# design 1

### Met4 routing, design 1

Scale bar: 100 um. Supply wires on this layer in grey.
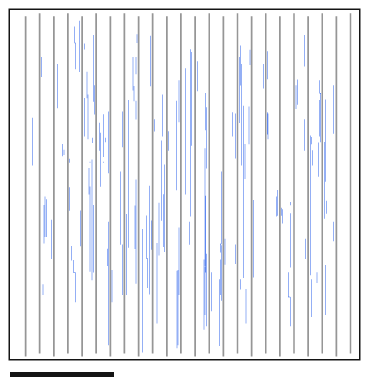

--- config.mk ---
export PLATFORM = sky130hd
export DESIGN_NAME = qr_sweep_ctrl
export DESIGN_NICKNAME = d
export VERILOG_FILES = /design/src/rtl/qr_pkg.sv /design/src/rtl/qr_mat_store.sv /design/src/rtl/qr_sweep_ctrl.sv
export SDC_FILE = /design/constraint.sdc
export NUM_CORES = 2
export LEC_CHECK = 0
export CAP_MARGIN = 20
export CELL_PAD_IN_SITES_DETAIL_PLACEMENT = 1
export CELL_PAD_IN_SITES_GLOBAL_PLACEMENT = 2
export CORE_UTILIZATION = 35
export DETAILED_ROUTE_END_ITERATION = 8
export PLACE_DENSITY_LB_ADDON = 0.08
export SLEW_MARGIN = 0
export SYNTH_ARGS = -nofsm -noshare
export SYNTH_HDL_FRONTEND = slang
export SYNTH_SLANG_ARGS = --single-unit
--- constraint.sdc ---
create_clock -name clk -period 2.8 [get_ports clk]
set_input_delay 0.42 -clock clk [delete_from_list [all_inputs] [get_ports clk]]
set_output_delay 0.42 -clock clk [all_outputs]
set_load 0.02 [all_outputs]
--- src/rtl/qr_pkg.sv ---
// Shared definitions for the QR sweep controller: FSM states, PE mode
// encodings, default sample width and an index-width helper.
package qr_pkg;

    typedef enum logic [1:0] {
        IDLE = 2'd0,
        RECV = 2'd1,
        COMP = 2'd2,
        SEND = 2'd3
    } qr_state_e;

    localparam logic PE_VEC = 1'b1;
    localparam logic PE_ROT = 1'b0;

    localparam int DEF_BIT_NUM = 18;

    // Width of an index into n entries, never narrower than one bit.
    function automatic int idx_w(input int n);
        return (n > 1) ? $clog2(n) : 1;
    endfunction

endpackage

--- src/rtl/qr_mat_store.sv ---
// ROWS x COLS complex register file. Ports: a row-pair read (rows r, r+1 at
// one column), a row-pair write, a single-element write used for ingest and a
// single-element read used for egress. All reads are combinational.
module qr_mat_store
    import qr_pkg::*;
#(
    parameter int ROWS    = 4,
    parameter int COLS    = 4,
    parameter int BIT_NUM = DEF_BIT_NUM,
    parameter int RW      = idx_w(ROWS),
    parameter int CW      = idx_w(COLS)
) (
    input  logic                      clk,
    input  logic                      rst_n,
    input  logic [RW-1:0]             rp_row_i,
    input  logic [CW-1:0]             rp_col_i,
    output logic signed [BIT_NUM-1:0] rp_x0_o,
    output logic signed [BIT_NUM-1:0] rp_y0_o,
    output logic signed [BIT_NUM-1:0] rp_x1_o,
    output logic signed [BIT_NUM-1:0] rp_y1_o,
    input  logic                      wp_en_i,
    input  logic [RW-1:0]             wp_row_i,
    input  logic [CW-1:0]             wp_col_i,
    input  logic signed [BIT_NUM-1:0] wp_x0_i,
    input  logic signed [BIT_NUM-1:0] wp_y0_i,
    input  logic signed [BIT_NUM-1:0] wp_x1_i,
    input  logic signed [BIT_NUM-1:0] wp_y1_i,
    input  logic                      ew_en_i,
    input  logic [RW-1:0]             ew_row_i,
    input  logic [CW-1:0]             ew_col_i,
    input  logic signed [BIT_NUM-1:0] ew_re_i,
    input  logic signed [BIT_NUM-1:0] ew_im_i,
    input  logic [RW-1:0]             sr_row_i,
    input  logic [CW-1:0]             sr_col_i,
    output logic signed [BIT_NUM-1:0] sr_re_o,
    output logic signed [BIT_NUM-1:0] sr_im_o
);

    logic signed [BIT_NUM-1:0] re_q [ROWS][COLS];
    logic signed [BIT_NUM-1:0] im_q [ROWS][COLS];

    // The lower row of a pair is always odd, so r+1 fits in RW bits.
    logic [RW-1:0] rp_row_lo;
    logic [RW-1:0] wp_row_lo;
    assign rp_row_lo = rp_row_i + RW'(1);
    assign wp_row_lo = wp_row_i + RW'(1);

    assign rp_x0_o = re_q[rp_row_i][rp_col_i];
    assign rp_y0_o = im_q[rp_row_i][rp_col_i];
    assign rp_x1_o = re_q[rp_row_lo][rp_col_i];
    assign rp_y1_o = im_q[rp_row_lo][rp_col_i];
    assign sr_re_o = re_q[sr_row_i][sr_col_i];
    assign sr_im_o = im_q[sr_row_i][sr_col_i];

    // Storage: cleared on reset, written by ingest or PE write-back (never both at once).
    always_ff @(posedge clk or negedge rst_n) begin
        if (!rst_n) begin
            for (int r = 0; r < ROWS; r++) begin
                for (int c = 0; c < COLS; c++) begin
                    re_q[r][c] <= '0;
                    im_q[r][c] <= '0;
                end
            end
        end else begin
            if (ew_en_i) begin
                re_q[ew_row_i][ew_col_i] <= ew_re_i;
                im_q[ew_row_i][ew_col_i] <= ew_im_i;
            end
            if (wp_en_i) begin
                re_q[wp_row_i][wp_col_i]  <= wp_x0_i;
                im_q[wp_row_i][wp_col_i]  <= wp_y0_i;
                re_q[wp_row_lo][wp_col_i] <= wp_x1_i;
                im_q[wp_row_lo][wp_col_i] <= wp_y1_i;
            end
        end
    end

endmodule

--- src/rtl/qr_sweep_ctrl.sv ---
// QR sweep controller: ingests a ROWS x COLS complex matrix, issues one PE
// job per cycle for every (row pair, column), writes PE results back in issue
// order, then streams the matrix out. Define QR_SWEEP_COLMAJOR_OUT_EN for
// column-major output order; otherwise output is row-major like the input.
module qr_sweep_ctrl
    import qr_pkg::*;
#(
    parameter int ROWS    = 4,
    parameter int COLS    = 4,
    parameter int BIT_NUM = DEF_BIT_NUM
) (
    input  logic                      clk,
    input  logic                      rst_n,
    input  logic                      in_valid,
    output logic                      in_ready,
    input  logic signed [BIT_NUM-1:0] in_re,
    input  logic signed [BIT_NUM-1:0] in_im,
    output logic                      pe_valid,
    output logic                      pe_vec,
    output logic signed [BIT_NUM-1:0] pe_x0,
    output logic signed [BIT_NUM-1:0] pe_y0,
    output logic signed [BIT_NUM-1:0] pe_x1,
    output logic signed [BIT_NUM-1:0] pe_y1,
    input  logic                      pe_rvalid,
    input  logic signed [BIT_NUM-1:0] pe_rx0,
    input  logic signed [BIT_NUM-1:0] pe_ry0,
    input  logic signed [BIT_NUM-1:0] pe_rx1,
    input  logic signed [BIT_NUM-1:0] pe_ry1,
    output logic                      out_valid,
    input  logic                      out_ready,
    output logic signed [BIT_NUM-1:0] out_re,
    output logic signed [BIT_NUM-1:0] out_im,
    output logic                      busy,
    output logic                      err
);

    localparam int J  = (ROWS / 2) * COLS;
    localparam int RW = idx_w(ROWS);
    localparam int CW = idx_w(COLS);
    localparam int JW = $clog2(J + 1);
    localparam logic [RW-1:0] ROW_LAST  = RW'(ROWS - 1);
    localparam logic [RW-1:0] PAIR_LAST = RW'(ROWS - 2);
    localparam logic [CW-1:0] COL_LAST  = CW'(COLS - 1);
    localparam logic [JW-1:0] J_CNT     = JW'(J);
    localparam logic [JW-1:0] J_LAST    = JW'(J - 1);

    qr_state_e     state_q, state_d;
    logic [RW-1:0] er_q, er_d;      // ingest / egress element position
    logic [CW-1:0] ec_q, ec_d;
    logic [RW-1:0] ir_q, ir_d;      // next job to issue (upper row, column)
    logic [CW-1:0] ic_q, ic_d;
    logic [JW-1:0] icnt_q, icnt_d;
    logic [RW-1:0] wr_q, wr_d;      // oldest outstanding job (write-back target)
    logic [CW-1:0] wc_q, wc_d;
    logic [JW-1:0] wcnt_q, wcnt_d;
    logic          err_q, err_d;

    logic in_xfer, out_xfer, issue, wb_ok, wb_acc, last_elem;
    logic signed [BIT_NUM-1:0] rd_x0, rd_y0, rd_x1, rd_y1, sr_re, sr_im;

    assign in_ready  = (state_q == IDLE) || (state_q == RECV);
    assign in_xfer   = in_valid && in_ready;
    assign out_valid = (state_q == SEND);
    assign out_xfer  = out_valid && out_ready;
    assign issue     = (state_q == COMP) && (icnt_q != J_CNT);
    assign wb_ok     = (state_q == COMP) && (wcnt_q != icnt_q);
    assign wb_acc    = pe_rvalid && wb_ok;
    assign last_elem = (er_q == ROW_LAST) && (ec_q == COL_LAST);
    assign busy      = (state_q != IDLE);
    assign err       = err_q;

    assign pe_valid = issue;
    assign pe_vec   = (issue && ic_q == '0) ? PE_VEC : PE_ROT;
    assign pe_x0    = issue ? rd_x0 : '0;
    assign pe_y0    = issue ? rd_y0 : '0;
    assign pe_x1    = issue ? rd_x1 : '0;
    assign pe_y1    = issue ? rd_y1 : '0;
    assign out_re   = out_valid ? sr_re : '0;
    assign out_im   = out_valid ? sr_im : '0;

    qr_mat_store #(
        .ROWS(ROWS), .COLS(COLS), .BIT_NUM(BIT_NUM), .RW(RW), .CW(CW)
    ) u_store (
        .clk(clk), .rst_n(rst_n),
        .rp_row_i(ir_q), .rp_col_i(ic_q),
        .rp_x0_o(rd_x0), .rp_y0_o(rd_y0), .rp_x1_o(rd_x1), .rp_y1_o(rd_y1),
        .wp_en_i(wb_acc), .wp_row_i(wr_q), .wp_col_i(wc_q),
        .wp_x0_i(pe_rx0), .wp_y0_i(pe_ry0), .wp_x1_i(pe_rx1), .wp_y1_i(pe_ry1),
        .ew_en_i(in_xfer), .ew_row_i(er_q), .ew_col_i(ec_q),
        .ew_re_i(in_re), .ew_im_i(in_im),
        .sr_row_i(er_q), .sr_col_i(ec_q),
        .sr_re_o(sr_re), .sr_im_o(sr_im)
    );

    // State and counter registers; reset may arrive at any point of a frame.
    always_ff @(posedge clk or negedge rst_n) begin
        if (!rst_n) begin
            state_q <= IDLE;
            er_q    <= '0;
            ec_q    <= '0;
            ir_q    <= '0;
            ic_q    <= '0;
            icnt_q  <= '0;
            wr_q    <= '0;
            wc_q    <= '0;
            wcnt_q  <= '0;
            err_q   <= 1'b0;
        end else begin
            state_q <= state_d;
            er_q    <= er_d;
            ec_q    <= ec_d;
            ir_q    <= ir_d;
            ic_q    <= ic_d;
            icnt_q  <= icnt_d;
            wr_q    <= wr_d;
            wc_q    <= wc_d;
            wcnt_q  <= wcnt_d;
            err_q   <= err_d;
        end
    end

    // Next state: ingest walk, job issue, in-order write-back and egress walk.
    always_comb begin
        state_d = state_q;
        er_d    = er_q;
        ec_d    = ec_q;
        ir_d    = ir_q;
        ic_d    = ic_q;
        icnt_d  = icnt_q;
        wr_d    = wr_q;
        wc_d    = wc_q;
        wcnt_d  = wcnt_q;
        err_d   = err_q;

        // A result with nothing outstanding (or outside COMP) is dropped and flagged.
        if (pe_rvalid && !wb_ok) err_d = 1'b1;

        if (issue) begin
            icnt_d = icnt_q + JW'(1);
            if (ic_q == COL_LAST) begin
                ic_d = '0;
                ir_d = (ir_q == PAIR_LAST) ? '0 : ir_q + RW'(2);
            end else begin
                ic_d = ic_q + CW'(1);
            end
        end

        if (wb_acc) begin
            wcnt_d = wcnt_q + JW'(1);
            if (wc_q == COL_LAST) begin
                wc_d = '0;
                wr_d = (wr_q == PAIR_LAST) ? '0 : wr_q + RW'(2);
            end else begin
                wc_d = wc_q + CW'(1);
            end
        end

        case (state_q)
            IDLE, RECV: begin
                if (in_xfer) begin
                    if (last_elem) begin
                        state_d = COMP;
                        er_d    = '0;
                        ec_d    = '0;
                    end else begin
                        state_d = RECV;
                        if (ec_q == COL_LAST) begin
                            ec_d = '0;
                            er_d = er_q + RW'(1);
                        end else begin
                            ec_d = ec_q + CW'(1);
                        end
                    end
                end
            end
            COMP: begin
                if (wb_acc && wcnt_q == J_LAST) begin
                    state_d = SEND;
                    icnt_d  = '0;
                    wcnt_d  = '0;
                end
            end
            SEND: begin
                if (out_xfer) begin
                    if (last_elem) begin
                        state_d = IDLE;
                        er_d    = '0;
                        ec_d    = '0;
                    end else begin
`ifdef QR_SWEEP_COLMAJOR_OUT_EN
                        if (er_q == ROW_LAST) begin
                            er_d = '0;
                            ec_d = ec_q + CW'(1);
                        end else begin
                            er_d = er_q + RW'(1);
                        end
`else
                        if (ec_q == COL_LAST) begin
                            ec_d = '0;
                            er_d = er_q + RW'(1);
                        end else begin
                            ec_d = ec_q + CW'(1);
                        end
`endif
                    end
                end
            end
            default: state_d = IDLE;
        endcase
    end

endmodule

# design 2

File: config.mk
export PLATFORM = sky130hd
export DESIGN_NAME = jtag_bscan_tap
export DESIGN_NICKNAME = d
export VERILOG_FILES = /design/src/rtl/jtag_bscan_tap.sv
export SDC_FILE = /design/constraint.sdc
export NUM_CORES = 1
export LEC_CHECK = 0
export CAP_MARGIN = 20
export CORE_ASPECT_RATIO = 0.5
export CORE_MARGIN = 2
export CORE_UTILIZATION = 56
export CTS_BUF_LIST = sky130_fd_sc_hd__clkbuf_16
export DETAILED_ROUTE_END_ITERATION = 10
export GPL_TIMING_DRIVEN = 0
export MAX_ROUTING_LAYER = met4
export PLACE_DENSITY = 0.84
export SYNTH_ARGS = -nofsm -noshare
export SYNTH_HDL_FRONTEND = slang
export SYNTH_SLANG_ARGS = --single-unit
export TNS_END_PERCENT = 10
File: constraint.sdc
create_clock -name TCK -period 2.2 [get_ports TCK]
set_clock_uncertainty 0.1 [all_clocks]
set_input_delay 0.22 -clock TCK [delete_from_list [all_inputs] [get_ports TCK]]
set_output_delay 0.22 -clock TCK [all_outputs]
set_load 0.01 [all_outputs]
File: src/rtl/jtag_bscan_tap.sv
// jtag_bscan_tap: IEEE 1149.1 TAP controller with boundary-scan, IDCODE and bypass data registers
// Ports: TCK clock; TRST async active-high reset; TMS/TDI sampled on TCK rise;
//        TDO/TDO_EN registered on TCK fall; pin_in/core_in input boundary cells;
//        core_out/pin_out output boundary cells; tap_state = standard 1149.1 state code.
module jtag_bscan_tap #(
   parameter int          IR_W       = 4,
   parameter int          BSR_IN_W   = 5,
   parameter int          BSR_OUT_W  = 4,
   parameter logic [31:0] IDCODE_VAL = 32'h1000_0001
) (
   input  logic                 TCK,
   input  logic                 TRST,
   input  logic                 TMS,
   input  logic                 TDI,
   output logic                 TDO,
   output logic                 TDO_EN,
   input  logic [BSR_IN_W-1:0]  pin_in,
   output logic [BSR_IN_W-1:0]  core_in,
   input  logic [BSR_OUT_W-1:0] core_out,
   output logic [BSR_OUT_W-1:0] pin_out,
   output logic [3:0]           tap_state
);
   localparam int N = BSR_IN_W + BSR_OUT_W;
   localparam logic [31:0] ID = {IDCODE_VAL[31:1], 1'b1};
   localparam logic [IR_W-1:0] OP_EXTEST = '0;
   localparam logic [IR_W-1:0] OP_SAMPLE = IR_W'(1);
   localparam logic [IR_W-1:0] OP_IDCODE = IR_W'(2);
   localparam logic [IR_W-1:0] OP_INTEST = IR_W'(3);
   typedef enum logic [3:0] {
      EXIT2_DR = 4'h0, EXIT1_DR = 4'h1, SHIFT_DR = 4'h2, PAUSE_DR = 4'h3,
      SELECT_IR = 4'h4, UPDATE_DR = 4'h5, CAPTURE_DR = 4'h6, SELECT_DR = 4'h7,
      EXIT2_IR = 4'h8, EXIT1_IR = 4'h9, SHIFT_IR = 4'hA, PAUSE_IR = 4'hB,
      IDLE = 4'hC, UPDATE_IR = 4'hD, CAPTURE_IR = 4'hE, TLR = 4'hF
   } state_t;
   state_t state, nxt;
   logic [IR_W-1:0] ir, ir_sh;
   logic [N-1:0] bsr_sh, upd;
   logic [31:0] id_sh;
   logic byp, sel_bsr, sel_id, ir_col, dr_bit;
   assign sel_bsr = ir == OP_EXTEST || ir == OP_SAMPLE || ir == OP_INTEST;
   assign sel_id = ir == OP_IDCODE;
   assign ir_col = state inside {SELECT_IR, CAPTURE_IR, SHIFT_IR, EXIT1_IR, PAUSE_IR, EXIT2_IR, UPDATE_IR};
   assign dr_bit = sel_bsr ? bsr_sh[0] : sel_id ? id_sh[0] : byp;
   assign pin_out = ir == OP_EXTEST ? upd[BSR_OUT_W-1:0] : core_out;
   assign core_in = ir == OP_INTEST ? upd[N-1:BSR_OUT_W] : pin_in;
   assign tap_state = state;
   always_ff @(posedge TCK or posedge TRST)
      if (TRST) state <= TLR;
      else state <= nxt;
   always_comb begin
      nxt = TLR;
      case (state)
         TLR:        nxt = TMS ? TLR : IDLE;
         IDLE:       nxt = TMS ? SELECT_DR : IDLE;
         SELECT_DR:  nxt = TMS ? SELECT_IR : CAPTURE_DR;
         CAPTURE_DR: nxt = TMS ? EXIT1_DR : SHIFT_DR;
         SHIFT_DR:   nxt = TMS ? EXIT1_DR : SHIFT_DR;
         EXIT1_DR:   nxt = TMS ? UPDATE_DR : PAUSE_DR;
         PAUSE_DR:   nxt = TMS ? EXIT2_DR : PAUSE_DR;
         EXIT2_DR:   nxt = TMS ? UPDATE_DR : SHIFT_DR;
         UPDATE_DR:  nxt = TMS ? SELECT_DR : IDLE;
         SELECT_IR:  nxt = TMS ? TLR : CAPTURE_IR;
         CAPTURE_IR: nxt = TMS ? EXIT1_IR : SHIFT_IR;
         SHIFT_IR:   nxt = TMS ? EXIT1_IR : SHIFT_IR;
         EXIT1_IR:   nxt = TMS ? UPDATE_IR : PAUSE_IR;
         PAUSE_IR:   nxt = TMS ? EXIT2_IR : PAUSE_IR;
         EXIT2_IR:   nxt = TMS ? UPDATE_IR : SHIFT_IR;
         UPDATE_IR:  nxt = TMS ? SELECT_DR : IDLE;
      endcase
   end
   always_ff @(posedge TCK or posedge TRST)
      if (TRST) begin
         ir <= OP_IDCODE;
         ir_sh <= '0;
         bsr_sh <= '0;
         upd <= '0;
         id_sh <= '0;
         byp <= 1'b0;
      end else begin
         // entering TLR also restores IDCODE so the instruction is valid on arrival
         if (state == TLR || nxt == TLR) ir <= OP_IDCODE;
         if (state == UPDATE_IR) ir <= ir_sh;
         if (state == CAPTURE_IR) ir_sh <= IR_W'(1);
         if (state == SHIFT_IR) ir_sh <= {TDI, ir_sh[IR_W-1:1]};
         if (state == CAPTURE_DR) begin
            if (sel_bsr) bsr_sh <= {pin_in, core_out};
            else if (sel_id) id_sh <= ID;
            else byp <= 1'b0;
         end
         if (state == SHIFT_DR) begin
            if (sel_bsr) bsr_sh <= {TDI, bsr_sh[N-1:1]};
            else if (sel_id) id_sh <= {TDI, id_sh[31:1]};
            else byp <= TDI;
         end
         if (state == UPDATE_DR && sel_bsr) upd <= bsr_sh;
      end
   // TDO follows bit 0 of the active path in every state; TDO_EN marks when it is meaningful
   always_ff @(negedge TCK or posedge TRST)
      if (TRST) begin
         TDO <= 1'b0;
         TDO_EN <= 1'b0;
      end else begin
         TDO <= ir_col ? ir_sh[0] : dr_bit;
         TDO_EN <= state == SHIFT_IR || state == SHIFT_DR;
      end
endmodule

# design 3

[config.mk]
export PLATFORM = sky130hd
export DESIGN_NAME = sb_cfg_dbuf
export DESIGN_NICKNAME = d
export VERILOG_FILES = /design/src/rtl/sb_cfg_dbuf.sv
export SDC_FILE = /design/constraint.sdc
export NUM_CORES = 1
export LEC_CHECK = 0
export ABC_AREA = 1
export CAP_MARGIN = 20
export CORE_ASPECT_RATIO = 0.6
export CORE_MARGIN = 4
export CORE_UTILIZATION = 35
export CTS_CLUSTER_SIZE = 30
export DETAILED_ROUTE_END_ITERATION = 7
export REMOVE_ABC_BUFFERS = 1
export SETUP_SLACK_MARGIN = 0.2
export SLEW_MARGIN = 0
export SYNTH_ARGS = -nofsm -noshare
export SYNTH_HDL_FRONTEND = slang
export SYNTH_SLANG_ARGS = --single-unit
[constraint.sdc]
create_clock -name prog_clk -period 2.2 [get_ports prog_clk]
set_input_delay 0.44 -clock prog_clk [delete_from_list [all_inputs] [get_ports prog_clk]]
set_output_delay 0.44 -clock prog_clk [all_outputs]
set_load 0.02 [all_outputs]
[src/rtl/sb_cfg_dbuf.sv]
// Corner switch block: 4:1 routing muxes per output track, configured through
// a ccff shift chain into a shadow register that is committed atomically.
module sb_cfg_dbuf #(
    parameter int CHAN_W = 5,
    parameter int NPIN   = 2
) (
    input  logic              prog_clk,
    input  logic              pReset_n,
    input  logic [CHAN_W-1:0] chanx_right_in,
    input  logic [CHAN_W-1:0] chany_bottom_in,
    input  logic [NPIN-1:0]   grid_pin_in,
    output logic [CHAN_W-1:0] chanx_right_out,
    output logic [CHAN_W-1:0] chany_bottom_out,
    input  logic              ccff_head,
    input  logic              ccff_en,
    input  logic              ccff_commit,
    output logic              ccff_tail,
    output logic              cfg_full,
    output logic              cfg_err
);

    localparam int CFG_BITS = 4 * CHAN_W;
    localparam int CNT_W    = $clog2(CFG_BITS + 1);

    logic [CFG_BITS-1:0] shadow_q, shadow_d;
    logic [CFG_BITS-1:0] active_q, active_d;
    logic [CNT_W-1:0]    cnt_q, cnt_d;
    logic                err_q, err_d;
    logic                full;

    assign full      = (cnt_q == CNT_W'(CFG_BITS));
    assign cfg_full  = full;
    assign cfg_err   = err_q;
    assign ccff_tail = shadow_q[CFG_BITS-1];

    // Commit wins over shift; a premature commit only raises the sticky error.
    always_comb begin
        shadow_d = shadow_q;
        active_d = active_q;
        cnt_d    = cnt_q;
        err_d    = err_q;
        if (ccff_commit) begin
            if (full) begin
                active_d = shadow_q;
                cnt_d    = '0;
            end else begin
                err_d = 1'b1;
            end
        end else if (ccff_en) begin
            shadow_d = {shadow_q[CFG_BITS-2:0], ccff_head};
            if (!full) begin
                cnt_d = cnt_q + CNT_W'(1);
            end
        end
    end

    always_ff @(posedge prog_clk or negedge pReset_n) begin
        if (!pReset_n) begin
            shadow_q <= '0;
            active_q <= '1;
            cnt_q    <= '0;
            err_q    <= 1'b0;
        end else begin
            shadow_q <= shadow_d;
            active_q <= active_d;
            cnt_q    <= cnt_d;
            err_q    <= err_d;
        end
    end

    function automatic logic mux4(
        input logic [1:0] sel,
        input logic       a,
        input logic       b,
        input logic       c
    );
        logic y;
        case (sel)
            2'd0:    y = a;
            2'd1:    y = b;
            2'd2:    y = c;
            default: y = 1'b0;
        endcase
        return y;
    endfunction

    for (genvar i = 0; i < CHAN_W; i++) begin : g_mux
        localparam int XN = (i + 1) % CHAN_W;
        localparam int YP = (i + CHAN_W - 1) % CHAN_W;
        localparam int GX = i % NPIN;
        localparam int GY = (i + 1) % NPIN;

        assign chanx_right_out[i] = mux4(
            active_q[2*i +: 2],
            chany_bottom_in[i],
            chany_bottom_in[XN],
            grid_pin_in[GX]);

        assign chany_bottom_out[i] = mux4(
            active_q[2*(CHAN_W+i) +: 2],
            chanx_right_in[i],
            chanx_right_in[YP],
            grid_pin_in[GY]);
    end

endmodule

## Gallery

Met2 routing.
Cells faint in the background.
shot_01.png
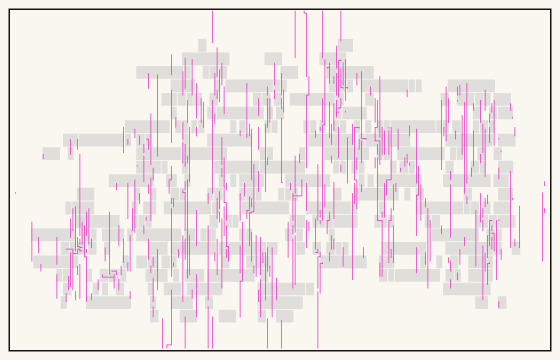
shot_02.png
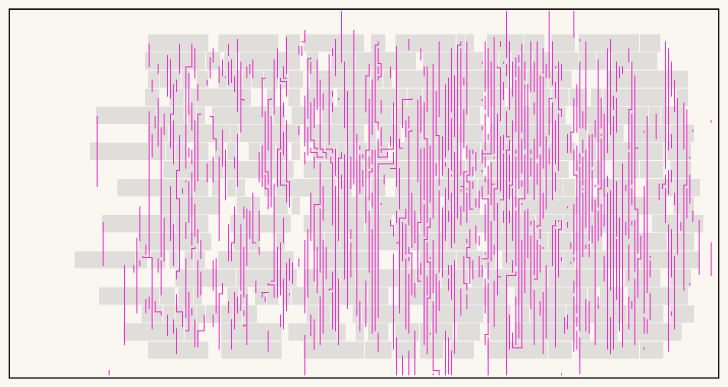
shot_03.png
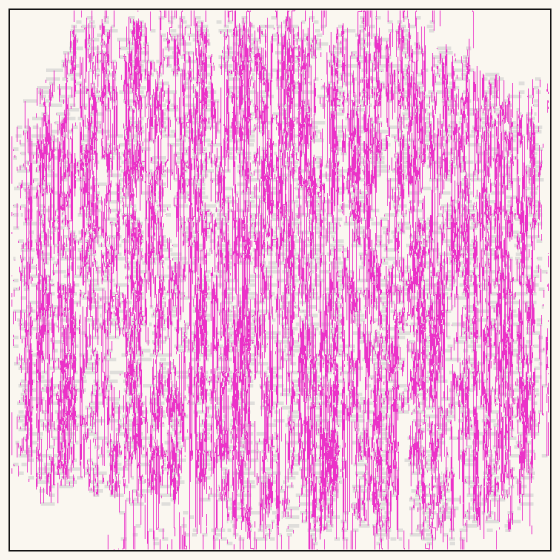
- design 1 = shot_03.png
- design 2 = shot_02.png
- design 3 = shot_01.png

Key to shot_02.png:
longest straight run: 35.0 um
main direction: vertical
nets with wire on the layer: 303
wire length on this layer: 3,570 um
share of all routed wire: 49%

### Signal wires on met3, design 2

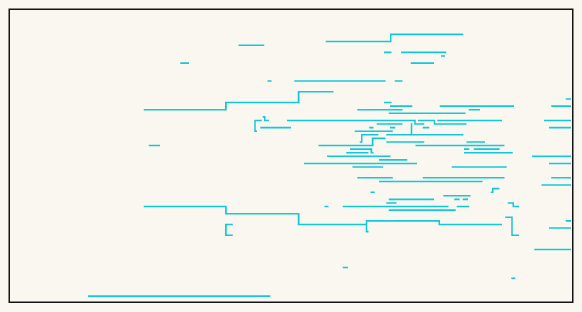
nets with wire on the layer: 56
share of all routed wire: 8.4%
wire length on this layer: 618 um
longest straight run: 34.3 um
main direction: horizontal

### Met4 routing, design 2

Scale bar: 20 um. Supply wires on this layer in grey.
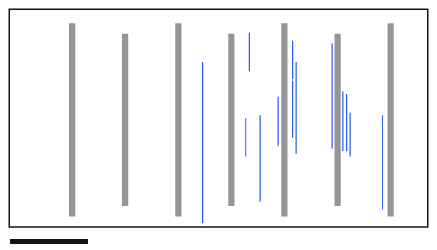
nets with wire on the layer: 13
wire length on this layer: 231 um
main direction: vertical
count of vias placed by the detailed router: 2,363
WL final: 7.334 mm

==> reports/metrics.json, design 2 <==
{
  "worst_hold_slack_ps": -8.891,
  "setup_slack_ps": -477.3,
  "finalSetupViolations": 13,
  "multi_input_comb_cells": 199,
  "drtIter0Drc": 205,
  "vdd_drop_max_v": 0.0007629,
  "coreArea_um2": 5000,
  "yosys.cell_count.top_type": "sky130_fd_sc_hd__dfrtp_1",
  "violations": "hold timing, setup timing",
  "status": "complete, but fails checks",
  "met3RoutedLength_um": 618,
  "hold_violations": 15,
  "placement.setup.worst_slack_ps": -895.6,
  "design.die.area_um2": 5893,
  "hp-class": "primary input to asynchronous set/reset pin",
  "setup_crit_start": "tap_state[3]"
}
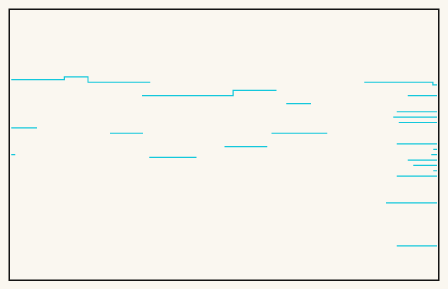
*Signal wires on met3, design 3*
share of all routed wire: 5.6%
wire length on this layer: 243 um
met3 layer usage reported by global route: 0.03582
WL final: 4.377 mm

### M1 wires, design 3

Scale bar: 20 um. Supply wires on this layer in grey.
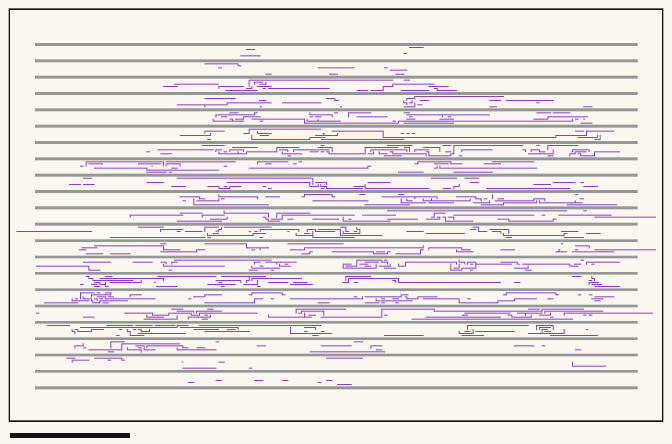
share of all routed wire: 53%
wire length on this layer: 2,340 um
main direction: horizontal
longest straight run: 29.9 um
nets with wire on the layer: 267
fraction of met1 tracks used by global routing: 0.1933
count of vias placed by the detailed router: 1,624

==> reports/metrics.json, design 3 <==
{
  "status": "finished, final reports clean",
  "postSynthAreaPerCell_um2": 8.517,
  "fp_util": 0.3702,
  "seq_power_share": 0.587,
  "met3RoutedLength_um": 243,
  "worstSetupPathDepth": 4,
  "critical-path-top-delay-family": "buffers and inverters",
  "final_cells": 360,
  "clockBufferCount": 5,
  "most_frequent_logic_cell_in_the_layout": "sky130_fd_sc_hd__nand2_1",
  "simple_gate_share": 0.2212,
  "finalSetupViolations": 0,
  "maxSlewHeadroom": 0.6204,
  "count_of_different_cell_masters_after_synthesis": 21,
  "post-cts-setup-buffers": 0,
  "leakage_nw": 1.284,
  "design.die.area_um2": 7410,
  "timing.critical_path.required_ps": 1760,
  "coreArea_um2": 5728,
  "final_min_period_over_clock_period": 0.8801,
  "worst-path-max-fanout": 2,
  "routed_via_count_divided_by_cell_count": 4.511,
  "synth-main-ff-cell": "sky130_fd_sc_hd__dfrtp_1",
  "p_seq_w": 0.000972,
  "critPathBufInv": 2,
  "ys_warn_count": 0,
  "critical_path_arrival_ps": 1500,
  "grt_use_total": 0.1363
}
### M1 wires, design 1

Scale bar: 100 um. Supply wires on this layer in grey.
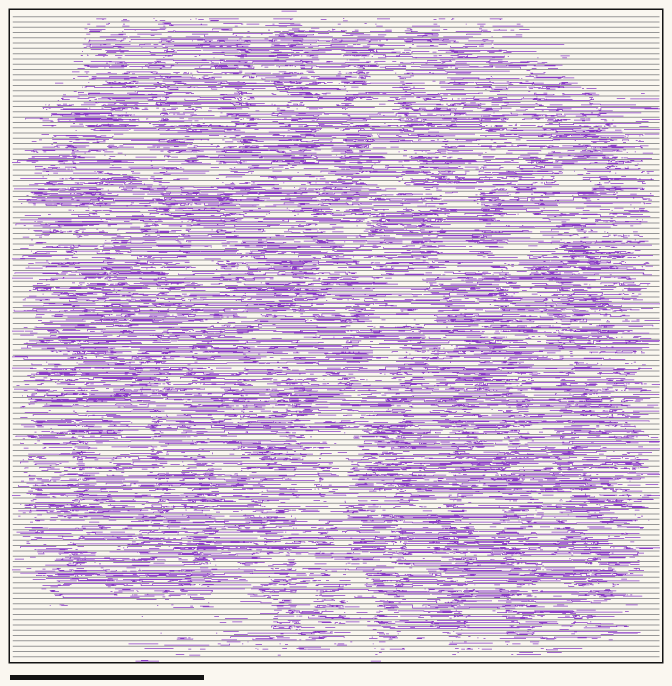
longest straight run: 121 um
main direction: horizontal
share of all routed wire: 42%
wire length on this layer: 68.2 mm

About 'Met4 routing' of design 1:
wire length on this layer: 5,870 um
nets with wire on the layer: 79
share of all routed wire: 3.6%
longest straight run: 165 um
main direction: vertical
count of vias placed by the detailed router: 28,760
WL final: 161.2 mm

==> reports/metrics.json, design 1 <==
{
  "finalSetupViolations": 85,
  "grt_antenna_before_repair": 7,
  "clock_insertion_delay_worst_skew_ps": 660,
  "detail_route.first_pass.iterations": 5,
  "setup_slack_ps": -146.5,
  "multi_input_comb_cells": 2121,
  "postSynthCellCount": 3008,
  "power.combinational.total_w": 0.0296,
  "timing.critical_path.cells": "buf_12, buf_16, mux4_2, o211ai_1, nand2_1, buf_2",
  "synth-edff-count": 0,
  "violations": "setup timing",
  "wl_met1_mm": 68.19,
  "met3RoutedLength_mm": 7.618,
  "post_route_cells_drive_above_1_share": 0.6326,
  "global_route.usage.met1": 0.3657,
  "status": "complete, but fails checks",
  "timing.critical_path.required_ps": 2380,
  "routedWlPerCell_um": 32.82
}

# design 4

### Met2 routing, design 4

Cells faint in the background.
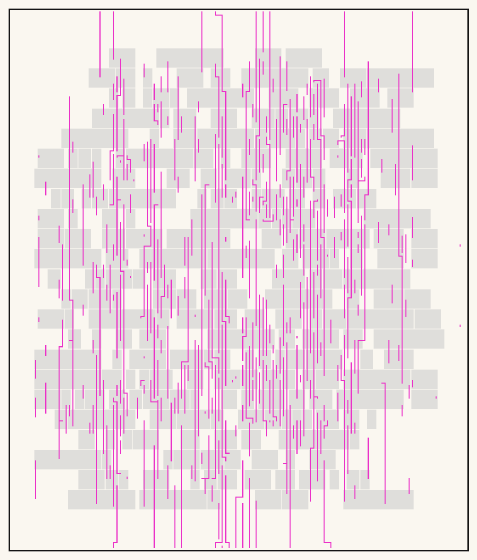

==> config.mk <==
export PLATFORM = sky130hd
export DESIGN_NAME = down_counter
export DESIGN_NICKNAME = d
export VERILOG_FILES = /design/src/rtl/down_counter_pkg.sv /design/src/rtl/down_counter.sv
export SDC_FILE = /design/constraint.sdc
export NUM_CORES = 1
export LEC_CHECK = 0
export CAP_MARGIN = 10
export CORE_ASPECT_RATIO = 1.2
export CORE_MARGIN = 3
export CORE_UTILIZATION = 50
export CTS_CLUSTER_SIZE = 8
export DETAILED_ROUTE_END_ITERATION = 10
export PLACE_DENSITY = 0.79
export SLEW_MARGIN = 25
export SYNTH_ARGS = -nofsm -noshare
export SYNTH_HDL_FRONTEND = slang
export SYNTH_SLANG_ARGS = --single-unit
==> constraint.sdc <==
create_clock -name clk -period 2.5 [get_ports clk]
set_input_delay 0.375 -clock clk [delete_from_list [all_inputs] [get_ports clk]]
set_output_delay 0.375 -clock clk [all_outputs]
set_load 0.02 [all_outputs]
==> src/rtl/down_counter_pkg.sv <==
// Shared definitions for the down_counter block: state encoding and
// default parameter values.
package down_counter_pkg;

    typedef enum logic {
        ST_IDLE = 1'b0,
        ST_RUN  = 1'b1
    } dc_state_t;

    localparam int DC_DEF_WIDTH = 16;
    localparam int DC_DEF_LIMIT = 25;

endpackage : down_counter_pkg

==> src/rtl/down_counter.sv <==
// Loadable down-counter with one-shot / periodic auto-reload and a
// combinational underflow strobe at the terminal (count == 0) cycle.
//
// state   | meaning
// --------+------------------------------------------------------------
// ST_IDLE | stopped; count frozen; start reloads from reload_q
// ST_RUN  | counting down on en; terminal cycle reloads or stops
module down_counter
    import down_counter_pkg::*;
#(
    parameter int WIDTH = DC_DEF_WIDTH,
    parameter int LIMIT = DC_DEF_LIMIT
) (
    input  logic             clk,
    input  logic             rst,
    input  logic             en,
    input  logic             load,
    input  logic [WIDTH-1:0] load_value,
    input  logic             start,
    input  logic             periodic,
    output logic [WIDTH-1:0] count,
    output logic             busy,
    output logic             unf
);

    localparam logic [WIDTH-1:0] LIMIT_W = WIDTH'(LIMIT);

    dc_state_t        state_q, state_d;
    logic [WIDTH-1:0] count_q, count_d;
    logic [WIDTH-1:0] reload_q, reload_d;
    logic             unf_d;

    // Next-state and strobe logic; priority is load, terminal, decrement, hold.
    always_comb begin
        state_d  = state_q;
        count_d  = count_q;
        reload_d = reload_q;
        unf_d    = 1'b0;

        if (load) begin
            count_d  = load_value;
            reload_d = load_value;
            state_d  = ST_RUN;
        end else begin
            case (state_q)
                ST_IDLE: begin
                    if (start) begin
                        count_d = reload_q;
                        state_d = ST_RUN;
                    end
                end
                ST_RUN: begin
                    if (en) begin
                        if (count_q == '0) begin
                            // Terminal cycle: periodic is only looked at here.
                            unf_d = 1'b1;
                            if (periodic) begin
                                count_d = reload_q;
                            end else begin
                                state_d = ST_IDLE;
                            end
                        end else begin
                            count_d = count_q - 1'b1;
                        end
                    end
                end
                default: begin
                    state_d = ST_IDLE;
                end
            endcase
        end
    end

    // State registers; reset forces idle with the reload value at LIMIT.
    always_ff @(posedge clk or posedge rst) begin
        if (rst) begin
            state_q  <= ST_IDLE;
            count_q  <= '0;
            reload_q <= LIMIT_W;
        end else begin
            state_q  <= state_d;
            count_q  <= count_d;
            reload_q <= reload_d;
        end
    end

    assign count = count_q;
    assign busy  = (state_q == ST_RUN);
    assign unf   = unf_d;

endmodule : down_counter

# design 5

`src/rtl/vtarb_pkg.sv`:
```
// Shared definitions for the vtarb Wishbone arbiter: FSM encoding, park master
// and the width helper used to size the owner index and watchdog counter.
package vtarb_pkg;

    typedef enum logic {
        IDLE = 1'b0,
        OWN  = 1'b1
    } state_t;

    localparam int PARK_MASTER = 0;

    function automatic int clog2(input int value);
        int w;
        w = 1;
        while ((1 << w) < value) w++;
        return w;
    endfunction

endpackage

```
`src/rtl/vtarb_if.sv`:
```
// Shared Wishbone bus between N masters, the arbiter and the slave decode.
// s_dat_i is a plain broadcast net: every master samples it directly.
interface vtarb_if #(
    parameter int N = 3
);
    logic [N-1:0]    m_cyc_i;
    logic [N-1:0]    m_stb_i;
    logic [N-1:0]    m_we_i;
    logic [16*N-1:0] m_adr_i;
    logic [16*N-1:0] m_dat_i;
    logic [2*N-1:0]  m_sel_i;
    logic [N-1:0]    m_gnt_o;
    logic [N-1:0]    m_ack_o;
    logic [N-1:0]    m_err_o;

    logic            s_cyc_o;
    logic            s_stb_o;
    logic            s_we_o;
    logic [15:0]     s_adr_o;
    logic [15:0]     s_dat_o;
    logic [1:0]      s_sel_o;
    logic            s_ack_i;
    logic [15:0]     s_dat_i;
    logic            tmo_o;

    // arbiter side
    modport master (
        input  m_cyc_i, m_stb_i, m_we_i, m_adr_i, m_dat_i, m_sel_i, s_ack_i,
        output m_gnt_o, m_ack_o, m_err_o,
        output s_cyc_o, s_stb_o, s_we_o, s_adr_o, s_dat_o, s_sel_o, tmo_o
    );

    // masters plus slave decode
    modport slave (
        output m_cyc_i, m_stb_i, m_we_i, m_adr_i, m_dat_i, m_sel_i, s_ack_i, s_dat_i,
        input  m_gnt_o, m_ack_o, m_err_o,
        input  s_cyc_o, s_stb_o, s_we_o, s_adr_o, s_dat_o, s_sel_o, tmo_o
    );

endinterface

```
`src/rtl/vtarb_rrsel.sv`:
```
// Round-robin picker over masters 1..N-1, starting after last_owner and
// wrapping; master 0 is handled by the FSM and never picked here.
module vtarb_rrsel
    import vtarb_pkg::*;
#(
    parameter int N  = 3,
    parameter int OW = clog2(N)
) (
    input  logic [N-1:1]  req,
    input  logic [OW-1:0] last_owner,
    output logic [N-1:0]  pick,
    output logic          valid
);

    int base;

    always_comb begin
        base  = int'(last_owner);
        pick  = '0;
        valid = 1'b0;
        for (int i = 1; i < N; i++) begin
            if (!valid && req[i] && (i > base)) begin
                pick[i] = 1'b1;
                valid   = 1'b1;
            end
        end
        for (int i = 1; i < N; i++) begin
            if (!valid && req[i] && (i <= base)) begin
                pick[i] = 1'b1;
                valid   = 1'b1;
            end
        end
    end

endmodule

```
`src/rtl/vtarb.sv`:
```
// Wishbone arbiter parked on the CPU (master 0) with round-robin among the
// other masters and an ack watchdog that aborts hung transfers.
//   state | meaning
//   IDLE  | parked on master 0, s_* follows the CPU with no added latency
//   OWN   | bus locked to the granted master until it drops cyc
module vtarb
    import vtarb_pkg::*;
#(
    parameter int N   = 3,
    parameter int TMO = 255
) (
    input  logic    wb_clk_i,
    input  logic    wb_rst_n_i,
    vtarb_if.master bus
);

    localparam int             CW       = clog2(TMO);
    localparam int             OW       = clog2(N);
    localparam logic [N-1:0]   PARK_GNT = N'(1) << PARK_MASTER;
    localparam logic [CW-1:0]  CNT_LAST = CW'(TMO - 1);

    state_t        state;
    logic [N-1:0]  gnt_q;
    logic [N-1:0]  hold_q;
    logic [OW-1:0] last_owner;
    logic [CW-1:0] cnt;

    logic [N-1:0]  rr_pick;
    logic          rr_valid;
    logic [OW-1:0] pick_idx;
    logic          tmo_hit;
    logic          state_chg;

    logic          s_cyc;
    logic          s_stb;
    logic          s_we;
    logic [15:0]   s_adr;
    logic [15:0]   s_dat;
    logic [1:0]    s_sel;

    vtarb_rrsel #(
        .N  (N),
        .OW (OW)
    ) u_rrsel (
        .req        (bus.m_cyc_i[N-1:1]),
        .last_owner (last_owner),
        .pick       (rr_pick),
        .valid      (rr_valid)
    );

    // gnt_q is 001 in IDLE and one-hot(owner) in OWN, so one AND-OR mux covers both
    always_comb begin
        s_cyc = 1'b0;
        s_stb = 1'b0;
        s_we  = 1'b0;
        s_adr = '0;
        s_dat = '0;
        s_sel = '0;
        for (int i = 0; i < N; i++) begin
            s_cyc = s_cyc | (bus.m_cyc_i[i] & gnt_q[i]);
            s_stb = s_stb | (bus.m_stb_i[i] & gnt_q[i]);
            s_we  = s_we  | (bus.m_we_i[i]  & gnt_q[i]);
            s_adr = s_adr | (bus.m_adr_i[16*i +: 16] & {16{gnt_q[i]}});
            s_dat = s_dat | (bus.m_dat_i[16*i +: 16] & {16{gnt_q[i]}});
            s_sel = s_sel | (bus.m_sel_i[2*i +: 2]   & {2{gnt_q[i]}});
        end
    end

    always_comb begin
        pick_idx = '0;
        for (int i = 1; i < N; i++) begin
            if (rr_pick[i]) pick_idx = OW'(i);
        end
    end

    assign tmo_hit   = s_stb && !bus.s_ack_i && (cnt == CNT_LAST);
    assign state_chg = (state == IDLE) ?
                       (!tmo_hit && (bus.m_cyc_i[PARK_MASTER] || rr_valid)) :
                       (tmo_hit || !s_cyc);

    always_ff @(posedge wb_clk_i or negedge wb_rst_n_i) begin
        if (!wb_rst_n_i) begin
            state      <= IDLE;
            gnt_q      <= PARK_GNT;
            last_owner <= '0;
            cnt        <= '0;
            hold_q     <= '0;
        end else begin
            // a timed-out master stays deaf to acks until it ends its cycle
            hold_q <= (hold_q | (gnt_q & {N{tmo_hit}})) & bus.m_cyc_i;

            if (state_chg || bus.s_ack_i || !s_stb || tmo_hit)
                cnt <= '0;
            else
                cnt <= cnt + CW'(1);

            case (state)
                IDLE: begin
                    if (!tmo_hit) begin
                        if (bus.m_cyc_i[PARK_MASTER]) begin
                            state <= OWN;
                            gnt_q <= PARK_GNT;
                        end else if (rr_valid) begin
                            state      <= OWN;
                            gnt_q      <= rr_pick;
                            last_owner <= pick_idx;
                        end
                    end
                end
                OWN: begin
                    if (tmo_hit || !s_cyc) begin
                        state <= IDLE;
                        gnt_q <= PARK_GNT;
                    end
                end
                default: begin
                    state <= IDLE;
                    gnt_q <= PARK_GNT;
                end
            endcase
        end
    end

    assign bus.m_gnt_o = gnt_q;
    assign bus.m_ack_o = gnt_q & bus.m_stb_i & ~hold_q & {N{bus.s_ack_i & wb_rst_n_i}};
    assign bus.m_err_o = gnt_q & {N{tmo_hit & wb_rst_n_i}};
    assign bus.tmo_o   = tmo_hit & wb_rst_n_i;
    assign bus.s_cyc_o = s_cyc;
    assign bus.s_stb_o = s_stb;
    assign bus.s_we_o  = s_we;
    assign bus.s_adr_o = s_adr;
    assign bus.s_dat_o = s_dat;
    assign bus.s_sel_o = s_sel;

endmodule

```
`src/flat_wrapper.sv`:
```
// flat-port wrapper written by rule: the top's interface ports become plain ports
module vtarb_flat import vtarb_pkg::*;
#(
    parameter int N   = 3,
    parameter int TMO = 255
)
  (wb_clk_i, wb_rst_n_i, bus_m_cyc_i, bus_m_stb_i, bus_m_we_i, bus_m_adr_i, bus_m_dat_i, bus_m_sel_i, bus_s_ack_i, bus_m_gnt_o, bus_m_ack_o, bus_m_err_o, bus_s_cyc_o, bus_s_stb_o, bus_s_we_o, bus_s_adr_o, bus_s_dat_o, bus_s_sel_o, bus_tmo_o);
  vtarb_if #(.N(N)) bus_i ();
  input  logic wb_clk_i;
  input  logic wb_rst_n_i;
  input wire logic [$bits(bus_i.m_cyc_i)-1:0] bus_m_cyc_i;
  input wire logic [$bits(bus_i.m_stb_i)-1:0] bus_m_stb_i;
  input wire logic [$bits(bus_i.m_we_i)-1:0] bus_m_we_i;
  input wire logic [$bits(bus_i.m_adr_i)-1:0] bus_m_adr_i;
  input wire logic [$bits(bus_i.m_dat_i)-1:0] bus_m_dat_i;
  input wire logic [$bits(bus_i.m_sel_i)-1:0] bus_m_sel_i;
  input wire logic [$bits(bus_i.s_ack_i)-1:0] bus_s_ack_i;
  output wire logic [$bits(bus_i.m_gnt_o)-1:0] bus_m_gnt_o;
  output wire logic [$bits(bus_i.m_ack_o)-1:0] bus_m_ack_o;
  output wire logic [$bits(bus_i.m_err_o)-1:0] bus_m_err_o;
  output wire logic [$bits(bus_i.s_cyc_o)-1:0] bus_s_cyc_o;
  output wire logic [$bits(bus_i.s_stb_o)-1:0] bus_s_stb_o;
  output wire logic [$bits(bus_i.s_we_o)-1:0] bus_s_we_o;
  output wire logic [$bits(bus_i.s_adr_o)-1:0] bus_s_adr_o;
  output wire logic [$bits(bus_i.s_dat_o)-1:0] bus_s_dat_o;
  output wire logic [$bits(bus_i.s_sel_o)-1:0] bus_s_sel_o;
  output wire logic [$bits(bus_i.tmo_o)-1:0] bus_tmo_o;
  assign bus_i.m_cyc_i = bus_m_cyc_i;
  assign bus_i.m_stb_i = bus_m_stb_i;
  assign bus_i.m_we_i = bus_m_we_i;
  assign bus_i.m_adr_i = bus_m_adr_i;
  assign bus_i.m_dat_i = bus_m_dat_i;
  assign bus_i.m_sel_i = bus_m_sel_i;
  assign bus_i.s_ack_i = bus_s_ack_i;
  assign bus_m_gnt_o = bus_i.m_gnt_o;
  assign bus_m_ack_o = bus_i.m_ack_o;
  assign bus_m_err_o = bus_i.m_err_o;
  assign bus_s_cyc_o = bus_i.s_cyc_o;
  assign bus_s_stb_o = bus_i.s_stb_o;
  assign bus_s_we_o = bus_i.s_we_o;
  assign bus_s_adr_o = bus_i.s_adr_o;
  assign bus_s_dat_o = bus_i.s_dat_o;
  assign bus_s_sel_o = bus_i.s_sel_o;
  assign bus_tmo_o = bus_i.tmo_o;
  vtarb #(.N(N), .TMO(TMO)) u_core (.wb_clk_i(wb_clk_i), .wb_rst_n_i(wb_rst_n_i), .bus(bus_i));
endmodule
```
`config.mk`:
```
export PLATFORM = sky130hd
export DESIGN_NAME = vtarb_flat
export DESIGN_NICKNAME = d
export VERILOG_FILES = /design/src/rtl/vtarb_pkg.sv /design/src/rtl/vtarb_if.sv /design/src/rtl/vtarb_rrsel.sv /design/src/rtl/vtarb.sv /design/src/flat_wrapper.sv
export SDC_FILE = /design/constraint.sdc
export NUM_CORES = 1
export LEC_CHECK = 0
export ABC_AREA = 1
export CORE_MARGIN = 2
export CORE_UTILIZATION = 31
export DETAILED_ROUTE_END_ITERATION = 16
export PLACE_DENSITY = 0.94
export SLEW_MARGIN = 5
export SYNTH_ARGS = -nofsm -noshare
export SYNTH_HDL_FRONTEND = slang
export SYNTH_SLANG_ARGS = --single-unit
export TNS_END_PERCENT = 1
```
`constraint.sdc`:
```
create_clock -name wb_clk_i -period 4.4 [get_ports wb_clk_i]
set_input_delay 1.1 -clock wb_clk_i [delete_from_list [all_inputs] [get_ports wb_clk_i]]
set_output_delay 1.1 -clock wb_clk_i [all_outputs]
set_load 0.02 [all_outputs]
```
# design 6

## config.mk

```make
export PLATFORM = sky130hd
export DESIGN_NAME = bcd_digit_counter_de2
export DESIGN_NICKNAME = d
export VERILOG_FILES = /design/src/rtl/bcd_digit_counter_de2.sv
export SDC_FILE = /design/constraint.sdc
export NUM_CORES = 1
export LEC_CHECK = 0
export ABC_CLOCK_PERIOD_IN_PS = 2100
export CAP_MARGIN = 20
export CORE_UTILIZATION = 40
export CTS_CLUSTER_DIAMETER = 150
export DETAILED_ROUTE_END_ITERATION = 10
export DONT_BUFFER_PORTS = 1
export GPL_TIMING_DRIVEN = 0
export PLACE_DENSITY = 0.65
export SYNTH_ARGS = -nofsm -noshare
export SYNTH_HDL_FRONTEND = slang
export SYNTH_SLANG_ARGS = --single-unit
```

## constraint.sdc

```tcl
create_clock -name CLOCK_50 -period 2.1 [get_ports CLOCK_50]
set_input_delay 0.21 -clock CLOCK_50 [delete_from_list [all_inputs] [get_ports CLOCK_50]]
set_output_delay 0.21 -clock CLOCK_50 [all_outputs]
set_load 0.01 [all_outputs]
```

## src/rtl/bcd_digit_counter_de2.sv

```systemverilog
// Single-digit BCD up/down counter feeding the HEX0 seven-segment decoder.
// Counts on a prescaled tick or a debounced pushbutton step, loads from switches, pulses CARRY on wrap.
module bcd_digit_counter_de2 #(
    parameter int CLK_HZ          = 50000000,
    parameter int TICK_HZ         = 1,
    parameter int DEBOUNCE_CYCLES = 1000000
) (
    input  logic       CLOCK_50,
    input  logic       RESET,
    input  logic       EN,
    input  logic       UP_DOWN,
    input  logic       LOAD,
    input  logic [3:0] LOAD_VAL,
    input  logic       STEP_N,
    output logic [3:0] DIGIT,
    output logic       CARRY,
    output logic       TICK
);

    localparam int              DIV     = CLK_HZ / TICK_HZ;
    localparam int              PS_W    = (DIV > 1) ? $clog2(DIV) : 1;
    localparam logic [PS_W-1:0] PS_LAST = PS_W'(DIV - 1);
    localparam int               DBC_W   = (DEBOUNCE_CYCLES > 1) ? $clog2(DEBOUNCE_CYCLES) : 1;
    localparam logic [DBC_W-1:0] DBC_PRE = DBC_W'(DEBOUNCE_CYCLES - 2);

    typedef enum logic [1:0] {
        RELEASED     = 2'd0,
        PRESS_WAIT   = 2'd1,
        PRESSED      = 2'd2,
        RELEASE_WAIT = 2'd3
    } dbs_t;

    // Out-of-range switch values collapse to 0 so DIGIT never leaves 0..9.
    function automatic logic [3:0] clamp_bcd(input logic [3:0] v);
        return (v <= 4'd9) ? v : 4'd0;
    endfunction

    logic             sync1_q;
    logic             sync_n_q;
    dbs_t             dbs_q;
    logic [DBC_W-1:0] dbc_q;
    logic             step_pulse_q;
    logic [PS_W-1:0]  ps_q;
    logic [PS_W-1:0]  ps_d;
    logic [3:0]       digit_q;
    logic [3:0]       digit_d;
    logic             carry_q;
    logic             carry_d;
    logic             tick;
    logic             evt;

    // Stage 0: two-flop synchronizer, idles high like the released button.
    always_ff @(posedge CLOCK_50) begin
        if (RESET) begin
            sync1_q  <= 1'b1;
            sync_n_q <= 1'b1;
        end else begin
            sync1_q  <= STEP_N;
            sync_n_q <= sync1_q;
        end
    end

    // Stage 1: debouncer; step_pulse_q fires only on the accepted press edge.
    always_ff @(posedge CLOCK_50) begin
        if (RESET) begin
            dbs_q        <= RELEASED;
            dbc_q        <= '0;
            step_pulse_q <= 1'b0;
        end else begin
            step_pulse_q <= 1'b0;
            case (dbs_q)
                RELEASED: begin
                    if (!sync_n_q) begin
                        dbc_q <= '0;
                        dbs_q <= PRESS_WAIT;
                    end
                end
                PRESS_WAIT: begin
                    if (sync_n_q) begin
                        dbs_q <= RELEASED;
                    end else begin
                        dbc_q <= dbc_q + 1'b1;
                        if (dbc_q == DBC_PRE) begin
                            dbs_q        <= PRESSED;
                            step_pulse_q <= 1'b1;
                        end
                    end
                end
                PRESSED: begin
                    if (sync_n_q) begin
                        dbc_q <= '0;
                        dbs_q <= RELEASE_WAIT;
                    end
                end
                RELEASE_WAIT: begin
                    if (!sync_n_q) begin
                        dbs_q <= PRESSED;
                    end else begin
                        dbc_q <= dbc_q + 1'b1;
                        if (dbc_q == DBC_PRE) begin
                            dbs_q <= RELEASED;
                        end
                    end
                end
                default: dbs_q <= RELEASED;
            endcase
        end
    end

    always_comb begin
        tick = EN && (ps_q == PS_LAST);
        evt  = tick || step_pulse_q;

        ps_d = ps_q;
        if (LOAD) begin
            ps_d = '0;
        end else if (EN) begin
            ps_d = tick ? '0 : ps_q + 1'b1;
        end

        digit_d = digit_q;
        carry_d = 1'b0;
        if (LOAD) begin
            digit_d = clamp_bcd(LOAD_VAL);
        end else if (evt) begin
            if (UP_DOWN) begin
                if (digit_q == 4'd9) begin
                    digit_d = 4'd0;
                    carry_d = 1'b1;
                end else begin
                    digit_d = digit_q + 4'd1;
                end
            end else begin
                if (digit_q == 4'd0) begin
                    digit_d = 4'd9;
                    carry_d = 1'b1;
                end else begin
                    digit_d = digit_q - 4'd1;
                end
            end
        end
    end

    // Stage 2: prescaler and digit registers.
    always_ff @(posedge CLOCK_50) begin
        if (RESET) begin
            ps_q    <= '0;
            digit_q <= 4'd0;
            carry_q <= 1'b0;
        end else begin
            ps_q    <= ps_d;
            digit_q <= digit_d;
            carry_q <= carry_d;
        end
    end

    assign DIGIT = digit_q;
    assign CARRY = carry_q;
    assign TICK  = tick;

endmodule

```

# design 7

==> src/rtl/gpio_pkg.sv <==
// Board-level GPIO constants shared by the debouncer and its users.
// Button index names follow the ZCU106 push-button order u, l, d, r, c.
package gpio_pkg;
  localparam int N_BTN               = 5;
  localparam int N_SW                = 8;
  localparam int SYNC_STAGES_DEF     = 2;
  localparam int DEBOUNCE_CYCLES_DEF = 100000;

  localparam int BTN_U = 0;
  localparam int BTN_L = 1;
  localparam int BTN_D = 2;
  localparam int BTN_R = 3;
  localparam int BTN_C = 4;
endpackage

==> src/rtl/debounce_cell.sv <==
// Single-bit synchroniser and stability-counter debouncer with gated rise/fall pulses.
// Level follows a clean input SYNC_STAGES+DEBOUNCE_CYCLES edges later; no backpressure.
module debounce_cell
  import gpio_pkg::*;
#(
  parameter int SYNC_STAGES     = SYNC_STAGES_DEF,
  parameter int DEBOUNCE_CYCLES = DEBOUNCE_CYCLES_DEF
) (
  input  logic clk,
  input  logic rst,
  input  logic din,
  input  logic pulse_en,
  output logic level,
  output logic rise,
  output logic fall
);
  localparam int            CW       = $clog2(DEBOUNCE_CYCLES);
  localparam logic [CW-1:0] CNT_LAST = CW'(DEBOUNCE_CYCLES - 1);

  logic [SYNC_STAGES-1:0] sync_q;
  logic [CW-1:0]          cnt;
  logic                   sync_out;

  assign sync_out = sync_q[SYNC_STAGES-1];

  always_ff @(posedge clk or posedge rst) begin
    if (rst) sync_q <= '0;
    else     sync_q <= {sync_q[SYNC_STAGES-2:0], din};
  end

  // Any sample that agrees with the accepted level restarts the stability count.
  always_ff @(posedge clk or posedge rst) begin
    if (rst) begin
      cnt   <= '0;
      level <= 1'b0;
      rise  <= 1'b0;
      fall  <= 1'b0;
    end else begin
      rise <= 1'b0;
      fall <= 1'b0;
      if (sync_out == level) begin
        cnt <= '0;
      end else if (cnt == CNT_LAST) begin
        cnt   <= '0;
        level <= ~level;
        rise  <= pulse_en & ~level;
        fall  <= pulse_en & level;
      end else begin
        cnt <= cnt + CW'(1);
      end
    end
  end
endmodule

==> src/rtl/gpio_debouncer.sv <==
// Debounces ZCU106 buttons and switches, adds start-up masking and a sticky press register.
// Levels lag clean inputs by SYNC_STAGES+DEBOUNCE_CYCLES edges; no backpressure.
module gpio_debouncer #(
  parameter int N_BTN           = gpio_pkg::N_BTN,
  parameter int N_SW            = gpio_pkg::N_SW,
  parameter int SYNC_STAGES     = gpio_pkg::SYNC_STAGES_DEF,
  parameter int DEBOUNCE_CYCLES = gpio_pkg::DEBOUNCE_CYCLES_DEF
) (
  input  logic             clk,
  input  logic             rst,
  input  logic [N_BTN-1:0] btn,
  input  logic [N_SW-1:0]  sw,
  input  logic [N_BTN-1:0] evt_clr,
  output logic [N_BTN-1:0] btn_level,
  output logic [N_BTN-1:0] btn_press,
  output logic [N_BTN-1:0] btn_release,
  output logic [N_SW-1:0]  sw_level,
  output logic [N_SW-1:0]  sw_change,
  output logic [N_BTN-1:0] evt_status,
  output logic             init_done
);
  import gpio_pkg::*;

  // Inputs already asserted at reset settle by edge ST_LAST, so events are
  // only unmasked once the edge after that has passed.
  localparam int ST_LAST = SYNC_STAGES + DEBOUNCE_CYCLES;
  localparam int SCW     = $clog2(ST_LAST + 1);

  logic [SCW-1:0]  st_cnt;
  logic [N_SW-1:0] sw_rise;
  logic [N_SW-1:0] sw_fall;

  always_ff @(posedge clk or posedge rst) begin
    if (rst) begin
      st_cnt    <= '0;
      init_done <= 1'b0;
    end else if (!init_done) begin
      if (st_cnt == SCW'(ST_LAST)) init_done <= 1'b1;
      else                         st_cnt    <= st_cnt + SCW'(1);
    end
  end

  for (genvar i = 0; i < N_BTN; i++) begin : g_btn
    debounce_cell #(
      .SYNC_STAGES    (SYNC_STAGES),
      .DEBOUNCE_CYCLES(DEBOUNCE_CYCLES)
    ) u_cell (
      .clk     (clk),
      .rst     (rst),
      .din     (btn[i]),
      .pulse_en(init_done),
      .level   (btn_level[i]),
      .rise    (btn_press[i]),
      .fall    (btn_release[i])
    );
  end

  for (genvar i = 0; i < N_SW; i++) begin : g_sw
    debounce_cell #(
      .SYNC_STAGES    (SYNC_STAGES),
      .DEBOUNCE_CYCLES(DEBOUNCE_CYCLES)
    ) u_cell (
      .clk     (clk),
      .rst     (rst),
      .din     (sw[i]),
      .pulse_en(init_done),
      .level   (sw_level[i]),
      .rise    (sw_rise[i]),
      .fall    (sw_fall[i])
    );
  end

  // Both terms are flops and can never be high together, so the OR is glitch-free.
  assign sw_change = sw_rise | sw_fall;

  // Set wins over a simultaneous clear.
  always_ff @(posedge clk or posedge rst) begin
    if (rst) evt_status <= '0;
    else     evt_status <= (evt_status & ~evt_clr) | btn_press;
  end
endmodule
==> config.mk <==
export PLATFORM = sky130hd
export DESIGN_NAME = gpio_debouncer
export DESIGN_NICKNAME = d
export VERILOG_FILES = /design/src/rtl/gpio_pkg.sv /design/src/rtl/debounce_cell.sv /design/src/rtl/gpio_debouncer.sv
export SDC_FILE = /design/constraint.sdc
export NUM_CORES = 1
export LEC_CHECK = 0
export CORE_MARGIN = 4
export CORE_UTILIZATION = 55
export DETAILED_ROUTE_END_ITERATION = 6
export DONT_BUFFER_PORTS = 1
export PLACE_DENSITY = 0.7
export SKIP_CTS_REPAIR_TIMING = 1
export SYNTH_ARGS = -nofsm -noshare
export SYNTH_HDL_FRONTEND = slang
export SYNTH_SLANG_ARGS = --single-unit
==> constraint.sdc <==
create_clock -name clk -period 14.2 [get_ports clk]
set_clock_uncertainty 0.05 [all_clocks]
set_input_delay 2.84 -clock clk [delete_from_list [all_inputs] [get_ports clk]]
set_output_delay 2.84 -clock clk [all_outputs]
set_load 0.02 [all_outputs]
### M1 wires, design 7

Scale bar: 50 um. Supply wires on this layer in grey.
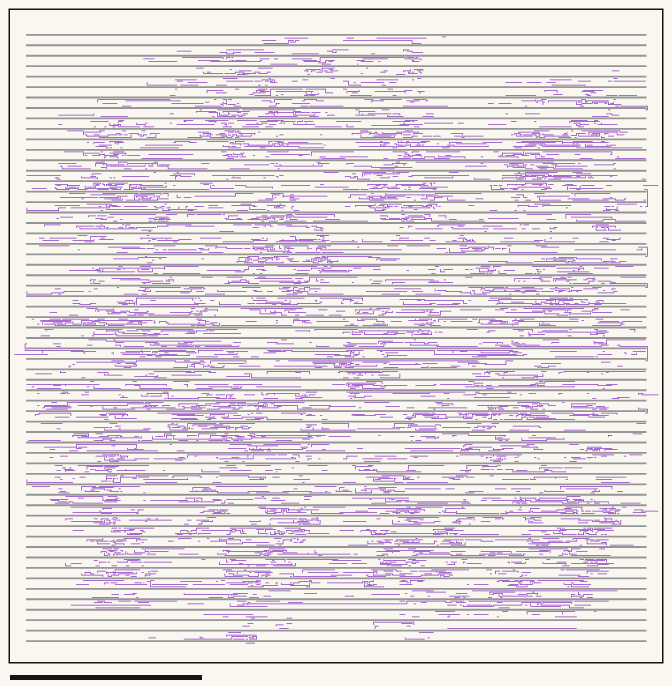
main direction: horizontal
wire length on this layer: 12,100 um
nets with wire on the layer: 1,300
share of all routed wire: 48%

==> reports/metrics.json, design 7 <==
{
  "combGateArea_um2": 6165,
  "worst_hold_slack_ps": 293.3,
  "portBuffers": 0,
  "worstSetupPathDepth": 3,
  "met3RoutedLength_mm": 1.153,
  "critical_path_arrival_ps": 4880,
  "highest_layer": "met5",
  "clkSlewWorstSetupHoldPaths_ps": 60,
  "setup_crit_start": "rst",
  "drt_wl_total_mm": 25.10,
  "total_power_per_unit_cell_area_nw_per_um2": 118.7,
  "design.die.area_um2": 28780,
  "powerClk_w": 0.000905,
  "most_numerous_cell_types_in_the_synthesized_netlist": "sky130_fd_sc_hd__dfrtp_1, sky130_fd_sc_hd__nor2_1, sky130_fd_sc_hd__xnor2_1",
  "routed_via_count_divided_by_cell_count": 5.556,
  "timing.critical_path.required_ps": 14720,
  "synth-xor-area-share": 0.1255,
  "hold_depth": 0,
  "status": "finished, final reports clean",
  "maxSlewHeadroom": 0.2300
}
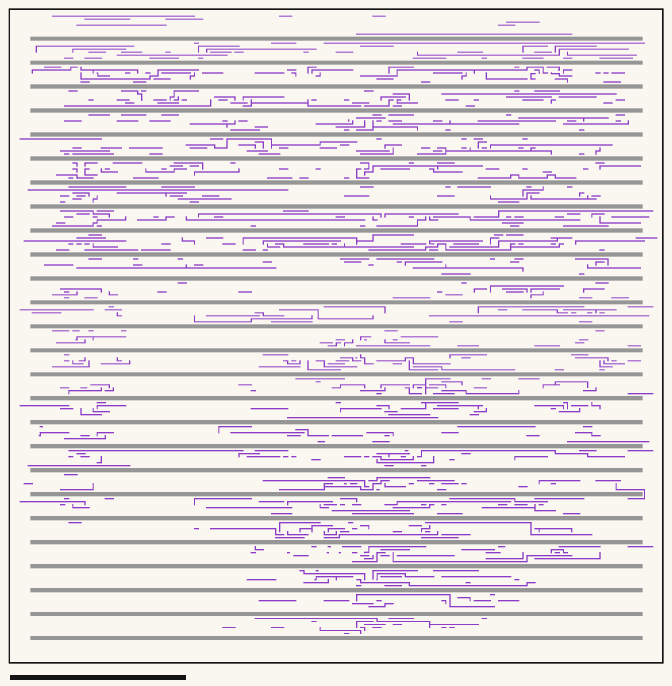
*M1 wires, design 5*
Scale bar: 20 um. Supply wires on this layer in grey.
wire length on this layer: 2,390 um
share of all routed wire: 38%

==> reports/metrics.json, design 5 <==
{
  "synth.ff_latch_count": 17,
  "detail_route.first_pass.iterations": 4,
  "logic_family": "simple AND/OR/NAND/NOR gates",
  "seq_power_share": 0.138,
  "unrepaired_setup_endpoints_after_global_routing": "false",
  "crit-reg2reg-launch": "u_core.bus.m_gnt_o[0]",
  "final.signal_inverter_count": 14,
  "status": "finished, final reports clean",
  "grt_antenna_before_repair": 0,
  "coreArea_um2": 4723,
  "grt_max_degree": 40,
  "n_sequential_cell": 17,
  "clkSlewWorstSetupHoldPaths_ps": 60,
  "post_route_cells_drive_above_1_share": 0.04067,
  "postSynthAreaPerCell_um2": 5.815,
  "antennaDiodeCount": 0,
  "grt_use_total": 0.2081,
  "placement.setup.worst_slack_ps": 300.1,
  "fraction_of_area_in_clock_buffers_and_inverters": 0.01392,
  "slowest_delay_ps": 610,
  "most_repeated_library_cell_on_the_critical_path": "sky130_fd_sc_hd__nand2_1",
  "global_route_wire_length_before_repair_mm": 8.873,
  "critical_path.endpoint_type": "primary output"
}
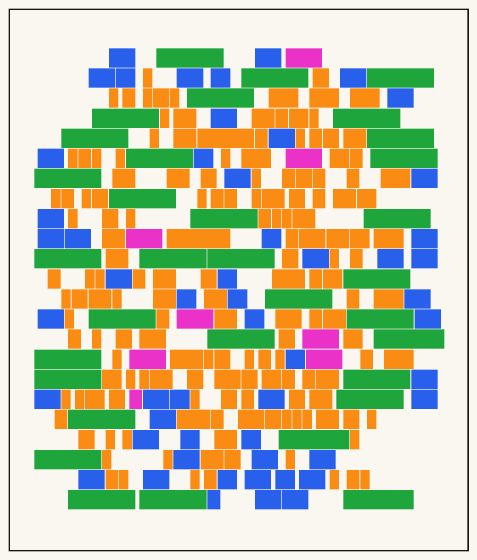
*Cells coloured by class, design 4*
[flops] green | cells: 33
[clock drivers and dummy loads] magenta | cells: 8
[all other logic] orange | cells: 158
[other buffers and delay cells] blue | cells: 53
Final Instance Area: 2485 um2
Core Box Area: 3482 um2
final design utilization: 0.7136

## Picture notes: 'Met2 routing' of design 4
longest straight run: 28.2 um
main direction: vertical
nets with wire on the layer: 223
share of all routed wire: 48%
met2 Usage GRT: 0.3583
WL final: 4.556 mm

==> reports/metrics.json, design 4 <==
{
  "status": "finished, final reports clean",
  "dp_cells": 294,
  "synth.yosys.seq_area_share": 0.4417,
  "logic_family": "AND-OR/OR-AND gates",
  "global_route_wire_length_before_repair_mm": 7.893,
  "count_of_different_cell_masters_after_synthesis": 44,
  "hold_ep": "reload_q[4]",
  "total_congestion_overflow_after_global_routing": 0,
  "grt_use_total": 0.2307,
  "unrepaired_setup_endpoints_after_global_routing": "false",
  "met2_length_mm": 2.203,
  "routedWlPerCell_um": 15.09,
  "post-layout-total-power_w": 0.001515,
  "top_usage_layer_grt": "met2",
  "worstSetupPathDepth": 6,
  "detail_route.first_pass.iterations": 4
}
### Cells coloured by class, design 6

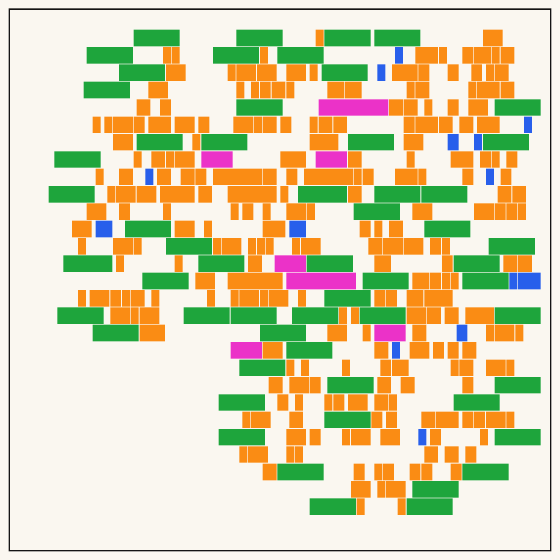
[all other logic] orange | cells: 247
[flops] green | cells: 56
[clock drivers and dummy loads] magenta | cells: 7
[other buffers and delay cells] blue | cells: 14
share of the final layout cell area in sequential cells: 0.3783
final design utilization: 0.4599
Final Instance Area: 2970 um2
Core Box Area: 6459 um2
standard-cell row count: 29

==> reports/metrics.json, design 6 <==
{
  "route.detailed.drc": 2,
  "ys_sh_aoi": 0.07787,
  "unrepaired_setup_endpoints_after_global_routing": "false",
  "synth.yosys.seq_area_share": 0.4104,
  "critPathCapture": "TICK",
  "routed_via_count_divided_by_cell_count": 5.327,
  "powerClk_w": 0.000814,
  "clkSlewWorstSetupHoldPaths_ps": 90,
  "status": "complete, but fails checks",
  "most_numerous_cell_types_in_the_synthesized_netlist": "sky130_fd_sc_hd__dfxtp_1, sky130_fd_sc_hd__nor2_1, sky130_fd_sc_hd__xor2_1",
  "top_usage_layer_grt": "met2",
  "synth-main-ff-cell": "sky130_fd_sc_hd__dfxtp_1",
  "finalSetupViolations": 0,
  "total_congestion_overflow_after_global_routing": 0,
  "violations": "DRC",
  "synthDominantCellAreaShare": 0.4104,
  "hp-class": "primary input to register",
  "critical_path_arrival_ps": 1790,
  "maxSlewHeadroom": 0.5356,
  "highest_layer": "met4"
}

==> screenshots <==
Signal wires on met3.
panel A
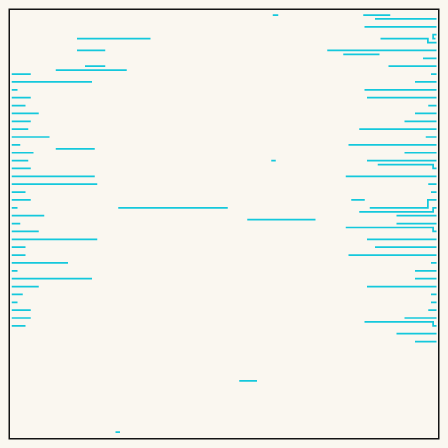
panel B
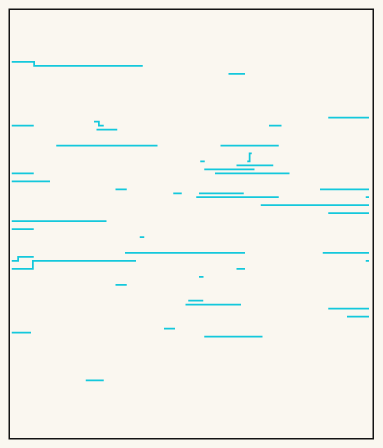
panel C
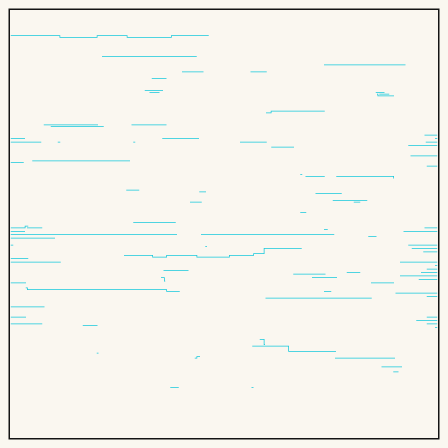
panel D
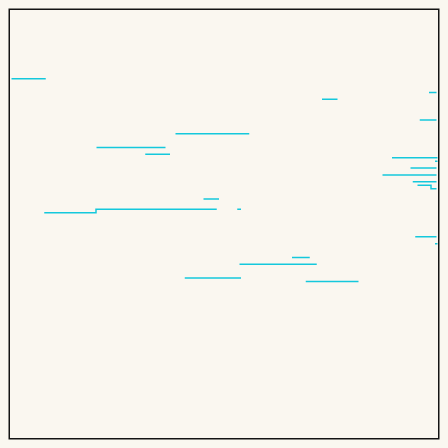
- panel B = design 4
- panel A = design 5
- panel C = design 7
- panel D = design 6



==> notes/layouts.md <==
Pictures saved along the way, in no particular order.

Track usage over the die.
(a)
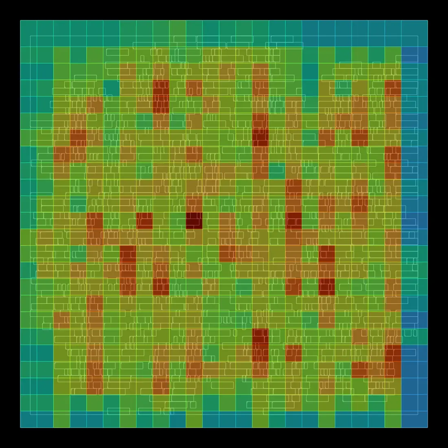
(b)
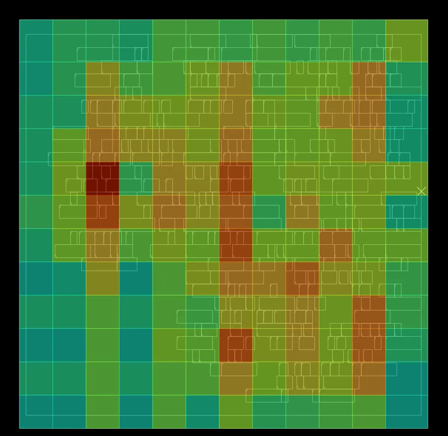
(c)
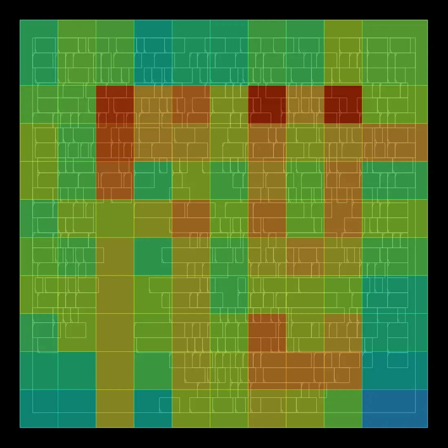
(d)
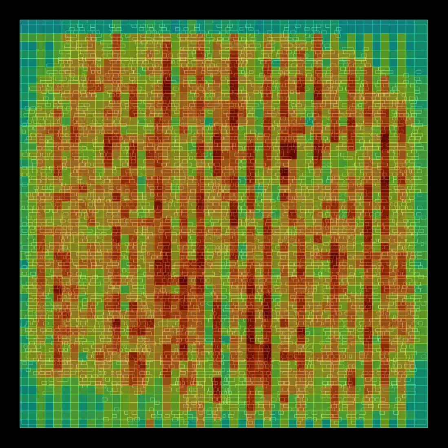
(e)
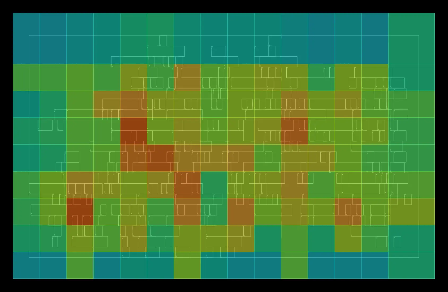
(f)
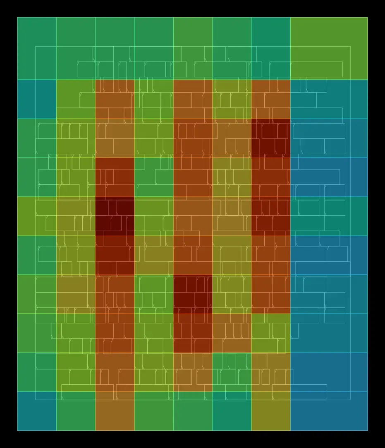
(d): design 1
(b): design 6
(e): design 3
(a): design 7
(c): design 5
(f): design 4


## Gallery

M1 wires.
Scale bar: 20 um. Supply wires on this layer in grey.
Plate I
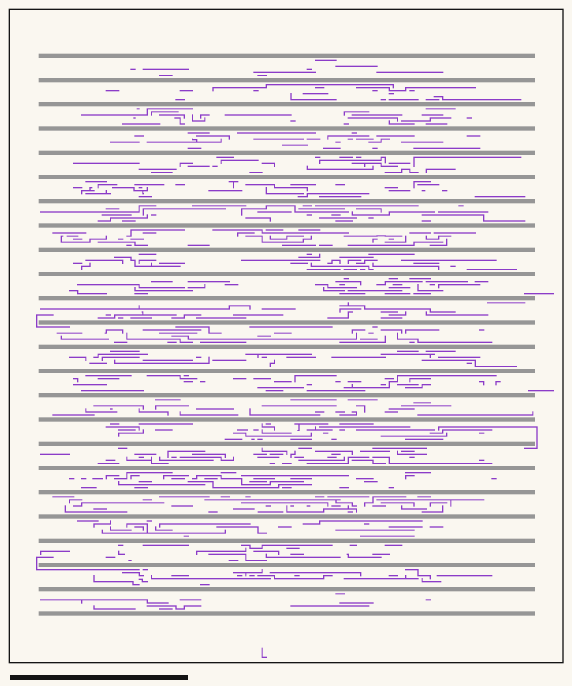
Plate II
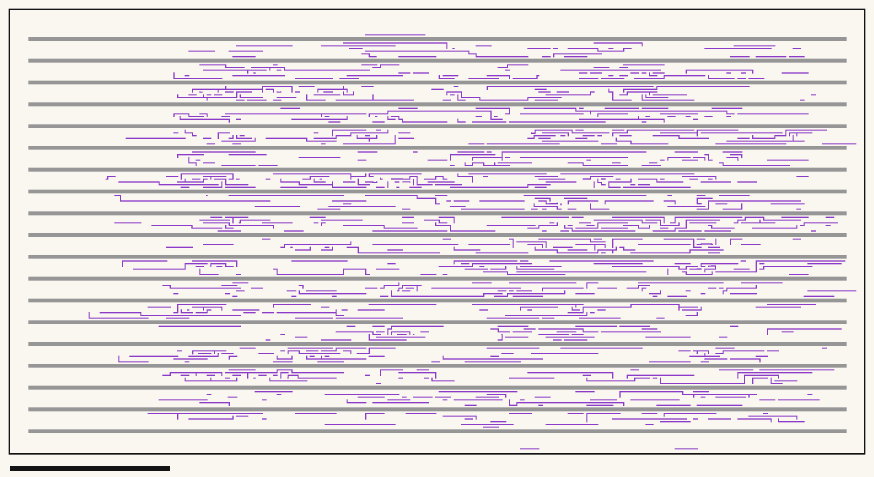
Plate III
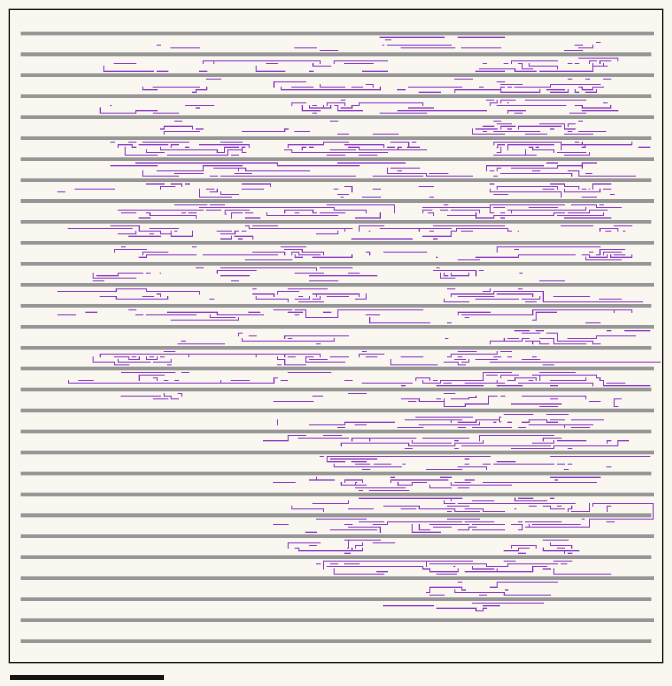
design 4: Plate I
design 2: Plate II
design 6: Plate III

